# ---- block 1 ----
### M1 wires, block 1

(4 px per um) Supply wires on this layer in grey.
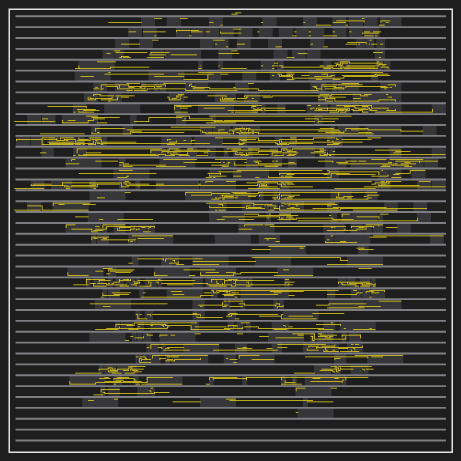

## config.mk

```make
export PLATFORM = sky130hd
export DESIGN_NAME = alu_display_sched
export DESIGN_NICKNAME = d
export VERILOG_FILES = /design/src/rtl/alu_display_sched.sv
export SDC_FILE = /design/constraint.sdc
export NUM_CORES = 1
export LEC_CHECK = 0
export CAP_MARGIN = 10
export CORE_UTILIZATION = 25
export DETAILED_ROUTE_END_ITERATION = 6
export PLACE_DENSITY = 0.43
export SYNTH_ARGS = -nofsm -noshare
export SYNTH_HDL_FRONTEND = slang
export SYNTH_SLANG_ARGS = --single-unit
export TNS_END_PERCENT = 100
```

## constraint.sdc

```tcl
create_clock -name clk_i -period 4.7 [get_ports clk_i]
set_input_delay 1.41 -clock clk_i [delete_from_list [all_inputs] [get_ports clk_i]]
set_output_delay 1.41 -clock clk_i [all_outputs]
set_load 0.05 [all_outputs]
```

## src/rtl/alu_display_sched.sv

```systemverilog
// Display scheduler: selects num_1 / num_2 / ALU result (manual or round-robin),
// formats it into display nibbles and offers each changed frame to the display driver.
module alu_display_sched #(
    parameter int unsigned DWELL_CYCLES = 100_000_000,
    parameter int unsigned DWELL_W      = 27
) (
    input  logic        clk_i,
    input  logic        reset_ni,
    input  logic [7:0]  num_1_i,
    input  logic [7:0]  num_2_i,
    input  logic [15:0] alu_result_i,
    input  logic        auto_i,
    input  logic [2:0]  num_select_i,
    input  logic        upd_ready_i,
    output logic        upd_valid_o,
    output logic [15:0] data_disp_o,
    output logic [1:0]  src_o,
    output logic [1:0]  dbg_state_o
);

    // Handshake: a frame transfers on the rising edge where upd_valid_o and
    // upd_ready_i are both 1; while valid is high data/src are frozen.
    typedef enum logic [1:0] {
        ST_INIT = 2'd0,
        ST_SEND = 2'd1,
        ST_HOLD = 2'd2
    } state_e;

    state_e             state_q, state_d;
    logic               valid_q, valid_d;
    logic [15:0]        data_q, data_d;
    logic [1:0]         src_q, src_d;
    logic [DWELL_W-1:0] dwell_q, dwell_d;
    logic [1:0]         rr_q, rr_d;

    logic [1:0]         man_src;
    logic [1:0]         cur_src;
    logic [7:0]         num_sel;
    logic [15:0]        next_data;
    logic               dwell_wrap;

    always_comb begin
        case (num_select_i)
            3'b001:  man_src = 2'd0;
            3'b010:  man_src = 2'd1;
            default: man_src = 2'd2;
        endcase
    end

    assign cur_src = auto_i ? rr_q : man_src;
    assign num_sel = (cur_src == 2'd0) ? num_1_i : num_2_i;

    // Operands occupy the two leftmost digits, least-significant nibble first.
    always_comb begin
        if (cur_src == 2'd2) begin
            next_data = {alu_result_i[3:0], alu_result_i[7:4],
                         alu_result_i[11:8], alu_result_i[15:12]};
        end else begin
            next_data = {num_sel[3:0], num_sel[7:4], 8'h00};
        end
    end

    assign dwell_wrap = (dwell_q == DWELL_W'(DWELL_CYCLES - 1));

    always_comb begin
        dwell_d = dwell_q;
        rr_d    = rr_q;
        if (!auto_i) begin
            dwell_d = '0;
            rr_d    = 2'd0;
        end else if (dwell_wrap) begin
            dwell_d = '0;
            rr_d    = (rr_q == 2'd2) ? 2'd0 : 2'(rr_q + 2'd1);
        end else begin
            dwell_d = DWELL_W'(dwell_q + 1'b1);
        end
    end

    always_comb begin
        state_d = state_q;
        data_d  = data_q;
        src_d   = src_q;
        case (state_q)
            ST_INIT: begin
                data_d  = next_data;
                src_d   = cur_src;
                state_d = ST_SEND;
            end
            ST_SEND: begin
                if (upd_ready_i) begin
                    state_d = ST_HOLD;
                end
            end
            ST_HOLD: begin
                if ((next_data != data_q) || (cur_src != src_q)) begin
                    data_d  = next_data;
                    src_d   = cur_src;
                    state_d = ST_SEND;
                end
            end
            default: begin
                state_d = ST_INIT;
            end
        endcase
        valid_d = (state_d == ST_SEND);
    end

    always_ff @(posedge clk_i or negedge reset_ni) begin
        if (!reset_ni) begin
            state_q <= ST_INIT;
            valid_q <= 1'b0;
            data_q  <= 16'h0000;
            src_q   <= 2'd0;
            dwell_q <= '0;
            rr_q    <= 2'd0;
        end else begin
            state_q <= state_d;
            valid_q <= valid_d;
            data_q  <= data_d;
            src_q   <= src_d;
            dwell_q <= dwell_d;
            rr_q    <= rr_d;
        end
    end

    assign upd_valid_o = valid_q;
    assign data_disp_o = data_q;
    assign src_o       = src_q;
    assign dbg_state_o = state_q;

endmodule

```

# ---- block 2 ----
==> src/rtl/wallace_mac.sv <==
// Burst multiply-accumulate around a 4x4 Wallace multiplier, valid/ready on both sides.
// Optional WALLACE_MAC_SATURATE_EN clamps the accumulator instead of wrapping.

module wallace_mul4 (
    input  logic [3:0] i_a,
    input  logic [3:0] i_b,
    output logic [7:0] o_p
);
    logic [7:0] w_r0, w_r1, w_r2, w_r3;
    logic [7:0] w_s1, w_m1, w_c1;
    logic [7:0] w_s2, w_m2, w_c2;

    assign w_r0 = {4'b0, i_a & {4{i_b[0]}}};
    assign w_r1 = {3'b0, i_a & {4{i_b[1]}}, 1'b0};
    assign w_r2 = {2'b0, i_a & {4{i_b[2]}}, 2'b0};
    assign w_r3 = {1'b0, i_a & {4{i_b[3]}}, 3'b0};

    // Two carry-save levels reduce four rows to two, then one carry-propagate add.
    assign w_s1 = w_r0 ^ w_r1 ^ w_r2;
    assign w_m1 = (w_r0 & w_r1) | (w_r0 & w_r2) | (w_r1 & w_r2);
    assign w_c1 = {w_m1[6:0], 1'b0};

    assign w_s2 = w_s1 ^ w_c1 ^ w_r3;
    assign w_m2 = (w_s1 & w_c1) | (w_s1 & w_r3) | (w_c1 & w_r3);
    assign w_c2 = {w_m2[6:0], 1'b0};

    assign o_p = w_s2 + w_c2;
endmodule

module wallace_mac #(
    parameter int ACC_W     = 10,
    parameter int BURST_MAX = 16
) (
    input  logic             clk,
    input  logic             rst,
    input  logic             clr,
    input  logic             in_valid,
    output logic             in_ready,
    input  logic [3:0]       A,
    input  logic [3:0]       B,
    input  logic             in_last,
    output logic             out_valid,
    input  logic             out_ready,
    output logic [ACC_W-1:0] acc_out,
    output logic [4:0]       beat_cnt,
    output logic             ovf
);
    typedef enum logic [1:0] {
        S_IDLE,
        S_ACCUM,
        S_FLUSH,
        S_DONE
    } state_t;

    state_t r_state;
    state_t w_state_nxt;

    logic [7:0]       w_prod;
    logic [7:0]       r_prod;
    logic             r_p_valid;
    logic             r_p_last;
    logic [4:0]       r_in_cnt;
    logic [ACC_W-1:0] r_acc;
    logic [4:0]       r_cnt;
    logic             r_ovf;

    logic             w_accept;
    logic             w_last;
    logic             w_release;
    logic [ACC_W:0]   w_sum;
    logic [ACC_W-1:0] w_acc_nxt;

    wallace_mul4 u_mul (
        .i_a (A),
        .i_b (B),
        .o_p (w_prod)
    );

    assign w_accept  = in_valid & in_ready;
    assign w_last    = in_last | (r_in_cnt == 5'(BURST_MAX - 1));
    assign w_release = (r_state == S_DONE) & out_ready;

    assign w_sum = {1'b0, r_acc} + (ACC_W + 1)'(r_prod);

`ifdef WALLACE_MAC_SATURATE_EN
    // Once clamped, the accumulator stays pinned for the rest of the burst.
    assign w_acc_nxt = (r_ovf | w_sum[ACC_W]) ? {ACC_W{1'b1}}
                                              : w_sum[ACC_W-1:0];
`else
    assign w_acc_nxt = w_sum[ACC_W-1:0];
`endif

    always_ff @(posedge clk or posedge rst) begin
        if (rst) begin
            r_state <= S_IDLE;
        end else begin
            r_state <= w_state_nxt;
        end
    end

    always_comb begin
        w_state_nxt = r_state;
        if (clr) begin
            w_state_nxt = S_IDLE;
        end else begin
            unique case (r_state)
                S_IDLE, S_ACCUM: begin
                    if (w_accept) begin
                        w_state_nxt = w_last ? S_FLUSH : S_ACCUM;
                    end
                end
                S_FLUSH: begin
                    if (r_p_valid && r_p_last) begin
                        w_state_nxt = S_DONE;
                    end
                end
                S_DONE: begin
                    if (out_ready) begin
                        w_state_nxt = S_IDLE;
                    end
                end
                default: w_state_nxt = S_IDLE;
            endcase
        end
    end

    always_comb begin
        in_ready  = 1'b0;
        out_valid = 1'b0;
        if (!rst && (r_state == S_IDLE || r_state == S_ACCUM)) begin
            in_ready = 1'b1;
        end
        if (r_state == S_DONE) begin
            out_valid = 1'b1;
        end
    end

    always_ff @(posedge clk or posedge rst) begin
        if (rst) begin
            r_prod    <= '0;
            r_p_valid <= 1'b0;
            r_p_last  <= 1'b0;
            r_in_cnt  <= '0;
            r_acc     <= '0;
            r_cnt     <= '0;
            r_ovf     <= 1'b0;
        end else if (clr) begin
            r_p_valid <= 1'b0;
            r_p_last  <= 1'b0;
            r_in_cnt  <= '0;
            r_acc     <= '0;
            r_cnt     <= '0;
            r_ovf     <= 1'b0;
        end else begin
            r_p_valid <= w_accept;
            r_p_last  <= w_accept & w_last;
            if (w_accept) begin
                r_prod   <= w_prod;
                r_in_cnt <= r_in_cnt + 5'd1;
            end
            if (w_release) begin
                r_in_cnt <= '0;
                r_acc    <= '0;
                r_cnt    <= '0;
                r_ovf    <= 1'b0;
            end else if (r_p_valid) begin
                r_acc <= w_acc_nxt;
                r_cnt <= r_cnt + 5'd1;
                r_ovf <= r_ovf | w_sum[ACC_W];
            end
        end
    end

    assign acc_out  = r_acc;
    assign beat_cnt = r_cnt;
    assign ovf      = r_ovf;
endmodule

==> config.mk <==
export PLATFORM = sky130hd
export DESIGN_NAME = wallace_mac
export DESIGN_NICKNAME = d
export VERILOG_FILES = /design/src/rtl/wallace_mac.sv
export SDC_FILE = /design/constraint.sdc
export NUM_CORES = 1
export LEC_CHECK = 0
export CAP_MARGIN = 20
export CORE_MARGIN = 2
export CORE_UTILIZATION = 50
export DETAILED_ROUTE_END_ITERATION = 8
export GPL_TIMING_DRIVEN = 0
export PLACE_DENSITY = 0.74
export SYNTH_ARGS = -nofsm -noshare
export SYNTH_HDL_FRONTEND = slang
export SYNTH_SLANG_ARGS = --single-unit
==> constraint.sdc <==
create_clock -name clk -period 2 [get_ports clk]
set_input_delay 0.4 -clock clk [delete_from_list [all_inputs] [get_ports clk]]
set_output_delay 0.4 -clock clk [all_outputs]
set_load 0.05 [all_outputs]
# ---- block 3 ----
`src/rtl/sv_packet_rx.sv`:
```
// rtl/sv_packet_rx.sv - packet receive stage: parity/destination filter into a show-ahead FIFO
// Optional statistics counters are built when PKT_STATS_EN is defined.
module sv_packet_rx #(
    parameter int          DEPTH      = 4,
    parameter logic [3:0]  BCAST_ADDR = 4'hF
) (
    input  logic        clk,
    input  logic        rst,
    input  logic [13:0] packet_in,
    input  logic [3:0]  my_addr,
    output logic        out_valid,
    input  logic        out_ready,
    output logic [7:0]  out_data,
    output logic [3:0]  out_dest,
    output logic        fifo_full,
    output logic        fifo_empty,
    output logic        drop_pulse,
    output logic        parity_err_pulse,
    output logic [15:0] rx_count,
    output logic [15:0] drop_count
);
    localparam int AW = $clog2(DEPTH);
    localparam int CW = AW + 1;

    logic [11:0]   mem_q [DEPTH];
    logic [AW-1:0] wr_ptr_q, rd_ptr_q;
    logic [CW-1:0] count_q, count_d;
    logic          full_q, empty_q;
    logic          drop_q, drop_d;
    logic          perr_q, perr_d;
    logic          cand, par_ok, addr_ok, want_push, push, pop;
    logic [11:0]   head;

    always_comb begin
        cand      = packet_in[0];
        par_ok    = (^packet_in[9:2]) == packet_in[1];
        addr_ok   = (packet_in[13:10] == my_addr) || (packet_in[13:10] == BCAST_ADDR);
        want_push = cand && par_ok && addr_ok;
        pop       = !empty_q && out_ready;
        // A full FIFO still accepts when the head leaves on the same edge.
        push      = want_push && (!full_q || pop);
        drop_d    = want_push && full_q && !pop;
        perr_d    = cand && !par_ok;
        count_d   = count_q + CW'(push) - CW'(pop);
    end

    always_ff @(posedge clk or posedge rst) begin
        if (rst) begin
            wr_ptr_q <= '0;
            rd_ptr_q <= '0;
            count_q  <= '0;
            full_q   <= 1'b0;
            empty_q  <= 1'b1;
            drop_q   <= 1'b0;
            perr_q   <= 1'b0;
        end else begin
            if (push) wr_ptr_q <= wr_ptr_q + AW'(1);
            if (pop)  rd_ptr_q <= rd_ptr_q + AW'(1);
            count_q <= count_d;
            full_q  <= (count_d == CW'(DEPTH));
            empty_q <= (count_d == '0);
            drop_q  <= drop_d;
            perr_q  <= perr_d;
        end
    end

    always_ff @(posedge clk) begin
        if (push) mem_q[wr_ptr_q] <= packet_in[13:2];
    end

    assign head             = mem_q[rd_ptr_q];
    assign out_valid        = !empty_q;
    assign out_data         = empty_q ? 8'h00 : head[7:0];
    assign out_dest         = empty_q ? 4'h0 : head[11:8];
    assign fifo_full        = full_q;
    assign fifo_empty       = empty_q;
    assign drop_pulse       = drop_q;
    assign parity_err_pulse = perr_q;

`ifdef PKT_STATS_EN
    logic [15:0] rx_cnt_q, drop_cnt_q;

    always_ff @(posedge clk or posedge rst) begin
        if (rst) begin
            rx_cnt_q   <= '0;
            drop_cnt_q <= '0;
        end else begin
            if (push && rx_cnt_q != 16'hFFFF) rx_cnt_q <= rx_cnt_q + 16'd1;
            if ((drop_d || perr_d) && drop_cnt_q != 16'hFFFF) drop_cnt_q <= drop_cnt_q + 16'd1;
        end
    end

    assign rx_count   = rx_cnt_q;
    assign drop_count = drop_cnt_q;
`else
    assign rx_count   = 16'h0;
    assign drop_count = 16'h0;
`endif

endmodule

```
`config.mk`:
```
export PLATFORM = sky130hd
export DESIGN_NAME = sv_packet_rx
export DESIGN_NICKNAME = d
export VERILOG_FILES = /design/src/rtl/sv_packet_rx.sv
export SDC_FILE = /design/constraint.sdc
export NUM_CORES = 1
export LEC_CHECK = 0
export ABC_AREA = 0
export CAP_MARGIN = 25
export CORE_UTILIZATION = 40
export DETAILED_ROUTE_END_ITERATION = 6
export PLACE_DENSITY = 0.66
export SLEW_MARGIN = 40
export SYNTH_ARGS = -nofsm -noshare
export SYNTH_HDL_FRONTEND = slang
export SYNTH_SLANG_ARGS = --single-unit
```
`constraint.sdc`:
```
create_clock -name clk -period 2.6 [get_ports clk]
set_input_delay 0.52 -clock clk [delete_from_list [all_inputs] [get_ports clk]]
set_output_delay 0.52 -clock clk [all_outputs]
set_load 0.005 [all_outputs]
```
# ---- block 4 ----
$ cat src/rtl/secded_scrub_ctrl.sv
// secded_scrub_ctrl
// Background scrubber for 72-bit SECDED words (64 data + 8 check). It walks
// addresses 0 .. 2^ADDR_W-1 and reads each word through an external
// registered decoder. A word with a single-bit error is written back
// corrected. Corrected and uncorrectable errors are counted, and the address
// of the most recent uncorrectable word is kept. The scrubber yields the
// shared memory port to host traffic.
//
// Ports
//   clk, rst_n            clock, asynchronous active-low reset
//   start, continuous,    pass control: start pulse, wrap-around enable,
//   stop, gap             stop request, idle cycles between words
//   clear_counts          clears ce_count / ue_count / ue_valid
//   host_busy             host owns the memory port; no new request
//   mem_req/we/addr/wdata memory request side
//   mem_gnt/rvalid/rdata  memory response side
//   dec_data_in           word to decoder (mem_rdata while waiting, else 0)
//   dec_data_out,         decoder result, one cycle after dec_data_in
//   dec_single_error,
//   dec_double_error
//   busy, pass_done       status
//   ce_count, ue_count,   saturating error counters, last uncorrectable
//   ue_addr, ue_valid     address and its valid flag
//
// state   | meaning
// --------+-----------------------------------------------------------
// IDLE    | waiting for start
// GAP     | counting down inter-word gap
// RD_REQ  | read request pending (raised once host_busy is low)
// RD_WAIT | read granted, waiting for rvalid; rdata drives decoder
// DECODE  | sample decoder flags, update counters
// WR_REQ  | write-back of corrected word pending
// NEXT    | advance address, end pass, or stop

module secded_scrub_ctrl #(
  parameter int ADDR_W = 10,
  parameter int GAP_W  = 16,
  parameter int CNT_W  = 16
) (
  input  logic              clk,
  input  logic              rst_n,
  input  logic              start,
  input  logic              continuous,
  input  logic              stop,
  input  logic [GAP_W-1:0]  gap,
  input  logic              clear_counts,
  input  logic              host_busy,
  output logic              mem_req,
  output logic              mem_we,
  output logic [ADDR_W-1:0] mem_addr,
  output logic [71:0]       mem_wdata,
  input  logic              mem_gnt,
  input  logic              mem_rvalid,
  input  logic [71:0]       mem_rdata,
  output logic [71:0]       dec_data_in,
  input  logic [71:0]       dec_data_out,
  input  logic              dec_single_error,
  input  logic              dec_double_error,
  output logic              busy,
  output logic              pass_done,
  output logic [CNT_W-1:0]  ce_count,
  output logic [CNT_W-1:0]  ue_count,
  output logic [ADDR_W-1:0] ue_addr,
  output logic              ue_valid
);

  typedef enum logic [2:0] {
    IDLE, GAP, RD_REQ, RD_WAIT, DECODE, WR_REQ, NEXT
  } state_t;

  localparam logic [ADDR_W-1:0] ADDR_MAX = '1;
  localparam logic [CNT_W-1:0]  CNT_MAX  = '1;

  state_t             state, state_d;
  logic [ADDR_W-1:0]  addr, addr_d;
  logic [GAP_W-1:0]   gap_cnt, gap_cnt_d;
  logic               req_q, req_d;
  logic               we_q, we_d;
  logic [71:0]        wdata_q, wdata_d;
  logic [CNT_W-1:0]   ce_q, ce_d;
  logic [CNT_W-1:0]   ue_q, ue_d;
  logic [ADDR_W-1:0]  ue_addr_q, ue_addr_d;
  logic               ue_valid_q, ue_valid_d;

  always_ff @(posedge clk or negedge rst_n) begin
    if (!rst_n) begin
      state      <= IDLE;
      addr       <= '0;
      gap_cnt    <= '0;
      req_q      <= 1'b0;
      we_q       <= 1'b0;
      wdata_q    <= '0;
      ce_q       <= '0;
      ue_q       <= '0;
      ue_addr_q  <= '0;
      ue_valid_q <= 1'b0;
    end else begin
      state      <= state_d;
      addr       <= addr_d;
      gap_cnt    <= gap_cnt_d;
      req_q      <= req_d;
      we_q       <= we_d;
      wdata_q    <= wdata_d;
      ce_q       <= ce_d;
      ue_q       <= ue_d;
      ue_addr_q  <= ue_addr_d;
      ue_valid_q <= ue_valid_d;
    end
  end

  always_comb begin
    state_d    = state;
    addr_d     = addr;
    gap_cnt_d  = gap_cnt;
    req_d      = req_q;
    we_d       = we_q;
    wdata_d    = wdata_q;
    ce_d       = ce_q;
    ue_d       = ue_q;
    ue_addr_d  = ue_addr_q;
    ue_valid_d = ue_valid_q;

    case (state)
      IDLE: begin
        if (start) begin
          addr_d    = '0;
          gap_cnt_d = gap;
          state_d   = GAP;
        end
      end
      GAP: begin
        if (gap_cnt == '0) state_d = RD_REQ;
        else               gap_cnt_d = gap_cnt - GAP_W'(1);
      end
      RD_REQ, WR_REQ: begin
        // host_busy only gates raising a request; once raised it is held
        // with a stable address until granted.
        if (req_q) begin
          if (mem_gnt) begin
            req_d   = 1'b0;
            we_d    = 1'b0;
            state_d = (state == RD_REQ) ? RD_WAIT : NEXT;
          end
        end else if (!host_busy) begin
          req_d = 1'b1;
          we_d  = (state == WR_REQ);
        end
      end
      RD_WAIT: begin
        if (mem_rvalid) state_d = DECODE;
      end
      DECODE: begin
        if (dec_single_error) begin
          if (ce_q != CNT_MAX) ce_d = ce_q + CNT_W'(1);
          wdata_d = dec_data_out;
          state_d = WR_REQ;
        end else if (dec_double_error) begin
          if (ue_q != CNT_MAX) ue_d = ue_q + CNT_W'(1);
          ue_addr_d  = addr;
          ue_valid_d = 1'b1;
          state_d    = NEXT;
        end else begin
          state_d = NEXT;
        end
      end
      NEXT: begin
        if (stop) begin
          state_d = IDLE;
        end else if (addr == ADDR_MAX) begin
          if (continuous) begin
            addr_d    = '0;
            gap_cnt_d = gap;
            state_d   = GAP;
          end else begin
            state_d = IDLE;
          end
        end else begin
          addr_d    = addr + ADDR_W'(1);
          gap_cnt_d = gap;
          state_d   = GAP;
        end
      end
      default: state_d = IDLE;
    endcase

    // Clear takes priority over any increment or set in the same cycle.
    if (clear_counts) begin
      ce_d       = '0;
      ue_d       = '0;
      ue_valid_d = 1'b0;
    end
  end

  assign mem_req     = req_q;
  assign mem_we      = we_q;
  assign mem_addr    = addr;
  assign mem_wdata   = wdata_q;
  assign dec_data_in = (state == RD_WAIT) ? mem_rdata : 72'd0;
  assign busy        = (state != IDLE);
  assign pass_done   = (state == NEXT) && (addr == ADDR_MAX);
  assign ce_count    = ce_q;
  assign ue_count    = ue_q;
  assign ue_addr     = ue_addr_q;
  assign ue_valid    = ue_valid_q;

endmodule

$ cat config.mk
export PLATFORM = sky130hd
export DESIGN_NAME = secded_scrub_ctrl
export DESIGN_NICKNAME = d
export VERILOG_FILES = /design/src/rtl/secded_scrub_ctrl.sv
export SDC_FILE = /design/constraint.sdc
export NUM_CORES = 1
export LEC_CHECK = 0
export ABC_AREA = 1
export CAP_MARGIN = 15
export CELL_PAD_IN_SITES_DETAIL_PLACEMENT = 1
export CELL_PAD_IN_SITES_GLOBAL_PLACEMENT = 2
export CORE_ASPECT_RATIO = 0.75
export CORE_UTILIZATION = 20
export CTS_BUF_LIST = sky130_fd_sc_hd__clkbuf_8
export CTS_CLUSTER_DIAMETER = 50
export CTS_CLUSTER_SIZE = 16
export DETAILED_ROUTE_END_ITERATION = 12
export PLACE_DENSITY_LB_ADDON = 0.1
export SLEW_MARGIN = 15
export SYNTH_ARGS = -nofsm -noshare
export SYNTH_HDL_FRONTEND = slang
export SYNTH_SLANG_ARGS = --single-unit
export TNS_END_PERCENT = 10
$ cat constraint.sdc
create_clock -name clk -period 1.43 [get_ports clk]
set_input_delay 0.143 -clock clk [delete_from_list [all_inputs] [get_ports clk]]
set_output_delay 0.143 -clock clk [all_outputs]
set_load 0.05 [all_outputs]

==> screenshots <==
Placement density heat map.
shot_01.png
(3 px per um) 11 x 11 tiles, from dark blue (low) to red (high), 0 to 100% covered.
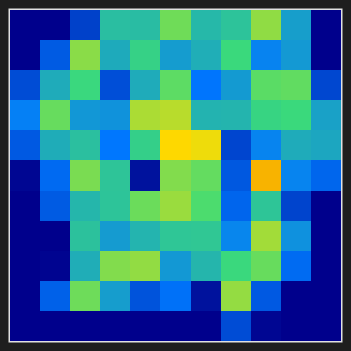
shot_02.png
(6 px per um) 7 x 7 tiles, from dark blue (low) to red (high), 0 to 100% covered.
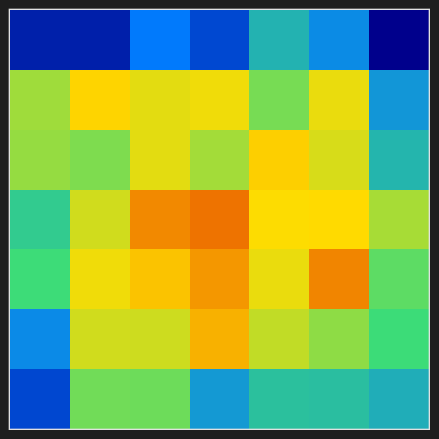
shot_03.png
(4 px per um) 8 x 8 tiles, from dark blue (low) to red (high), 0 to 100% covered.
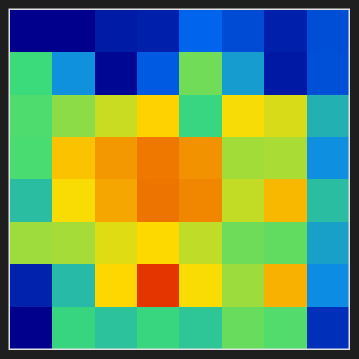
shot_04.png
(1.5 px per um) 23 x 17 tiles, from dark blue (low) to red (high), 0 to 100% covered.
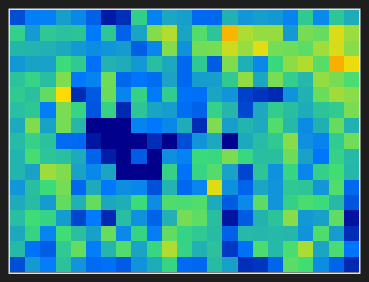
shot_02.png: block 2
shot_04.png: block 4
shot_03.png: block 3
shot_01.png: block 1
- highest utilization: shot_02.png
- lowest utilization: shot_01.png

Key to shot_02.png:
fullest tile	87%
densest ninth of the die	middle
mean over tiles	55%
tiles over 75% full	18%
nearly empty tiles	2.0%

### Cells by drive strength, block 3

(4 px per um)
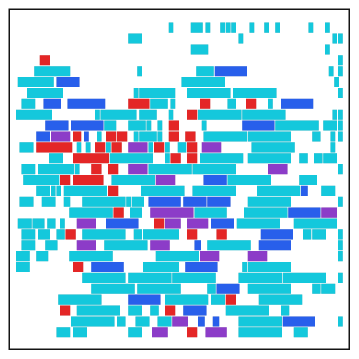
colour	size	cells
red	x3 and x4	34
blue	x2	29
purple	x6 and larger	18
cyan	x1 and smaller	171

==> job_summary.md, block 3 <==
### Yosys + OpenROAD results

| Metric | Value |
|---|---|
| Outcome | `finished, violations left` |
| Violated checks | `design-rule violations, negative setup slack` |
| Die area | `about 7000 um2` |
| Fin worst setup slack | `-0.0806 ns` |
| Ys Warns | `0` |
| Count leader, synth | `edfxtp_1` |
| Root buf cell | `clkbuf_8` |
| DIE HEIGHT | `around 85 um` |
| Vias in the first global route | `1528` |
| DR pass1 iterations | `7` |
| Final setup viols | `2` |
| Worst-Skew Late Latency | `approximately 0.33 ns` |
| Synthesized registers | `a little under 60` |
| Dpl ws | `-0.918 ns` |
| GR Util met1 | `between 10% and 20%` |
| Met2 GRT Util | `roughly a quarter` |
| Fillers | `~530` |
| Drt drc | `7` |
| Biggest regs | `mem_q (48), count_q (3)` |
| Finished Core Util | `55.6%` |
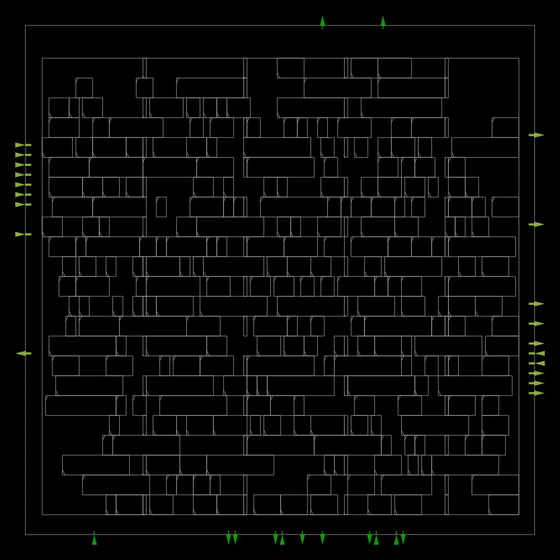
*Cell outlines without signal wires, block 2*
num tapcells: 50
Core Area: 4090 um2
flop count: 33
Finished Core Util: 67.5%

==> job_summary.md, block 2 <==
### Yosys + OpenROAD results

| Metric | Value |
|---|---|
| Worst-path cell chain | `buf_8 > nand2_8 > fa_1 > inv_2 > fa_1 > ha_2 > inv_2 > fa_2 > inv_1 > a21o_1 > a21oi_1 > o21ai_1` |
| Worst Setup End Kind | `flip-flop` |
| Flop pwr share | `between 40% and 50%` |
| Multi-In Gates | `around 170` |
| Combinational fraction of the cell area | `around 47%` |
| Final ANT Viol Nets | `0` |
| Clock tree buffer depth | `2` |
| Outcome | `finished, violations left` |
| WL per Instance | `13.8 um` |
| Post-synthesis compound-gate area fraction | `13.1%` |
| Hold depth | `3` |
| Pins Over Slew Limit | `0` |
| Top post-synthesis cells by area | `dfrtp_1 38%, ha_1 10%, fa_1 6.5%` |
| PwrDens | `roughly 680 nW/um2` |
| Worst VDD drop | `between 0.3 and 0.4 mV` |
| Worst slew pin tran | `just under 0.6 ns` |
| Violated checks | `negative setup slack` |
| Max_cap viols | `0` |
| Post-Route WL | `about 4400 um` |
| Crit share post-route | `116%` |
| FP Util | `52.9%` |
| FP Rows | `23` |
| Fin worst setup slack | `-0.325 ns` |
| Power Total | `around 1.9 mW` |
| Seq/total area | `between 20% and 30%` |
| Logic area | `1290 um2` |
| Sw frac | `between 20% and 30%` |
| Top-area cell share | `38.2%` |
| Setup TNS | `-1.10 ns` |
| DRT iter0 DRCs | `118` |
| Synth Instances | `about 220` |
| CP max FO | `2` |
| CTS resizes | `38` |
| Net Switching | `approximately 0.56 mW` |
| Gate power share | `24.8%` |
| CP top delay family | `adder cells` |
| Worst r2r src | `acc_out[0]` |
| I/O pin total | `32` |
| Pint | `1.32 mW` |
| Final setup viols | `4` |
| Largest register FFs | `10` |
| Met2 Routed Length | `2060 um` |
| Die area | `approximately 4900 um2` |
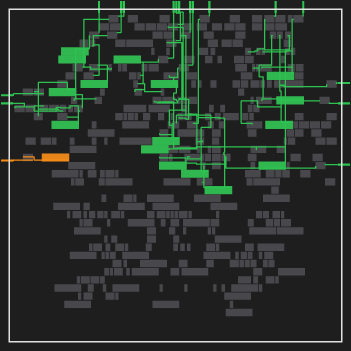
*Nets reached from selected ports, block 1*
(3 px per um)
colour	port	bits	direction	edge	end cells	buffers	wire
orange	upd_valid_o	1	output	left	1	1	23.5 um
green	data_disp_o	16	output	11 top, 3 right, 2 left	16	16	995 um

## Picture notes: 'M1 wires' of block 1
main direction	horizontal
longest straight run	46.0 um
Via Count: 2474
Post-Route WL: 8210 um
GR Util met1: 19.8%

==> job_summary.md, block 1 <==
### Yosys + OpenROAD results

| Metric | Value |
|---|---|
| Highest clock rate | `0.231 GHz` |
| Outcome | `complete, no violations` |
| Hold Slack | `a little over 0.5 ns` |
| WHS Endpoint | `dwell_q[0]` |
| Multiplexer share of the synthesized area | `4.77%` |
| Gate power share | `between 30% and 40%` |
| Fillers | `between 1000 and 1500` |
| Drt drc | `0` |
| Relative max-transition margin | `a little under a third` |
| EDFF count, synth | `0` |
| Post-DP HPWL | `approximately 6200 um` |
| Simple share | `~22%` |
| Ys Warns | `0` |
| Most numerous logic cells after layout | `58 x clkdlybuf4s50_1, 50 x dfrtp_1, 38 x nor2_1, 21 x xor2_1, 16 x inv_1` |
| Commonest cells in the netlist | `50 x dfrtp_1, 38 x nor2_1, 21 x xor2_1` |
| Seq/total area | `32.2%` |
| Pins Over Slew Limit | `0` |
| Final setup viols | `0` |
| Synth Instances | `300` |
| WL per Instance | `16.2 um` |
| Kind of critical path | `input pin to flip-flop` |
| P_comb | `between 0.4 and 0.5 mW` |
| # port buffers | `about 59` |
| Worst-Skew Late Latency | `approximately 0.29 ns` |
| Nets | `about 400` |
| Final ANT Viol Nets | `0` |
| Crit share post-route | `between 90% and 100%` |
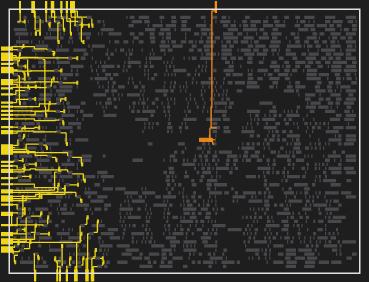
*Nets reached from selected ports, block 4*
(1.5 px per um)
colour	port	bits	direction	edge	end cells	buffers	wire
orange	mem_req	1	output	top	1	1	101 um
yellow	dec_data_out	72	input	51 left, 11 top, 10 bottom	72	72	1640 um
I/O pin total: 372
# port buffers: 371

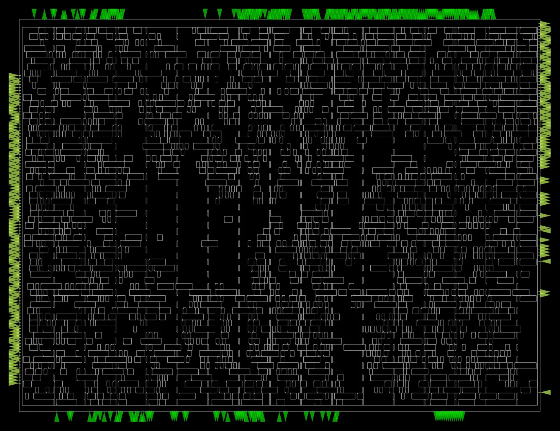
*Cell outlines without signal wires, block 4*
Layout Cells excl Fill: 2199
flop count: 146
Finished Core Util: 41.1%
num tapcells: 512

==> job_summary.md, block 4 <==
### Yosys + OpenROAD results

| Metric | Value |
|---|---|
| FF-to-FF path depth | `9` |
| Invs w/o clock | `around 140` |
| Core Area | `38800 um2` |
| CP Buf/Inv Count | `3` |
| Count leader, synth | `nand2_1` |
| Hold Vio Cnt, Final | `0` |
| Top sig layer | `met4` |
| Violated checks | `negative setup slack` |
| Multi-In Gates | `between 800 and 900` |
| Net Switching | `between 10 and 15 mW` |
| H-Tree Depth | `4` |
| FP Rows | `just over 60` |
| Storage element area | `3680 um2` |
| P&R area growth vs syn | `99.7%` |
| EDFF count, synth | `0` |
| Flop pwr share | `around a quarter` |
| Clock Power | `~3.6 mW` |
| CP top delay family | `buffers and inverters` |
| Largest register FFs | `around 70` |
| Most numerous logic cells after layout | `495 x nand2_1, 204 x buf_4, 169 x clkdlybuf4s50_1, 135 x buf_12, 132 x inv_1` |
| Outcome | `finished, violations left` |
| Largest net degree at the start of global routing | `37` |
| Crit share post-route | `138%` |
| Top post-synthesis cells by area | `dfrtp_1 46%, nand2_1 23%, nor2_1 6.9%` |
| Max_cap viols | `0` |
| XOR/XNOR Area Share | `between 1.5 and 2%` |
| GRT overflow | `0` |
| Worst r2r src | `state[1]` |
| Yosys stat chip area | `around 8000 um2` |
| Pwr top | `combinational logic` |
| Fin worst setup slack | `-0.545 ns` |
| CTS tree | `done` |
| Fin Clk Skew | `approximately 0.013 ns` |
| Clock share of power | `a little over an eighth` |
| Synth unique cells | `38` |
| CTS resizes | `163` |
| Cts hold-fix bufs | `1` |
| Top-area cell share | `between 40% and 50%` |
| Tool warning count | `30` |
| Register share after synthesis | `a little under half` |
| Nonclk buf count | `539` |
| Clk slew on worst S/H paths | `0.10 ns` |
| Ys cells | `roughly 1200` |
| Commonest cells in the netlist | `499 x nand2_1, 147 x nor2_1, 146 x dfrtp_1` |
| GPL Wtd Cong | `0.739` |
| Slowest cell on the critical path | `dfrtp_1` |
| Critical Path Start | `state[0]` |
| DRT iter0 DRCs | `between 200 and 300` |
| Dpl ws | `-0.378 ns` |
| Mean Syn Cell Area | `roughly 7 um2` |
| HP Class | `input pin to async pin` |
| Drt drc | `0` |
| Synthesized registers | `between 100 and 150` |
| Layout clock area frac | `under 10%` |
| FP Util | `about a fifth` |
| Lkg Pwr | `roughly 7.6 nW` |
| Hold Slack | `roughly 0.11 ns` |
| Met2 GRT Util | `~28%` |
| Power Total | `27.5 mW` |
| Final setup viols | `roughly 220` |
| Clk sinks | `~150` |
| Dominant kind of combinational cell | `simple AND/OR/NAND/NOR gates` |

# ---- block 5 ----
### M1 wires, block 5

(3 px per um) Supply wires on this layer in grey.
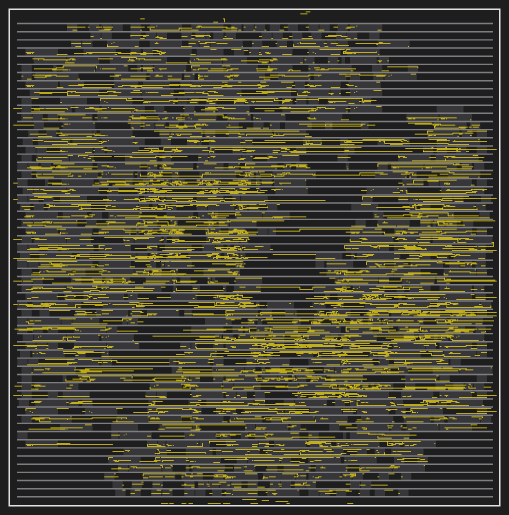

File: src/rtl/output_streamer.sv
// Captures a DIM x DIM matrix on start and drains it one element per valid/ready handshake.
// Optional build macro OUT_TRANSPOSE_EN switches emission from row-major to column-major order.
module output_streamer #(
   parameter int DATA_W = 16,
   parameter int DIM    = 4,
   parameter int IDX_W  = 4
) (
   input  logic                       clk,
   input  logic                       reset,
   input  logic                       start,
   input  logic [DATA_W*DIM*DIM-1:0]  matrix_in,
   output logic                       busy,
   output logic [DATA_W-1:0]          out_data,
   output logic                       out_valid,
   input  logic                       out_ready,
   output logic [IDX_W-1:0]           out_index,
   output logic                       out_last,
   output logic                       done,
   output logic                       dbg_state
);

   localparam int NUM = DIM * DIM;

   typedef enum logic {S_IDLE, S_STREAM} state_t;

   state_t              state_q, state_d;
   logic [DATA_W-1:0]   buf_q [NUM];
   logic [DATA_W-1:0]   out_data_q, out_data_d;
   logic [IDX_W-1:0]    out_index_q, out_index_d;
   logic                out_valid_q, out_valid_d;
   logic                out_last_q, out_last_d;
   logic                busy_q, busy_d;
   logic                done_q, done_d;
   logic                xfer;
   logic                at_last;
   logic [IDX_W-1:0]    nxt_index;

   // Maps emission index to buffer slot.
   function automatic logic [IDX_W-1:0] slot_of(input logic [IDX_W-1:0] j);
`ifdef OUT_TRANSPOSE_EN
      int unsigned ji;
      ji = int'(j);
      return IDX_W'((ji % DIM) * DIM + ji / DIM);
`else
      return j;
`endif
   endfunction

   // Valid/ready: an element moves on any rising edge where out_valid and out_ready are both high;
   // while out_valid is high and out_ready low, out_data/out_index/out_last stay frozen.
   assign xfer      = out_valid_q & out_ready;
   assign at_last   = (out_index_q == IDX_W'(NUM - 1));
   assign nxt_index = out_index_q + 1'b1;

   always_ff @(posedge clk or posedge reset) begin
      if (reset) state_q <= S_IDLE;
      else       state_q <= state_d;
   end

   always_comb begin
      state_d = state_q;
      case (state_q)
         S_IDLE:   if (start)           state_d = S_STREAM;
         S_STREAM: if (xfer && at_last) state_d = S_IDLE;
         default:                       state_d = S_IDLE;
      endcase
   end

   always_comb begin
      out_data_d  = out_data_q;
      out_index_d = out_index_q;
      out_valid_d = out_valid_q;
      out_last_d  = out_last_q;
      busy_d      = busy_q;
      done_d      = 1'b0;
      case (state_q)
         S_IDLE: begin
            if (start) begin
               // Element 0 maps to slot 0 in either order, so present it straight from the bus.
               out_data_d  = matrix_in[DATA_W-1:0];
               out_index_d = '0;
               out_valid_d = 1'b1;
               out_last_d  = 1'b0;
               busy_d      = 1'b1;
            end
         end
         S_STREAM: begin
            if (xfer) begin
               if (at_last) begin
                  out_data_d  = '0;
                  out_index_d = '0;
                  out_valid_d = 1'b0;
                  out_last_d  = 1'b0;
                  busy_d      = 1'b0;
                  done_d      = 1'b1;
               end else begin
                  out_data_d  = buf_q[slot_of(nxt_index)];
                  out_index_d = nxt_index;
                  out_last_d  = (nxt_index == IDX_W'(NUM - 1));
               end
            end
         end
         default: ;
      endcase
   end

   always_ff @(posedge clk or posedge reset) begin
      if (reset) begin
         out_data_q  <= '0;
         out_index_q <= '0;
         out_valid_q <= 1'b0;
         out_last_q  <= 1'b0;
         busy_q      <= 1'b0;
         done_q      <= 1'b0;
      end else begin
         out_data_q  <= out_data_d;
         out_index_q <= out_index_d;
         out_valid_q <= out_valid_d;
         out_last_q  <= out_last_d;
         busy_q      <= busy_d;
         done_q      <= done_d;
      end
   end

   // Capture buffer needs no reset: it is only read after a fresh capture.
   always_ff @(posedge clk) begin
      if (state_q == S_IDLE && start) begin
         for (int k = 0; k < NUM; k++) buf_q[k] <= matrix_in[k*DATA_W +: DATA_W];
      end
   end

   assign out_data  = out_data_q;
   assign out_index = out_index_q;
   assign out_valid = out_valid_q;
   assign out_last  = out_last_q;
   assign busy      = busy_q;
   assign done      = done_q;
   assign dbg_state = (state_q == S_STREAM);

endmodule
File: config.mk
export PLATFORM = sky130hd
export DESIGN_NAME = output_streamer
export DESIGN_NICKNAME = d
export VERILOG_FILES = /design/src/rtl/output_streamer.sv
export SDC_FILE = /design/constraint.sdc
export NUM_CORES = 1
export LEC_CHECK = 0
export CAP_MARGIN = 20
export CORE_AREA = 2 2 161 163
export CTS_CLUSTER_SIZE = 12
export DETAILED_ROUTE_END_ITERATION = 6
export DIE_AREA = 0 0 163 165
export HOLD_SLACK_MARGIN = 0.03
export PLACE_DENSITY = 0.74
export SETUP_SLACK_MARGIN = 0.15
export SLEW_MARGIN = 20
export SYNTH_ARGS = -nofsm -noshare
export SYNTH_HDL_FRONTEND = slang
export SYNTH_SLANG_ARGS = --single-unit
File: constraint.sdc
create_clock -name clk -period 19 [get_ports clk]
set_input_delay 3.8 -clock clk [delete_from_list [all_inputs] [get_ports clk]]
set_output_delay 3.8 -clock clk [all_outputs]
set_load 0.005 [all_outputs]
# ---- block 6 ----
## config.mk

```make
export PLATFORM = sky130hd
export DESIGN_NAME = seg_scan_driver_flat
export DESIGN_NICKNAME = d
export VERILOG_FILES = /design/src/rtl/seg_scan_driver_if.sv /design/src/rtl/seg_scan_driver.sv /design/src/flat_wrapper.sv
export SDC_FILE = /design/constraint.sdc
export NUM_CORES = 1
export LEC_CHECK = 0
export ABC_CLOCK_PERIOD_IN_PS = 5200
export CELL_PAD_IN_SITES_DETAIL_PLACEMENT = 0
export CELL_PAD_IN_SITES_GLOBAL_PLACEMENT = 1
export CORE_UTILIZATION = 25
export DETAILED_ROUTE_END_ITERATION = 8
export PLACE_DENSITY = 0.47
export SYNTH_ARGS = -nofsm -noshare
export SYNTH_HDL_FRONTEND = slang
export SYNTH_SLANG_ARGS = --single-unit
```

## constraint.sdc

```tcl
create_clock -name clk -period 5.2 [get_ports clk]
set_clock_uncertainty 0.2 [all_clocks]
set_input_delay 0.52 -clock clk [delete_from_list [all_inputs] [get_ports clk]]
set_output_delay 0.52 -clock clk [all_outputs]
set_load 0.1 [all_outputs]
```

## src/rtl/seg_scan_driver_if.sv

```systemverilog
// Frame load port of seg_scan_driver: ready/valid handshake carrying one
// frame of DIGITS glyph codes (digit k at bits [k*5+4 : k*5]).
interface seg_scan_driver_if #(
    parameter int unsigned DIGITS = 4,
    parameter int unsigned CODE_W = 5
) ();
    logic                       load;
    logic [DIGITS*CODE_W-1:0]   code_in;
    logic                       ready;

    modport master (output load, output code_in, input  ready);
    modport slave  (input  load, input  code_in, output ready);
endinterface

```

## src/rtl/seg_scan_driver.sv

```systemverilog
// Time-multiplexed seven-segment display driver.
// Glyph codes arrive a frame at a time on the load port, are double-buffered
// (shadow + pending) and swapped into the active frame only at the scan wrap,
// so a frame is never shown half old and half new.
// Optional feature macro: SEG_SCAN_BLINK_EN (adds BLINK_FRAMES and blink_mask).
module seg_scan_driver #(
    parameter int unsigned DIGITS   = 4,
    parameter int unsigned PRESCALE = 1000,
    parameter int unsigned CODE_W   = 5
`ifdef SEG_SCAN_BLINK_EN
    ,
    parameter int unsigned BLINK_FRAMES = 32
`endif
) (
    input  logic                clk,
    input  logic                rst_n,
    seg_scan_driver_if.slave    bus,
`ifdef SEG_SCAN_BLINK_EN
    input  logic [DIGITS-1:0]   blink_mask,
`endif
    output logic [6:0]          seg,
    output logic [DIGITS-1:0]   dig_en,
    output logic                frame_tick
);

    localparam int unsigned IDX_W = (DIGITS   > 1) ? $clog2(DIGITS)   : 1;
    localparam int unsigned PS_W  = (PRESCALE > 1) ? $clog2(PRESCALE) : 1;
    localparam int unsigned FR_W  = DIGITS * CODE_W;

    function automatic logic [6:0] decode(input logic [CODE_W-1:0] c);
        case (c)
            5'd0:    decode = 7'b1111110;
            5'd1:    decode = 7'b0110000;
            5'd2:    decode = 7'b1101101;
            5'd3:    decode = 7'b1111001;
            5'd4:    decode = 7'b0110011;
            5'd5:    decode = 7'b1011011;
            5'd6:    decode = 7'b1011111;
            5'd7:    decode = 7'b1110000;
            5'd8:    decode = 7'b1111111;
            5'd9:    decode = 7'b1111011;
            5'd10:   decode = 7'b1110111;
            5'd11:   decode = 7'b0011111;
            5'd12:   decode = 7'b1001110;
            5'd13:   decode = 7'b0111101;
            5'd14:   decode = 7'b1001111;
            5'd15:   decode = 7'b1000111;
            5'd17:   decode = 7'b0000001;
            default: decode = 7'b0000000;
        endcase
    endfunction

    // Blank glyph (16) replicated across the frame.
    function automatic logic [FR_W-1:0] blank_frame();
        logic [FR_W-1:0] f;
        f = '0;
        for (int unsigned k = 0; k < DIGITS; k++) begin
            f[k*CODE_W +: CODE_W] = CODE_W'(16);
        end
        return f;
    endfunction

    logic [PS_W-1:0]    presc_q,   presc_d;
    logic [IDX_W-1:0]   idx_q,     idx_d;
    logic [FR_W-1:0]    active_q,  active_d;
    logic [FR_W-1:0]    shadow_q,  shadow_d;
    logic               pending_q, pending_d;
    logic               running_q, running_d;
    logic [6:0]         seg_q,     seg_d;
    logic [DIGITS-1:0]  dig_en_q,  dig_en_d;
    logic               tick_q,    tick_d;
    logic               wrap;
    logic               accept;

`ifdef SEG_SCAN_BLINK_EN
    localparam int unsigned BC_W = (BLINK_FRAMES > 1) ? $clog2(BLINK_FRAMES) : 1;
    logic [BC_W-1:0]    bcnt_q,    bcnt_d;
    logic               boff_q,    boff_d;
`endif

    assign bus.ready  = !pending_q;
    assign accept     = bus.load && !pending_q;
    assign seg        = seg_q;
    assign dig_en     = dig_en_q;
    assign frame_tick = tick_q;

    // Next-state: prescaler/index advance, double-buffer swap and load capture.
    // running_q holds the scan on its first post-reset cycle so that digit 0
    // gets its full PRESCALE-cycle slot in the first frame as in every other.
    always_comb begin
        presc_d   = presc_q;
        idx_d     = idx_q;
        active_d  = active_q;
        shadow_d  = shadow_q;
        pending_d = pending_q;
        running_d = 1'b1;
        wrap      = 1'b0;

        if (running_q) begin
            if (presc_q == PS_W'(PRESCALE - 1)) begin
                presc_d = '0;
                if (idx_q == IDX_W'(DIGITS - 1)) begin
                    idx_d = '0;
                    wrap  = 1'b1;
                end else begin
                    idx_d = idx_q + 1'b1;
                end
            end else begin
                presc_d = presc_q + 1'b1;
            end
        end

        if (wrap && pending_q) begin
            active_d  = shadow_q;
            pending_d = 1'b0;
        end

        if (accept) begin
            if (wrap) begin
                active_d = bus.code_in;
            end else begin
                shadow_d  = bus.code_in;
                pending_d = 1'b1;
            end
        end
    end

`ifdef SEG_SCAN_BLINK_EN
    // Blink phase toggles every BLINK_FRAMES frame boundaries.
    always_comb begin
        bcnt_d = bcnt_q;
        boff_d = boff_q;
        if (wrap) begin
            if (bcnt_q == BC_W'(BLINK_FRAMES - 1)) begin
                bcnt_d = '0;
                boff_d = !boff_q;
            end else begin
                bcnt_d = bcnt_q + 1'b1;
            end
        end
    end
`endif

    // Output pattern from the post-update index and active frame.
    always_comb begin
        seg_d    = decode(active_d[int'(idx_d)*CODE_W +: CODE_W]);
        dig_en_d = DIGITS'(1) << idx_d;
        tick_d   = wrap;
`ifdef SEG_SCAN_BLINK_EN
        if (boff_d && blink_mask[idx_d]) begin
            seg_d = '0;
        end
`endif
    end

    // Scan and frame-buffer state.
    always_ff @(posedge clk or negedge rst_n) begin
        if (!rst_n) begin
            presc_q   <= '0;
            idx_q     <= '0;
            active_q  <= blank_frame();
            shadow_q  <= blank_frame();
            pending_q <= 1'b0;
            running_q <= 1'b0;
        end else begin
            presc_q   <= presc_d;
            idx_q     <= idx_d;
            active_q  <= active_d;
            shadow_q  <= shadow_d;
            pending_q <= pending_d;
            running_q <= running_d;
        end
    end

`ifdef SEG_SCAN_BLINK_EN
    // Blink frame counter and phase; phase resets to "on".
    always_ff @(posedge clk or negedge rst_n) begin
        if (!rst_n) begin
            bcnt_q <= '0;
            boff_q <= 1'b0;
        end else begin
            bcnt_q <= bcnt_d;
            boff_q <= boff_d;
        end
    end
`endif

    // Registered pin outputs.
    always_ff @(posedge clk or negedge rst_n) begin
        if (!rst_n) begin
            seg_q    <= '0;
            dig_en_q <= '0;
            tick_q   <= 1'b0;
        end else begin
            seg_q    <= seg_d;
            dig_en_q <= dig_en_d;
            tick_q   <= tick_d;
        end
    end

endmodule

```

## src/flat_wrapper.sv

```systemverilog
// flat-port wrapper written by rule: the top's interface ports become plain ports
module seg_scan_driver_flat 
#(
    parameter int unsigned DIGITS   = 4,
    parameter int unsigned PRESCALE = 1000,
    parameter int unsigned CODE_W   = 5

)
  (clk, rst_n, seg, dig_en, frame_tick, bus_load, bus_code_in, bus_ready);
  seg_scan_driver_if #(.DIGITS(DIGITS), .CODE_W(CODE_W)) bus_i ();
  input  logic clk;
  input  logic rst_n;
  output logic [6:0] seg;
  output logic [DIGITS-1:0] dig_en;
  output logic frame_tick;
  input wire logic [$bits(bus_i.load)-1:0] bus_load;
  input wire logic [$bits(bus_i.code_in)-1:0] bus_code_in;
  output wire logic [$bits(bus_i.ready)-1:0] bus_ready;
  assign bus_i.load = bus_load;
  assign bus_i.code_in = bus_code_in;
  assign bus_ready = bus_i.ready;
  seg_scan_driver #(.DIGITS(DIGITS), .PRESCALE(PRESCALE), .CODE_W(CODE_W)) u_core (.clk(clk), .rst_n(rst_n), .bus(bus_i), .seg(seg), .dig_en(dig_en), .frame_tick(frame_tick));
endmodule
```

# ---- block 7 ----
===== src/rtl/adbg_jtag_tap_if.sv =====
// Debug-side signal bundle of the JTAG TAP: TAP-state strobes, instruction select and the debug chain TDO.
// master = TAP controller, slave = debug top level.
interface adbg_jtag_tap_if;
  logic debug_tdo_i;
  logic test_logic_reset_o;
  logic run_test_idle_o;
  logic capture_dr_o;
  logic shift_dr_o;
  logic pause_dr_o;
  logic update_dr_o;
  logic debug_select_o;

  modport master (
    input  debug_tdo_i,
    output test_logic_reset_o,
    output run_test_idle_o,
    output capture_dr_o,
    output shift_dr_o,
    output pause_dr_o,
    output update_dr_o,
    output debug_select_o
  );

  modport slave (
    output debug_tdo_i,
    input  test_logic_reset_o,
    input  run_test_idle_o,
    input  capture_dr_o,
    input  shift_dr_o,
    input  pause_dr_o,
    input  update_dr_o,
    input  debug_select_o
  );
endinterface


===== src/rtl/adbg_jtag_tap.sv =====
// IEEE 1149.1 TAP controller with IR, BYPASS, optional IDCODE and negedge TDO stage.
// Define ADBG_TAP_IDCODE_EN to build the IDCODE register and make IDCODE the reset instruction.
module adbg_jtag_tap #(
  parameter int unsigned        IR_LEN        = 4,
  parameter logic [31:0]        IDCODE_VALUE  = 32'h1495_11C3,
  parameter logic [IR_LEN-1:0]  IDCODE_OPCODE = IR_LEN'(4'b0010),
  parameter logic [IR_LEN-1:0]  DEBUG_OPCODE  = IR_LEN'(4'b1000)
) (
  input  logic            tck_i,
  input  logic            trstn_i,
  input  logic            tms_i,
  input  logic            tdi_i,
  output logic            tdo_o,
  output logic            tdo_oe_o,
  adbg_jtag_tap_if.master dbg
);

  localparam int unsigned       IDCODE_LEN = 32;
  localparam logic [IR_LEN-1:0] IR_CAPTURE = IR_LEN'(1);
  localparam logic [IR_LEN-1:0] BYPASS_OP  = '1;
`ifdef ADBG_TAP_IDCODE_EN
  localparam logic [IR_LEN-1:0] RESET_INSTR = IDCODE_OPCODE;
`else
  localparam logic [IR_LEN-1:0] RESET_INSTR = BYPASS_OP;
`endif

  typedef enum logic [3:0] {
    ST_TLR, ST_RTI,
    ST_SEL_DR, ST_CAP_DR, ST_SHIFT_DR, ST_EXIT1_DR, ST_PAUSE_DR, ST_EXIT2_DR, ST_UPD_DR,
    ST_SEL_IR, ST_CAP_IR, ST_SHIFT_IR, ST_EXIT1_IR, ST_PAUSE_IR, ST_EXIT2_IR, ST_UPD_IR
  } tap_state_e;

  tap_state_e        state_q, state_d;
  logic [IR_LEN-1:0] ir_sr_q;
  logic [IR_LEN-1:0] ir_q;
  logic              bypass_q;
  logic              dr_tdo_c;

  always_ff @(posedge tck_i or negedge trstn_i) begin
    if (!trstn_i) state_q <= ST_TLR;
    else          state_q <= state_d;
  end

  always_comb begin
    state_d = state_q;
    unique case (state_q)
      ST_TLR:      state_d = tms_i ? ST_TLR      : ST_RTI;
      ST_RTI:      state_d = tms_i ? ST_SEL_DR   : ST_RTI;
      ST_SEL_DR:   state_d = tms_i ? ST_SEL_IR   : ST_CAP_DR;
      ST_CAP_DR:   state_d = tms_i ? ST_EXIT1_DR : ST_SHIFT_DR;
      ST_SHIFT_DR: state_d = tms_i ? ST_EXIT1_DR : ST_SHIFT_DR;
      ST_EXIT1_DR: state_d = tms_i ? ST_UPD_DR   : ST_PAUSE_DR;
      ST_PAUSE_DR: state_d = tms_i ? ST_EXIT2_DR : ST_PAUSE_DR;
      ST_EXIT2_DR: state_d = tms_i ? ST_UPD_DR   : ST_SHIFT_DR;
      ST_UPD_DR:   state_d = tms_i ? ST_SEL_DR   : ST_RTI;
      ST_SEL_IR:   state_d = tms_i ? ST_TLR      : ST_CAP_IR;
      ST_CAP_IR:   state_d = tms_i ? ST_EXIT1_IR : ST_SHIFT_IR;
      ST_SHIFT_IR: state_d = tms_i ? ST_EXIT1_IR : ST_SHIFT_IR;
      ST_EXIT1_IR: state_d = tms_i ? ST_UPD_IR   : ST_PAUSE_IR;
      ST_PAUSE_IR: state_d = tms_i ? ST_EXIT2_IR : ST_PAUSE_IR;
      ST_EXIT2_IR: state_d = tms_i ? ST_UPD_IR   : ST_SHIFT_IR;
      ST_UPD_IR:   state_d = tms_i ? ST_SEL_DR   : ST_RTI;
      default:     state_d = ST_TLR;
    endcase
  end

  // Strobes decode straight from the state register, so they are stable for the whole TCK cycle.
  assign dbg.test_logic_reset_o = (state_q == ST_TLR);
  assign dbg.run_test_idle_o    = (state_q == ST_RTI);
  assign dbg.capture_dr_o       = (state_q == ST_CAP_DR);
  assign dbg.shift_dr_o         = (state_q == ST_SHIFT_DR);
  assign dbg.pause_dr_o         = (state_q == ST_PAUSE_DR);
  assign dbg.update_dr_o        = (state_q == ST_UPD_DR);
  assign dbg.debug_select_o     = (ir_q == DEBUG_OPCODE);

  always_ff @(posedge tck_i or negedge trstn_i) begin
    if (!trstn_i) begin
      ir_sr_q <= '0;
    end else if (state_q == ST_CAP_IR) begin
      ir_sr_q <= IR_CAPTURE;
    end else if (state_q == ST_SHIFT_IR) begin
      ir_sr_q <= {tdi_i, ir_sr_q[IR_LEN-1:1]};
    end
  end

  // Active instruction changes on negedge so decode is settled before the next posedge.
  always_ff @(negedge tck_i or negedge trstn_i) begin
    if (!trstn_i) begin
      ir_q <= RESET_INSTR;
    end else if (state_q == ST_TLR) begin
      ir_q <= RESET_INSTR;
    end else if (state_q == ST_UPD_IR) begin
      ir_q <= ir_sr_q;
    end
  end

  always_ff @(posedge tck_i or negedge trstn_i) begin
    if (!trstn_i) begin
      bypass_q <= 1'b0;
    end else if (state_q == ST_CAP_DR) begin
      bypass_q <= 1'b0;
    end else if (state_q == ST_SHIFT_DR) begin
      bypass_q <= tdi_i;
    end
  end

`ifdef ADBG_TAP_IDCODE_EN
  logic [IDCODE_LEN-1:0] idcode_sr_q;

  always_ff @(posedge tck_i or negedge trstn_i) begin
    if (!trstn_i) begin
      idcode_sr_q <= IDCODE_VALUE;
    end else if (state_q == ST_CAP_DR) begin
      idcode_sr_q <= IDCODE_VALUE;
    end else if (state_q == ST_SHIFT_DR) begin
      idcode_sr_q <= {tdi_i, idcode_sr_q[IDCODE_LEN-1:1]};
    end
  end

  always_comb begin
    dr_tdo_c = bypass_q;
    if (ir_q == DEBUG_OPCODE)       dr_tdo_c = dbg.debug_tdo_i;
    else if (ir_q == IDCODE_OPCODE) dr_tdo_c = idcode_sr_q[0];
  end
`else
  always_comb begin
    dr_tdo_c = bypass_q;
    if (ir_q == DEBUG_OPCODE) dr_tdo_c = dbg.debug_tdo_i;
  end
`endif

  // Negedge output stage; TDO holds its last value while not shifting.
  always_ff @(negedge tck_i or negedge trstn_i) begin
    if (!trstn_i) begin
      tdo_o    <= 1'b0;
      tdo_oe_o <= 1'b0;
    end else if (state_q == ST_SHIFT_IR) begin
      tdo_o    <= ir_sr_q[0];
      tdo_oe_o <= 1'b1;
    end else if (state_q == ST_SHIFT_DR) begin
      tdo_o    <= dr_tdo_c;
      tdo_oe_o <= 1'b1;
    end else begin
      tdo_oe_o <= 1'b0;
    end
  end

endmodule

===== src/flat_wrapper.sv =====
// flat-port wrapper written by rule: the top's interface ports become plain ports
module adbg_jtag_tap_flat 
#(
  parameter int unsigned        IR_LEN        = 4,
  parameter logic [31:0]        IDCODE_VALUE  = 32'h1495_11C3,
  parameter logic [IR_LEN-1:0]  IDCODE_OPCODE = IR_LEN'(4'b0010),
  parameter logic [IR_LEN-1:0]  DEBUG_OPCODE  = IR_LEN'(4'b1000)
)
  (tck_i, trstn_i, tms_i, tdi_i, tdo_o, tdo_oe_o, dbg_debug_tdo_i, dbg_test_logic_reset_o, dbg_run_test_idle_o, dbg_capture_dr_o, dbg_shift_dr_o, dbg_pause_dr_o, dbg_update_dr_o, dbg_debug_select_o);
  adbg_jtag_tap_if dbg_i ();
  input  logic tck_i;
  input  logic trstn_i;
  input  logic tms_i;
  input  logic tdi_i;
  output logic tdo_o;
  output logic tdo_oe_o;
  input wire logic [$bits(dbg_i.debug_tdo_i)-1:0] dbg_debug_tdo_i;
  output wire logic [$bits(dbg_i.test_logic_reset_o)-1:0] dbg_test_logic_reset_o;
  output wire logic [$bits(dbg_i.run_test_idle_o)-1:0] dbg_run_test_idle_o;
  output wire logic [$bits(dbg_i.capture_dr_o)-1:0] dbg_capture_dr_o;
  output wire logic [$bits(dbg_i.shift_dr_o)-1:0] dbg_shift_dr_o;
  output wire logic [$bits(dbg_i.pause_dr_o)-1:0] dbg_pause_dr_o;
  output wire logic [$bits(dbg_i.update_dr_o)-1:0] dbg_update_dr_o;
  output wire logic [$bits(dbg_i.debug_select_o)-1:0] dbg_debug_select_o;
  assign dbg_i.debug_tdo_i = dbg_debug_tdo_i;
  assign dbg_test_logic_reset_o = dbg_i.test_logic_reset_o;
  assign dbg_run_test_idle_o = dbg_i.run_test_idle_o;
  assign dbg_capture_dr_o = dbg_i.capture_dr_o;
  assign dbg_shift_dr_o = dbg_i.shift_dr_o;
  assign dbg_pause_dr_o = dbg_i.pause_dr_o;
  assign dbg_update_dr_o = dbg_i.update_dr_o;
  assign dbg_debug_select_o = dbg_i.debug_select_o;
  adbg_jtag_tap #(.IR_LEN(IR_LEN), .IDCODE_VALUE(IDCODE_VALUE), .IDCODE_OPCODE(IDCODE_OPCODE), .DEBUG_OPCODE(DEBUG_OPCODE)) u_core (.tck_i(tck_i), .trstn_i(trstn_i), .tms_i(tms_i), .tdi_i(tdi_i), .tdo_o(tdo_o), .tdo_oe_o(tdo_oe_o), .dbg(dbg_i));
endmodule

===== config.mk =====
export PLATFORM = sky130hd
export DESIGN_NAME = adbg_jtag_tap_flat
export DESIGN_NICKNAME = d
export VERILOG_FILES = /design/src/rtl/adbg_jtag_tap_if.sv /design/src/rtl/adbg_jtag_tap.sv /design/src/flat_wrapper.sv
export SDC_FILE = /design/constraint.sdc
export NUM_CORES = 1
export LEC_CHECK = 0
export CAP_MARGIN = 20
export CORE_ASPECT_RATIO = 0.75
export CORE_UTILIZATION = 30
export DETAILED_ROUTE_END_ITERATION = 10
export HOLD_SLACK_MARGIN = 0.03
export PLACE_DENSITY = 0.49
export REMOVE_ABC_BUFFERS = 1
export SLEW_MARGIN = 5
export SYNTH_ARGS = -nofsm -noshare
export SYNTH_HDL_FRONTEND = slang
export SYNTH_SLANG_ARGS = --single-unit

===== constraint.sdc =====
create_clock -name tck_i -period 1.4 [get_ports tck_i]
set_input_delay 0.14 -clock tck_i [delete_from_list [all_inputs] [get_ports tck_i]]
set_output_delay 0.14 -clock tck_i [all_outputs]
set_load 0.02 [all_outputs]

# ---- block 8 ----
**src/rtl/control_cursor_rgb_pkg.sv**
```systemverilog
// control_cursor_rgb_pkg
// Shared constants for the cursor/ring colour block: FSM states, field indices,
// field box geometry (also used by the RGB selector) and colour values.
package control_cursor_rgb_pkg;

    typedef enum logic [1:0] {
        ST_IDLE,
        ST_SHOW,
        ST_HIDE
    } state_t;

    // Field indices: hour 0-2, date 3-5, timer 6-8
    localparam logic [3:0] FIELD_HOUR1  = 4'd0;
    localparam logic [3:0] FIELD_HOUR2  = 4'd1;
    localparam logic [3:0] FIELD_HOUR3  = 4'd2;
    localparam logic [3:0] FIELD_DATE1  = 4'd3;
    localparam logic [3:0] FIELD_DATE2  = 4'd4;
    localparam logic [3:0] FIELD_DATE3  = 4'd5;
    localparam logic [3:0] FIELD_TIMER1 = 4'd6;
    localparam logic [3:0] FIELD_TIMER2 = 4'd7;
    localparam logic [3:0] FIELD_TIMER3 = 4'd8;

    // Box geometry: every box is 64x64 pixels, given by its top-left corner
    localparam logic [9:0] BOX_SPAN    = 10'd63;
    localparam logic [9:0] HT_COL0_X   = 10'd192;
    localparam logic [9:0] HT_COL1_X   = 10'd320;
    localparam logic [9:0] HT_COL2_X   = 10'd448;
    localparam logic [9:0] DT_COL0_X   = 10'd160;
    localparam logic [9:0] DT_COL1_X   = 10'd320;
    localparam logic [9:0] DT_COL2_X   = 10'd480;
    localparam logic [9:0] HOUR_ROW_Y  = 10'd64;
    localparam logic [9:0] DATE_ROW_Y  = 10'd192;
    localparam logic [9:0] TIMER_ROW_Y = 10'd320;

    // Colours (12-bit RGB 4:4:4)
    localparam logic [11:0] HILITE    = 12'hFF0;
    localparam logic [11:0] NORMAL    = 12'hFFF;
    localparam logic [11:0] RING_ON   = 12'hF00;
    localparam logic [11:0] RING_IDLE = 12'h888;
    localparam logic [11:0] BLACK     = 12'h000;

    // Inclusive range check [lo, lo+63]; largest corner + 63 still fits 10 bits
    function automatic logic in_span(input logic [9:0] v, input logic [9:0] lo);
        return (v >= lo) && (v <= lo + BOX_SPAN);
    endfunction

endpackage

```
**src/rtl/control_cursor_rgb_field_box_lookup.sv**
```systemverilog
// field_box_lookup
// Combinational: is pixel (pix_x, pix_y) inside the box of field cursor_idx?
// Ports: cursor_idx[3:0], pix_x[9:0], pix_y[9:0] in; in_box out (0 for idx>8).
module field_box_lookup
    import control_cursor_rgb_pkg::*;
(
    input  logic [3:0] cursor_idx,
    input  logic [9:0] pix_x,
    input  logic [9:0] pix_y,
    output logic       in_box
);

    logic [9:0] x0;
    logic [9:0] y0;
    logic       valid;

    always_comb begin
        x0    = '0;
        y0    = '0;
        valid = 1'b1;
        case (cursor_idx)
            FIELD_HOUR1:  begin x0 = HT_COL0_X; y0 = HOUR_ROW_Y;  end
            FIELD_HOUR2:  begin x0 = HT_COL1_X; y0 = HOUR_ROW_Y;  end
            FIELD_HOUR3:  begin x0 = HT_COL2_X; y0 = HOUR_ROW_Y;  end
            FIELD_DATE1:  begin x0 = DT_COL0_X; y0 = DATE_ROW_Y;  end
            FIELD_DATE2:  begin x0 = DT_COL1_X; y0 = DATE_ROW_Y;  end
            FIELD_DATE3:  begin x0 = DT_COL2_X; y0 = DATE_ROW_Y;  end
            FIELD_TIMER1: begin x0 = HT_COL0_X; y0 = TIMER_ROW_Y; end
            FIELD_TIMER2: begin x0 = HT_COL1_X; y0 = TIMER_ROW_Y; end
            FIELD_TIMER3: begin x0 = HT_COL2_X; y0 = TIMER_ROW_Y; end
            default:      valid = 1'b0;
        endcase
        in_box = valid && in_span(pix_x, x0) && in_span(pix_y, y0);
    end

endmodule

```
**src/rtl/control_cursor_rgb.sv**
```systemverilog
// control_cursor_rgb
// Edit-mode cursor (field select + blink) and ring-flash colour generation.
// Ports: clk, reset (sync, active high), frame_tick, edit_en, btn_right,
//        btn_left, ring_active, video_on, pix_x/pix_y[9:0] in;
//        cursor_idx[3:0], blink_on, rgb_numero[11:0], rgb_ring[11:0] out.
module control_cursor_rgb
    import control_cursor_rgb_pkg::*;
#(
    parameter int BLINK_FRAMES = 30,
    parameter int RING_FRAMES  = 15
) (
    input  logic        clk,
    input  logic        reset,
    input  logic        frame_tick,
    input  logic        edit_en,
    input  logic        btn_right,
    input  logic        btn_left,
    input  logic        ring_active,
    input  logic        video_on,
    input  logic [9:0]  pix_x,
    input  logic [9:0]  pix_y,
    output logic [3:0]  cursor_idx,
    output logic        blink_on,
    output logic [11:0] rgb_numero,
    output logic [11:0] rgb_ring
);

    state_t     state, state_n;
    logic [5:0] blink_cnt, blink_cnt_n;
    logic [3:0] idx_n;
    logic [4:0] ring_cnt, ring_cnt_n;
    logic       ring_phase, ring_phase_n;
    logic       in_box;
    logic       move;

    field_box_lookup u_box (
        .cursor_idx (cursor_idx),
        .pix_x      (pix_x),
        .pix_y      (pix_y),
        .in_box     (in_box)
    );

    // Both buttons at once cancel out and count as no move
    assign move     = (state != ST_IDLE) && (btn_right ^ btn_left);
    assign blink_on = (state != ST_HIDE);

    always_comb begin
        state_n     = state;
        blink_cnt_n = blink_cnt;
        idx_n       = cursor_idx;
        if (state == ST_IDLE) begin
            if (edit_en) begin
                state_n     = ST_SHOW;
                blink_cnt_n = '0;
            end
        end else begin
            // A move wins over a coincident blink expiry
            if (move) begin
                if (btn_right) idx_n = (cursor_idx == FIELD_TIMER3) ? FIELD_HOUR1  : cursor_idx + 4'd1;
                else           idx_n = (cursor_idx == FIELD_HOUR1)  ? FIELD_TIMER3 : cursor_idx - 4'd1;
                state_n     = ST_SHOW;
                blink_cnt_n = '0;
            end else if (frame_tick) begin
                if (blink_cnt == 6'(BLINK_FRAMES - 1)) begin
                    blink_cnt_n = '0;
                    state_n     = (state == ST_SHOW) ? ST_HIDE : ST_SHOW;
                end else begin
                    blink_cnt_n = blink_cnt + 6'd1;
                end
            end
            if (!edit_en) begin
                state_n     = ST_IDLE;
                blink_cnt_n = '0;
            end
        end
    end

    // Ring counter and phase are pinned at 0 while not ringing so every
    // new ring starts on the red phase
    always_comb begin
        ring_cnt_n   = ring_cnt;
        ring_phase_n = ring_phase;
        if (!ring_active) begin
            ring_cnt_n   = '0;
            ring_phase_n = 1'b0;
        end else if (frame_tick) begin
            if (ring_cnt == 5'(RING_FRAMES - 1)) begin
                ring_cnt_n   = '0;
                ring_phase_n = ~ring_phase;
            end else begin
                ring_cnt_n = ring_cnt + 5'd1;
            end
        end
    end

    always_ff @(posedge clk) begin
        if (reset) begin
            state      <= ST_IDLE;
            blink_cnt  <= '0;
            cursor_idx <= FIELD_HOUR1;
            ring_cnt   <= '0;
            ring_phase <= 1'b0;
        end else begin
            state      <= state_n;
            blink_cnt  <= blink_cnt_n;
            cursor_idx <= idx_n;
            ring_cnt   <= ring_cnt_n;
            ring_phase <= ring_phase_n;
        end
    end

    always_ff @(posedge clk) begin
        if (reset) begin
            rgb_numero <= BLACK;
            rgb_ring   <= RING_IDLE;
        end else begin
            if (!video_on)                       rgb_numero <= BLACK;
            else if (in_box && state == ST_SHOW) rgb_numero <= HILITE;
            else if (in_box && state == ST_HIDE) rgb_numero <= BLACK;
            else                                 rgb_numero <= NORMAL;

            if (!ring_active)    rgb_ring <= RING_IDLE;
            else if (ring_phase) rgb_ring <= BLACK;
            else                 rgb_ring <= RING_ON;
        end
    end

endmodule

```
**config.mk**
```make
export PLATFORM = sky130hd
export DESIGN_NAME = control_cursor_rgb
export DESIGN_NICKNAME = d
export VERILOG_FILES = /design/src/rtl/control_cursor_rgb_pkg.sv /design/src/rtl/control_cursor_rgb_field_box_lookup.sv /design/src/rtl/control_cursor_rgb.sv
export SDC_FILE = /design/constraint.sdc
export NUM_CORES = 1
export LEC_CHECK = 0
export CAP_MARGIN = 25
export CORE_MARGIN = 5
export CORE_UTILIZATION = 43
export CTS_CLUSTER_SIZE = 12
export DETAILED_ROUTE_END_ITERATION = 16
export PLACE_DENSITY = 0.89
export SLEW_MARGIN = 20
export SYNTH_ARGS = -nofsm -noshare
export SYNTH_HDL_FRONTEND = slang
export SYNTH_SLANG_ARGS = --single-unit
```
**constraint.sdc**
```tcl
create_clock -name clk -period 2.85 [get_ports clk]
set_clock_uncertainty 0.05 [all_clocks]
set_input_delay 0.4275 -clock clk [delete_from_list [all_inputs] [get_ports clk]]
set_output_delay 0.4275 -clock clk [all_outputs]
set_load 0.02 [all_outputs]
```
### Nets reached from selected ports, block 8

(4 px per um)
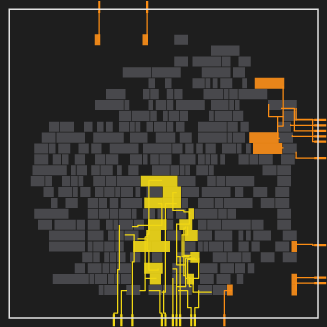
colour	port	bits	direction	edge	end cells	buffers	wire
orange	rgb_ring	12	output	9 right, 2 top, 1 bottom	9	6	116 um
yellow	pix_x	10	input	bottom	15	10	306 um

==> job_summary.md, block 8 <==
### Yosys + OpenROAD results

| Metric | Value |
|---|---|
| Outcome | `complete, no violations` |
| Fin worst setup slack | `approximately 0.055 ns` |
| Worst VDD drop | `approximately 0.18 mV` |
| Post-synthesis compound-gate area fraction | `approximately a fifth` |
| Hold Vio Cnt, Final | `0` |
| Final ANT Viol Nets | `0` |
| Kind of critical path | `flip-flop to flip-flop` |
| Drt drc | `0` |
| Mapped cell area | `1920 um2` |
| Top cell excl fill/tap | `clkdlybuf4s50_1` |
| Net Switching | `0.249 mW` |
| Synth Instances | `between 200 and 250` |
| Main synth FF type | `dfxtp_1` |
| Finished Core Util | `roughly three fifths` |
| CP Buf/Inv Count | `2` |
| CTS tree | `done` |
| Critical path data arrival time | `approximately 2.9 ns` |
| Min Tclk post-route | `between 2 and 3 ns` |
| Synthesized registers | `23` |
| CTS resizes | `3` |
| Worst-Skew Late Latency | `roughly 0.26 ns` |
| FP Rows | `24` |
| Placed Cells | `roughly 330` |
| Avg Vias per Cell | `5.45` |
| I/O pin total | `57` |
| Layout clock area frac | `roughly 1.8%` |
| Layout Cells excl Fill | `332` |
| GR peak layer | `met2` |
| Dominant kind of combinational cell | `simple AND/OR/NAND/NOR gates` |
| Crit path depth | `13` |
| Largest register FFs | `6` |
| Highest clock rate | `~0.36 GHz` |
| Pwr top | `sequential cells` |
| WL met3 | `~280 um` |
| Sw frac | `approximately 31%` |
| Top sig layer | `met4` |
| Clock share of power | `between 20% and 30%` |
| FP Util | `between 40% and 50%` |
| Synth unique cells | `53` |
| Invs w/o clock | `13` |
| Core Area | `4350 um2` |
| Lkg Pwr | `a little over 1 nW` |
| Slowest cell on the critical path | `or3_4` |
| Biggest regs | `blink_cnt (6), ring_cnt (5), cursor_idx (4)` |
| Total GRT Usage | `between 10 and 15%` |
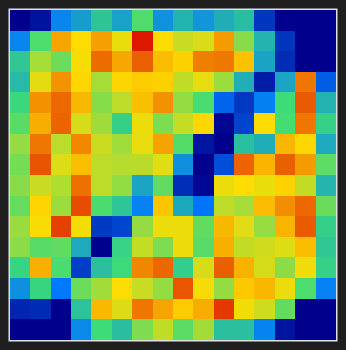
*Placement density heat map, block 5*
(2 px per um) 16 x 16 tiles, from dark blue (low) to red (high), 0 to 100% covered.
tiles over 75% full	26%
mean over tiles	55%
fullest tile	97%
nearly empty tiles	8.2%
emptiest ninth of the die	top right
FP Util: 44.8%
Finished Core Util: 60.8%
Core Area: 25000 um2

About 'M1 wires' of block 5:
share of all routed wire	39%
longest straight run	57.5 um
main direction	horizontal
Via Count: 6764
Post-Route WL: 27500 um

==> job_summary.md, block 5 <==
### Yosys + OpenROAD results

| Metric | Value |
|---|---|
| Pins Over Slew Limit | `0` |
| Fillers | `1926` |
| Post-DP HPWL | `roughly 19000 um` |
| CTS tree | `done` |
| Clock share of power | `about a quarter` |
| FF-to-FF path depth | `8` |
| Hold_sp | `out_last` |
| Async S/R FF share, synth | `around 8.6%` |
| Final setup viols | `0` |
| Count leader, synth | `edfxtp_1` |
| Reg-to-Reg End | `out_data[8]` |
| Clk sinks | `roughly 280` |
| Critical path data arrival time | `about 6.7 ns` |
| Top cell excl fill/tap | `clkdlybuf4s50_1` |
| WL per Instance | `between 20 and 25 um` |
| Data buffer area share | `between 10% and 20%` |
| Crit path depth | `4` |
| Flop count | `280` |
| Max-area cell class | `registers` |
| Min Tclk post-route | `6.56 ns` |
| Tool warning count | `29` |
| Total CTS buffers | `29` |
| Ant diodes | `2` |
| CTS resizes | `0` |
| Cts hold-fix bufs | `0` |
| Fin worst setup slack | `around 12 ns` |
| Multi-In Gates | `314` |
| Synth unique cells | `38` |
| Highest clock rate | `approximately 0.15 GHz` |
| CP top delay family | `buffers and inverters` |
| Largest reg by FF count | `buf_q` |
| FP Rows | `just under 60` |
| EDFF count, synth | `between 200 and 300` |
| Outcome | `complete, no violations` |
| Category of the worst setup path launch point | `input pin` |
| I/O pin total | `roughly 290` |
| Worst-Skew Late Latency | `0.55 ns` |
| Finished Cell Area | `about 15000 um2` |
| Setup TNS | `0 ns` |
| GRT overflow | `0` |
| Drt drc | `0` |
| Mapped Nets | `~900` |
| Main synth FF type | `edfxtp_1` |
| Synthesized registers | `around 280` |
| Worst-path cell chain | `clkdlybuf4s50_1 > nand2b_1 > inv_8 > buf_4` |
| Met2 Routed Length | `around 14000 um` |
| Invs w/o clock | `3` |
| Yosys stat chip area | `between 10000 and 15000 um2` |
| Top post-synthesis cells by area | `edfxtp_1 69%, mux2i_1 9.5%, dfrtp_1 5.4%` |
| Most numerous logic cells after layout | `284 x clkdlybuf4s50_1, 256 x edfxtp_1, 107 x mux2i_1, 34 x a22oi_1` |
| Vias in the first global route | `6885` |
| CP max FO | `roughly 110` |
| Multiplexer share of the synthesized area | `12.4%` |
| CLK BUF | `43` |
| Ys Warns | `0` |
| Mean Syn Cell Area | `17.7 um2` |
| Top sig layer | `met4` |
| GR peak layer | `met2` |
| Largest net degree at the start of global routing | `roughly 110` |
| Layout clock area frac | `between 5 and 6%` |
| Share of layout cells above drive strength 1 | `8.30%` |
| Ys cells | `approximately 640` |
| Clk slew on worst S/H paths | `approximately 0.060 ns` |
| Net Switching | `0.651 mW` |
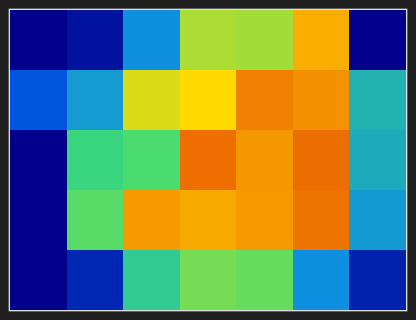
*Placement density heat map, block 7*
(6 px per um) 7 x 5 tiles, from dark blue (low) to red (high), 0 to 100% covered.
fullest tile	88%
mean over tiles	48%
densest ninth of the die	middle
nearly empty tiles	14%

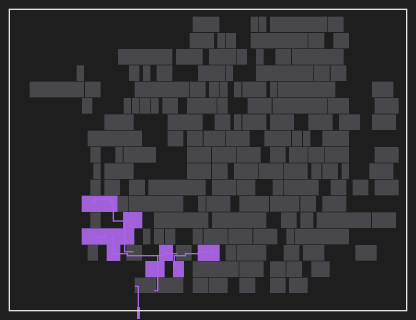
*Nets reached from selected ports, block 7*
(6 px per um)
colour	port	bits	direction	edge	end cells	buffers	wire
purple	tms_i	1	input	bottom	11	3	53.3 um

==> job_summary.md, block 7 <==
### Yosys + OpenROAD results

| Metric | Value |
|---|---|
| Critical Path Start | `u_core.ir_q[3]` |
| Layout Cells excl Fill | `a little under 200` |
| Fin worst setup slack | `-0.649 ns` |
| Via Count | `approximately 970` |
| Num tapcells | `38` |
| H-Tree Depth | `1` |
| XOR/XNOR Area Share | `0.951%` |
| Final setup viols | `15` |
| Outcome | `finished, violations left` |
| FP Rows | `17` |
| Invs w/o clock | `3` |
| Hold Vio Cnt, Final | `0` |
| Worst stage delay on the critical path | `roughly 0.52 ns` |
| Pwr top | `combinational logic` |
| Pint | `2.33 mW` |
| Post-synthesis compound-gate area fraction | `around a fifth` |
| Pins Over Slew Limit | `0` |
| Root buf cell | `clkbuf_8` |
| Sw frac | `approximately 40%` |
| Share of layout cells above drive strength 1 | `55.1%` |
| First-pass GRT wire length | `4270 um` |
| Die x size | `approximately 66 um` |
| DIE HEIGHT | `50.0 um` |
| Total GRT Usage | `about 17%` |
| Lkg Pwr | `between 0.7 and 0.8 nW` |
| Crit path depth | `2` |
| Category of the worst setup path launch point | `flip-flop` |
| Post-synthesis adder-cell area fraction | `0%` |
| Met2 GRT Util | `~27%` |
| Power Total | `just under 4 mW` |
| Initial antenna violation count | `0` |
| FF-to-FF path depth | `3` |
| Violated checks | `negative setup slack` |
| WL per Instance | `approximately 14 um` |
| Post-Route WL | `between 2000 and 3000 um` |
| Top-area cell share | `between 20% and 30%` |
| Setup TNS | `-4.67 ns` |
| Finished Cell Area | `1620 um2` |
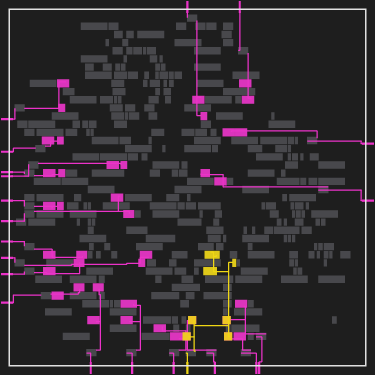
*Nets reached from selected ports, block 6*
(3 px per um)
colour	port	bits	direction	edge	end cells	buffers	wire
yellow	bus_load	1	input	bottom	8	1	68.4 um
magenta	bus_code_in	20	input	10 left, 6 bottom, 2 right, 2 top	40	20	621 um

==> job_summary.md, block 6 <==
### Yosys + OpenROAD results

| Metric | Value |
|---|---|
| Outcome | `complete, no violations` |
| WL per Instance | `around 15 um` |
| Root buf cell | `clkbuf_16` |
| GR peak layer | `met2` |
| Highest clock rate | `between 0.2 and 0.25 GHz` |
| Hold Slack | `just under 0.04 ns` |
| Vias in the first global route | `roughly 2500` |
| P&R area growth vs syn | `26.1%` |
| Commonest cells in the netlist | `58 x dfrtp_1, 22 x mux2_2, 16 x nor2_1` |
| Clock Power | `about 0.65 mW` |
| Finished Core Util | `about a third` |
| Post-synthesis compound-gate area fraction | `between 10% and 20%` |
| Biggest regs | `u_core.active_q (20), u_core.shadow_q (20), u_core.presc_q (10)` |
| RSZ-0062 raised after global routing | `no` |
| Critical Path End | `u_core.seg[6]` |
| Pwr top | `clock` |
| Critical Path Start | `u_core.presc_q[0]` |
| Clk slew on worst S/H paths | `roughly 0.060 ns` |
| Mapped cell area | `between 3000 and 4000 um2` |
| DRT iter0 DRCs | `148` |
| GPL Wtd Cong | `about 0.72` |
| Mapped Nets | `318` |
| FP Rows | `approximately 42` |
| I/O pin total | `36` |
| Invs w/o clock | `14` |
| Finished Cell Area | `around 4300 um2` |
| Die x size | `118 um` |
| Synthesized registers | `66` |
| Fin worst setup slack | `about 1.2 ns` |
| HP Class | `input pin to async pin` |
| Max-area cell class | `registers` |
| Die area | `around 14000 um2` |
| Fillers | `around 1400` |
| Clk sinks | `approximately 66` |
| Ys Warns | `0` |
| Post-DP HPWL | `between 5000 and 6000 um` |
| Multi-In Gates | `~200` |
| GR Util met1 | `16.2%` |
| Worst stage delay on the critical path | `~0.62 ns` |
| Data buffer area share | `under 10%` |
| CP Buf/Inv Count | `1` |
| Sequential group power | `about 0.6 mW` |
| Clock share of power | `a little under half` |
| Worst-Skew Late Latency | `between 0.3 and 0.4 ns` |
| Met3 Usage GRT | `2.65%` |
| Slowest cell on the critical path | `nor3_1` |
| CP required | `~5.3 ns` |
| Storage element area | `about 1700 um2` |
| Most numerous logic cells after layout | `58 x dfrtp_1, 34 x clkdlybuf4s50_1, 22 x mux2_2, 16 x nor2_1, 14 x nand2_1` |
| Postcts setup bufs | `0` |
| Hold Vio Cnt, Final | `0` |
| Post-synthesis adder-cell area fraction | `between 3 and 4%` |
| Dominant kind of combinational cell | `simple AND/OR/NAND/NOR gates` |
| Top post-synthesis cells by area | `dfrtp_1 43%, mux2_2 7.3%, dfstp_2 6.2%` |
| Num tapcells | `between 150 and 200` |
| Setup TNS | `0 ns` |
| Post-Place Cell Area | `roughly 4000 um2` |
| R2R Setup Slk | `about 1.2 ns` |

==> screenshots <==
Cells by drive strength.
Plate I
(6 px per um)
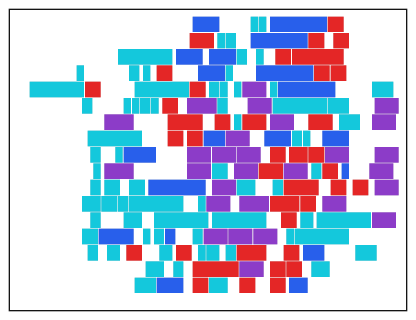
Plate II
(4 px per um)
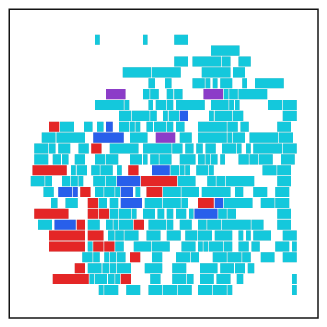
Plate III
(3 px per um)
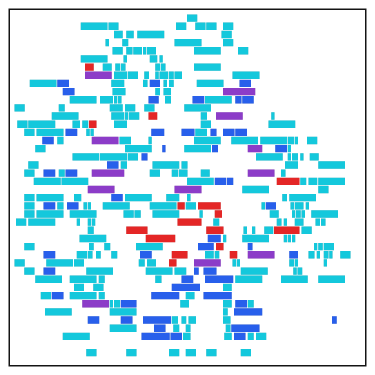
Plate IV
(2 px per um)
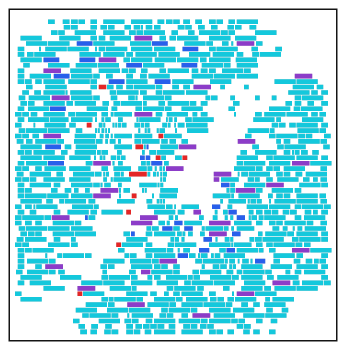
Plate III -> block 6
Plate I -> block 7
Plate IV -> block 5
Plate II -> block 8

Key to Plate II:
colour	size	cells
cyan	x1 and smaller	242
red	x3 and x4	23
blue	x2	12
purple	x6 and larger	3



## Gallery

M1 wires.
image #1
(2 px per um) Supply wires on this layer in grey.
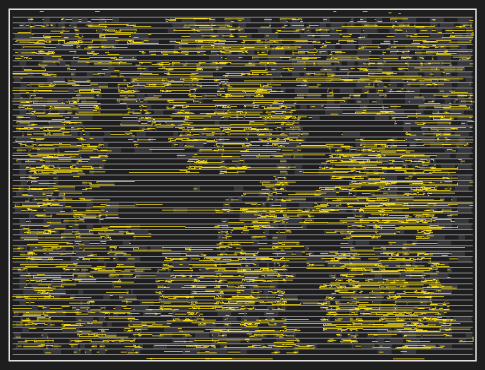
image #2
(8 px per um) Supply wires on this layer in grey.
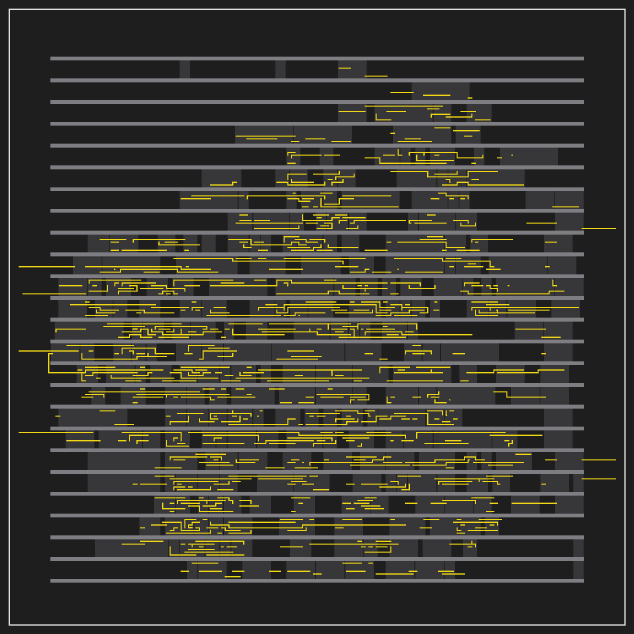
image #3
(8 px per um) Supply wires on this layer in grey.
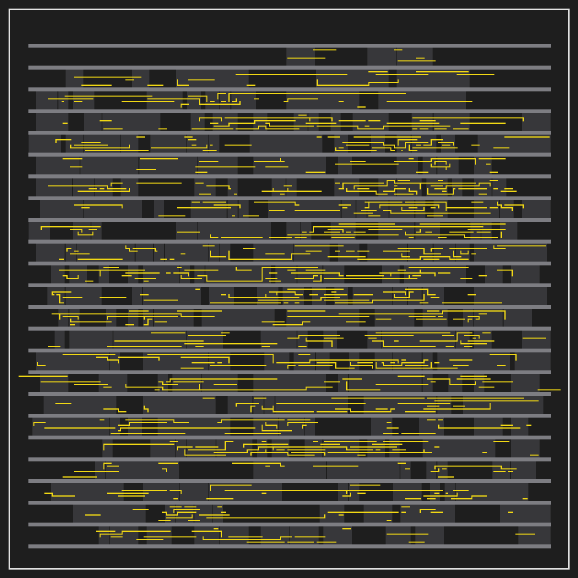
image #4
(8 px per um) Supply wires on this layer in grey.
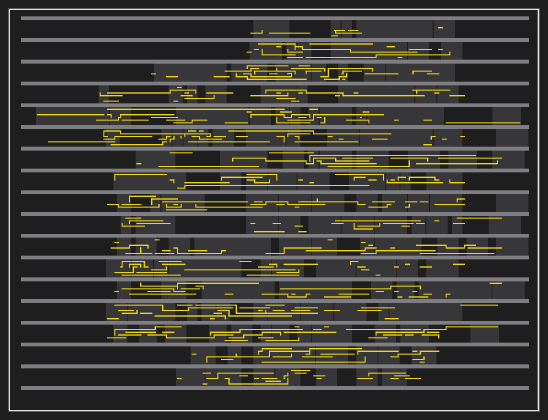
image #5
(4 px per um) Supply wires on this layer in grey.
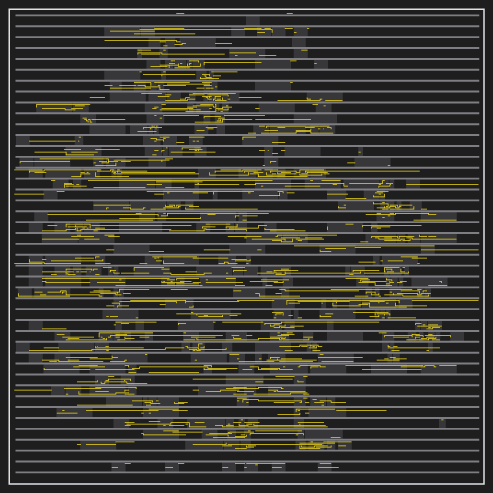
image #6
(6 px per um) Supply wires on this layer in grey.
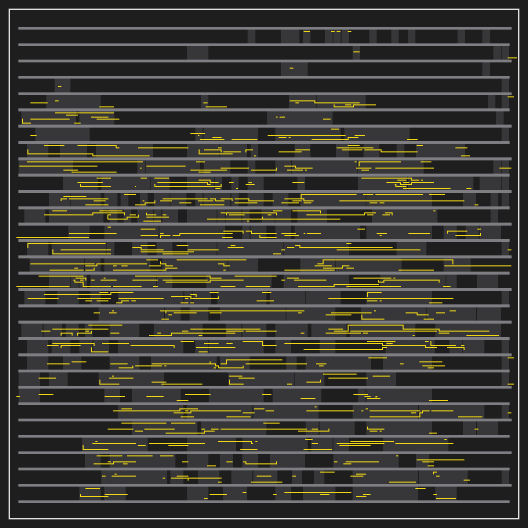
- smallest die: image #4
- largest die: image #1
Image #5 is block 6.
Image #4 is block 7.
Image #6 is block 3.
Image #1 is block 4.
Image #3 is block 2.
Image #2 is block 8.


==> screenshots <==
Cell outlines without signal wires.
panel A
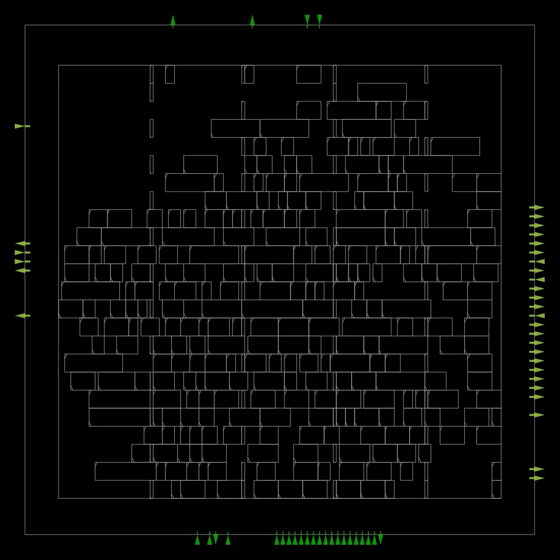
panel B
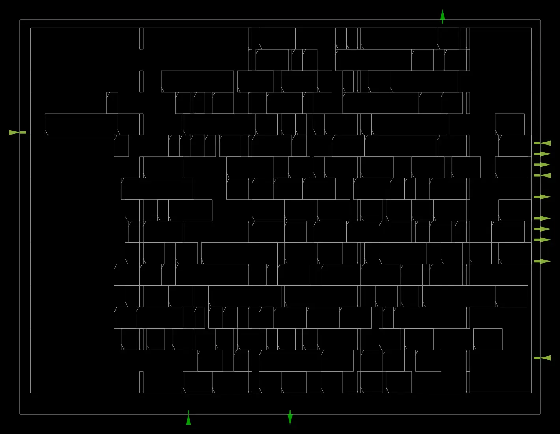
panel C
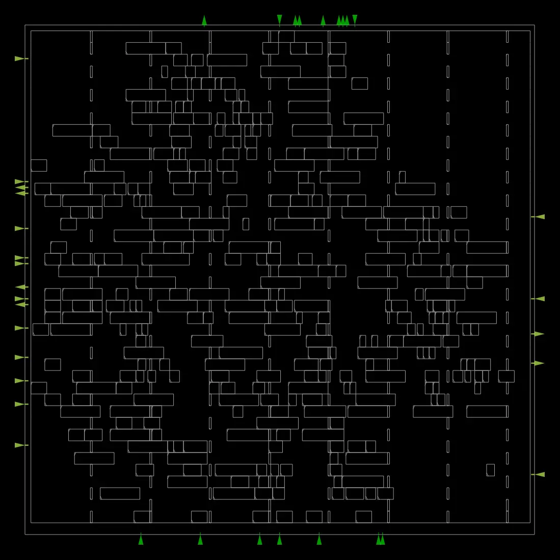
panel D
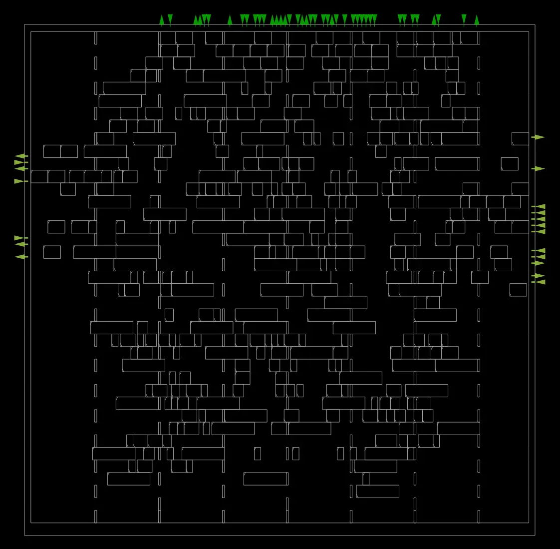
panel E
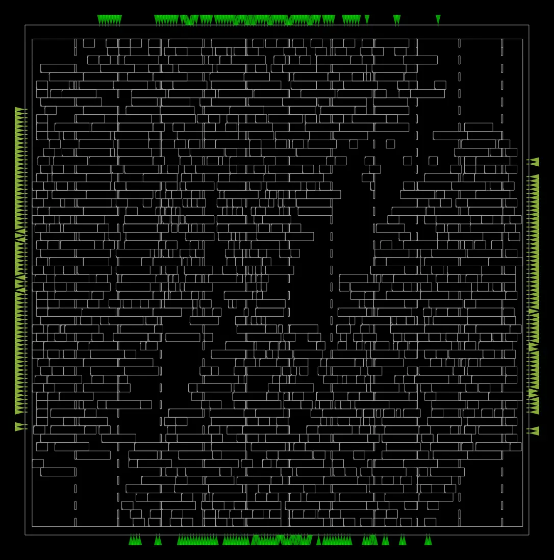
panel F
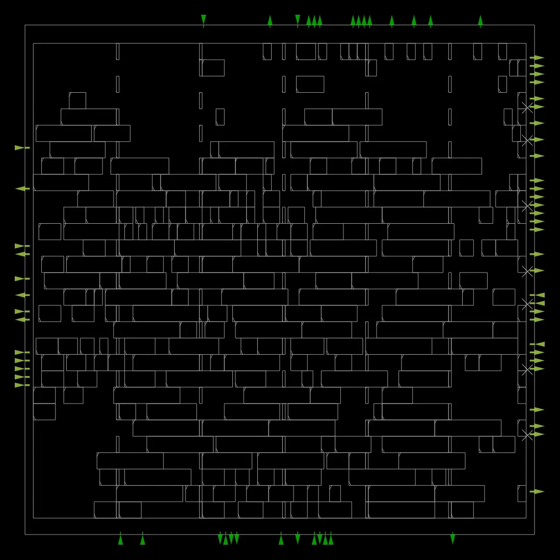
The one with the most cells is panel E.
block 3: panel F
block 6: panel C
block 8: panel A
block 5: panel E
block 1: panel D
block 7: panel B

Power figures rest on the tool's default switching activity, not on a simulated workload.
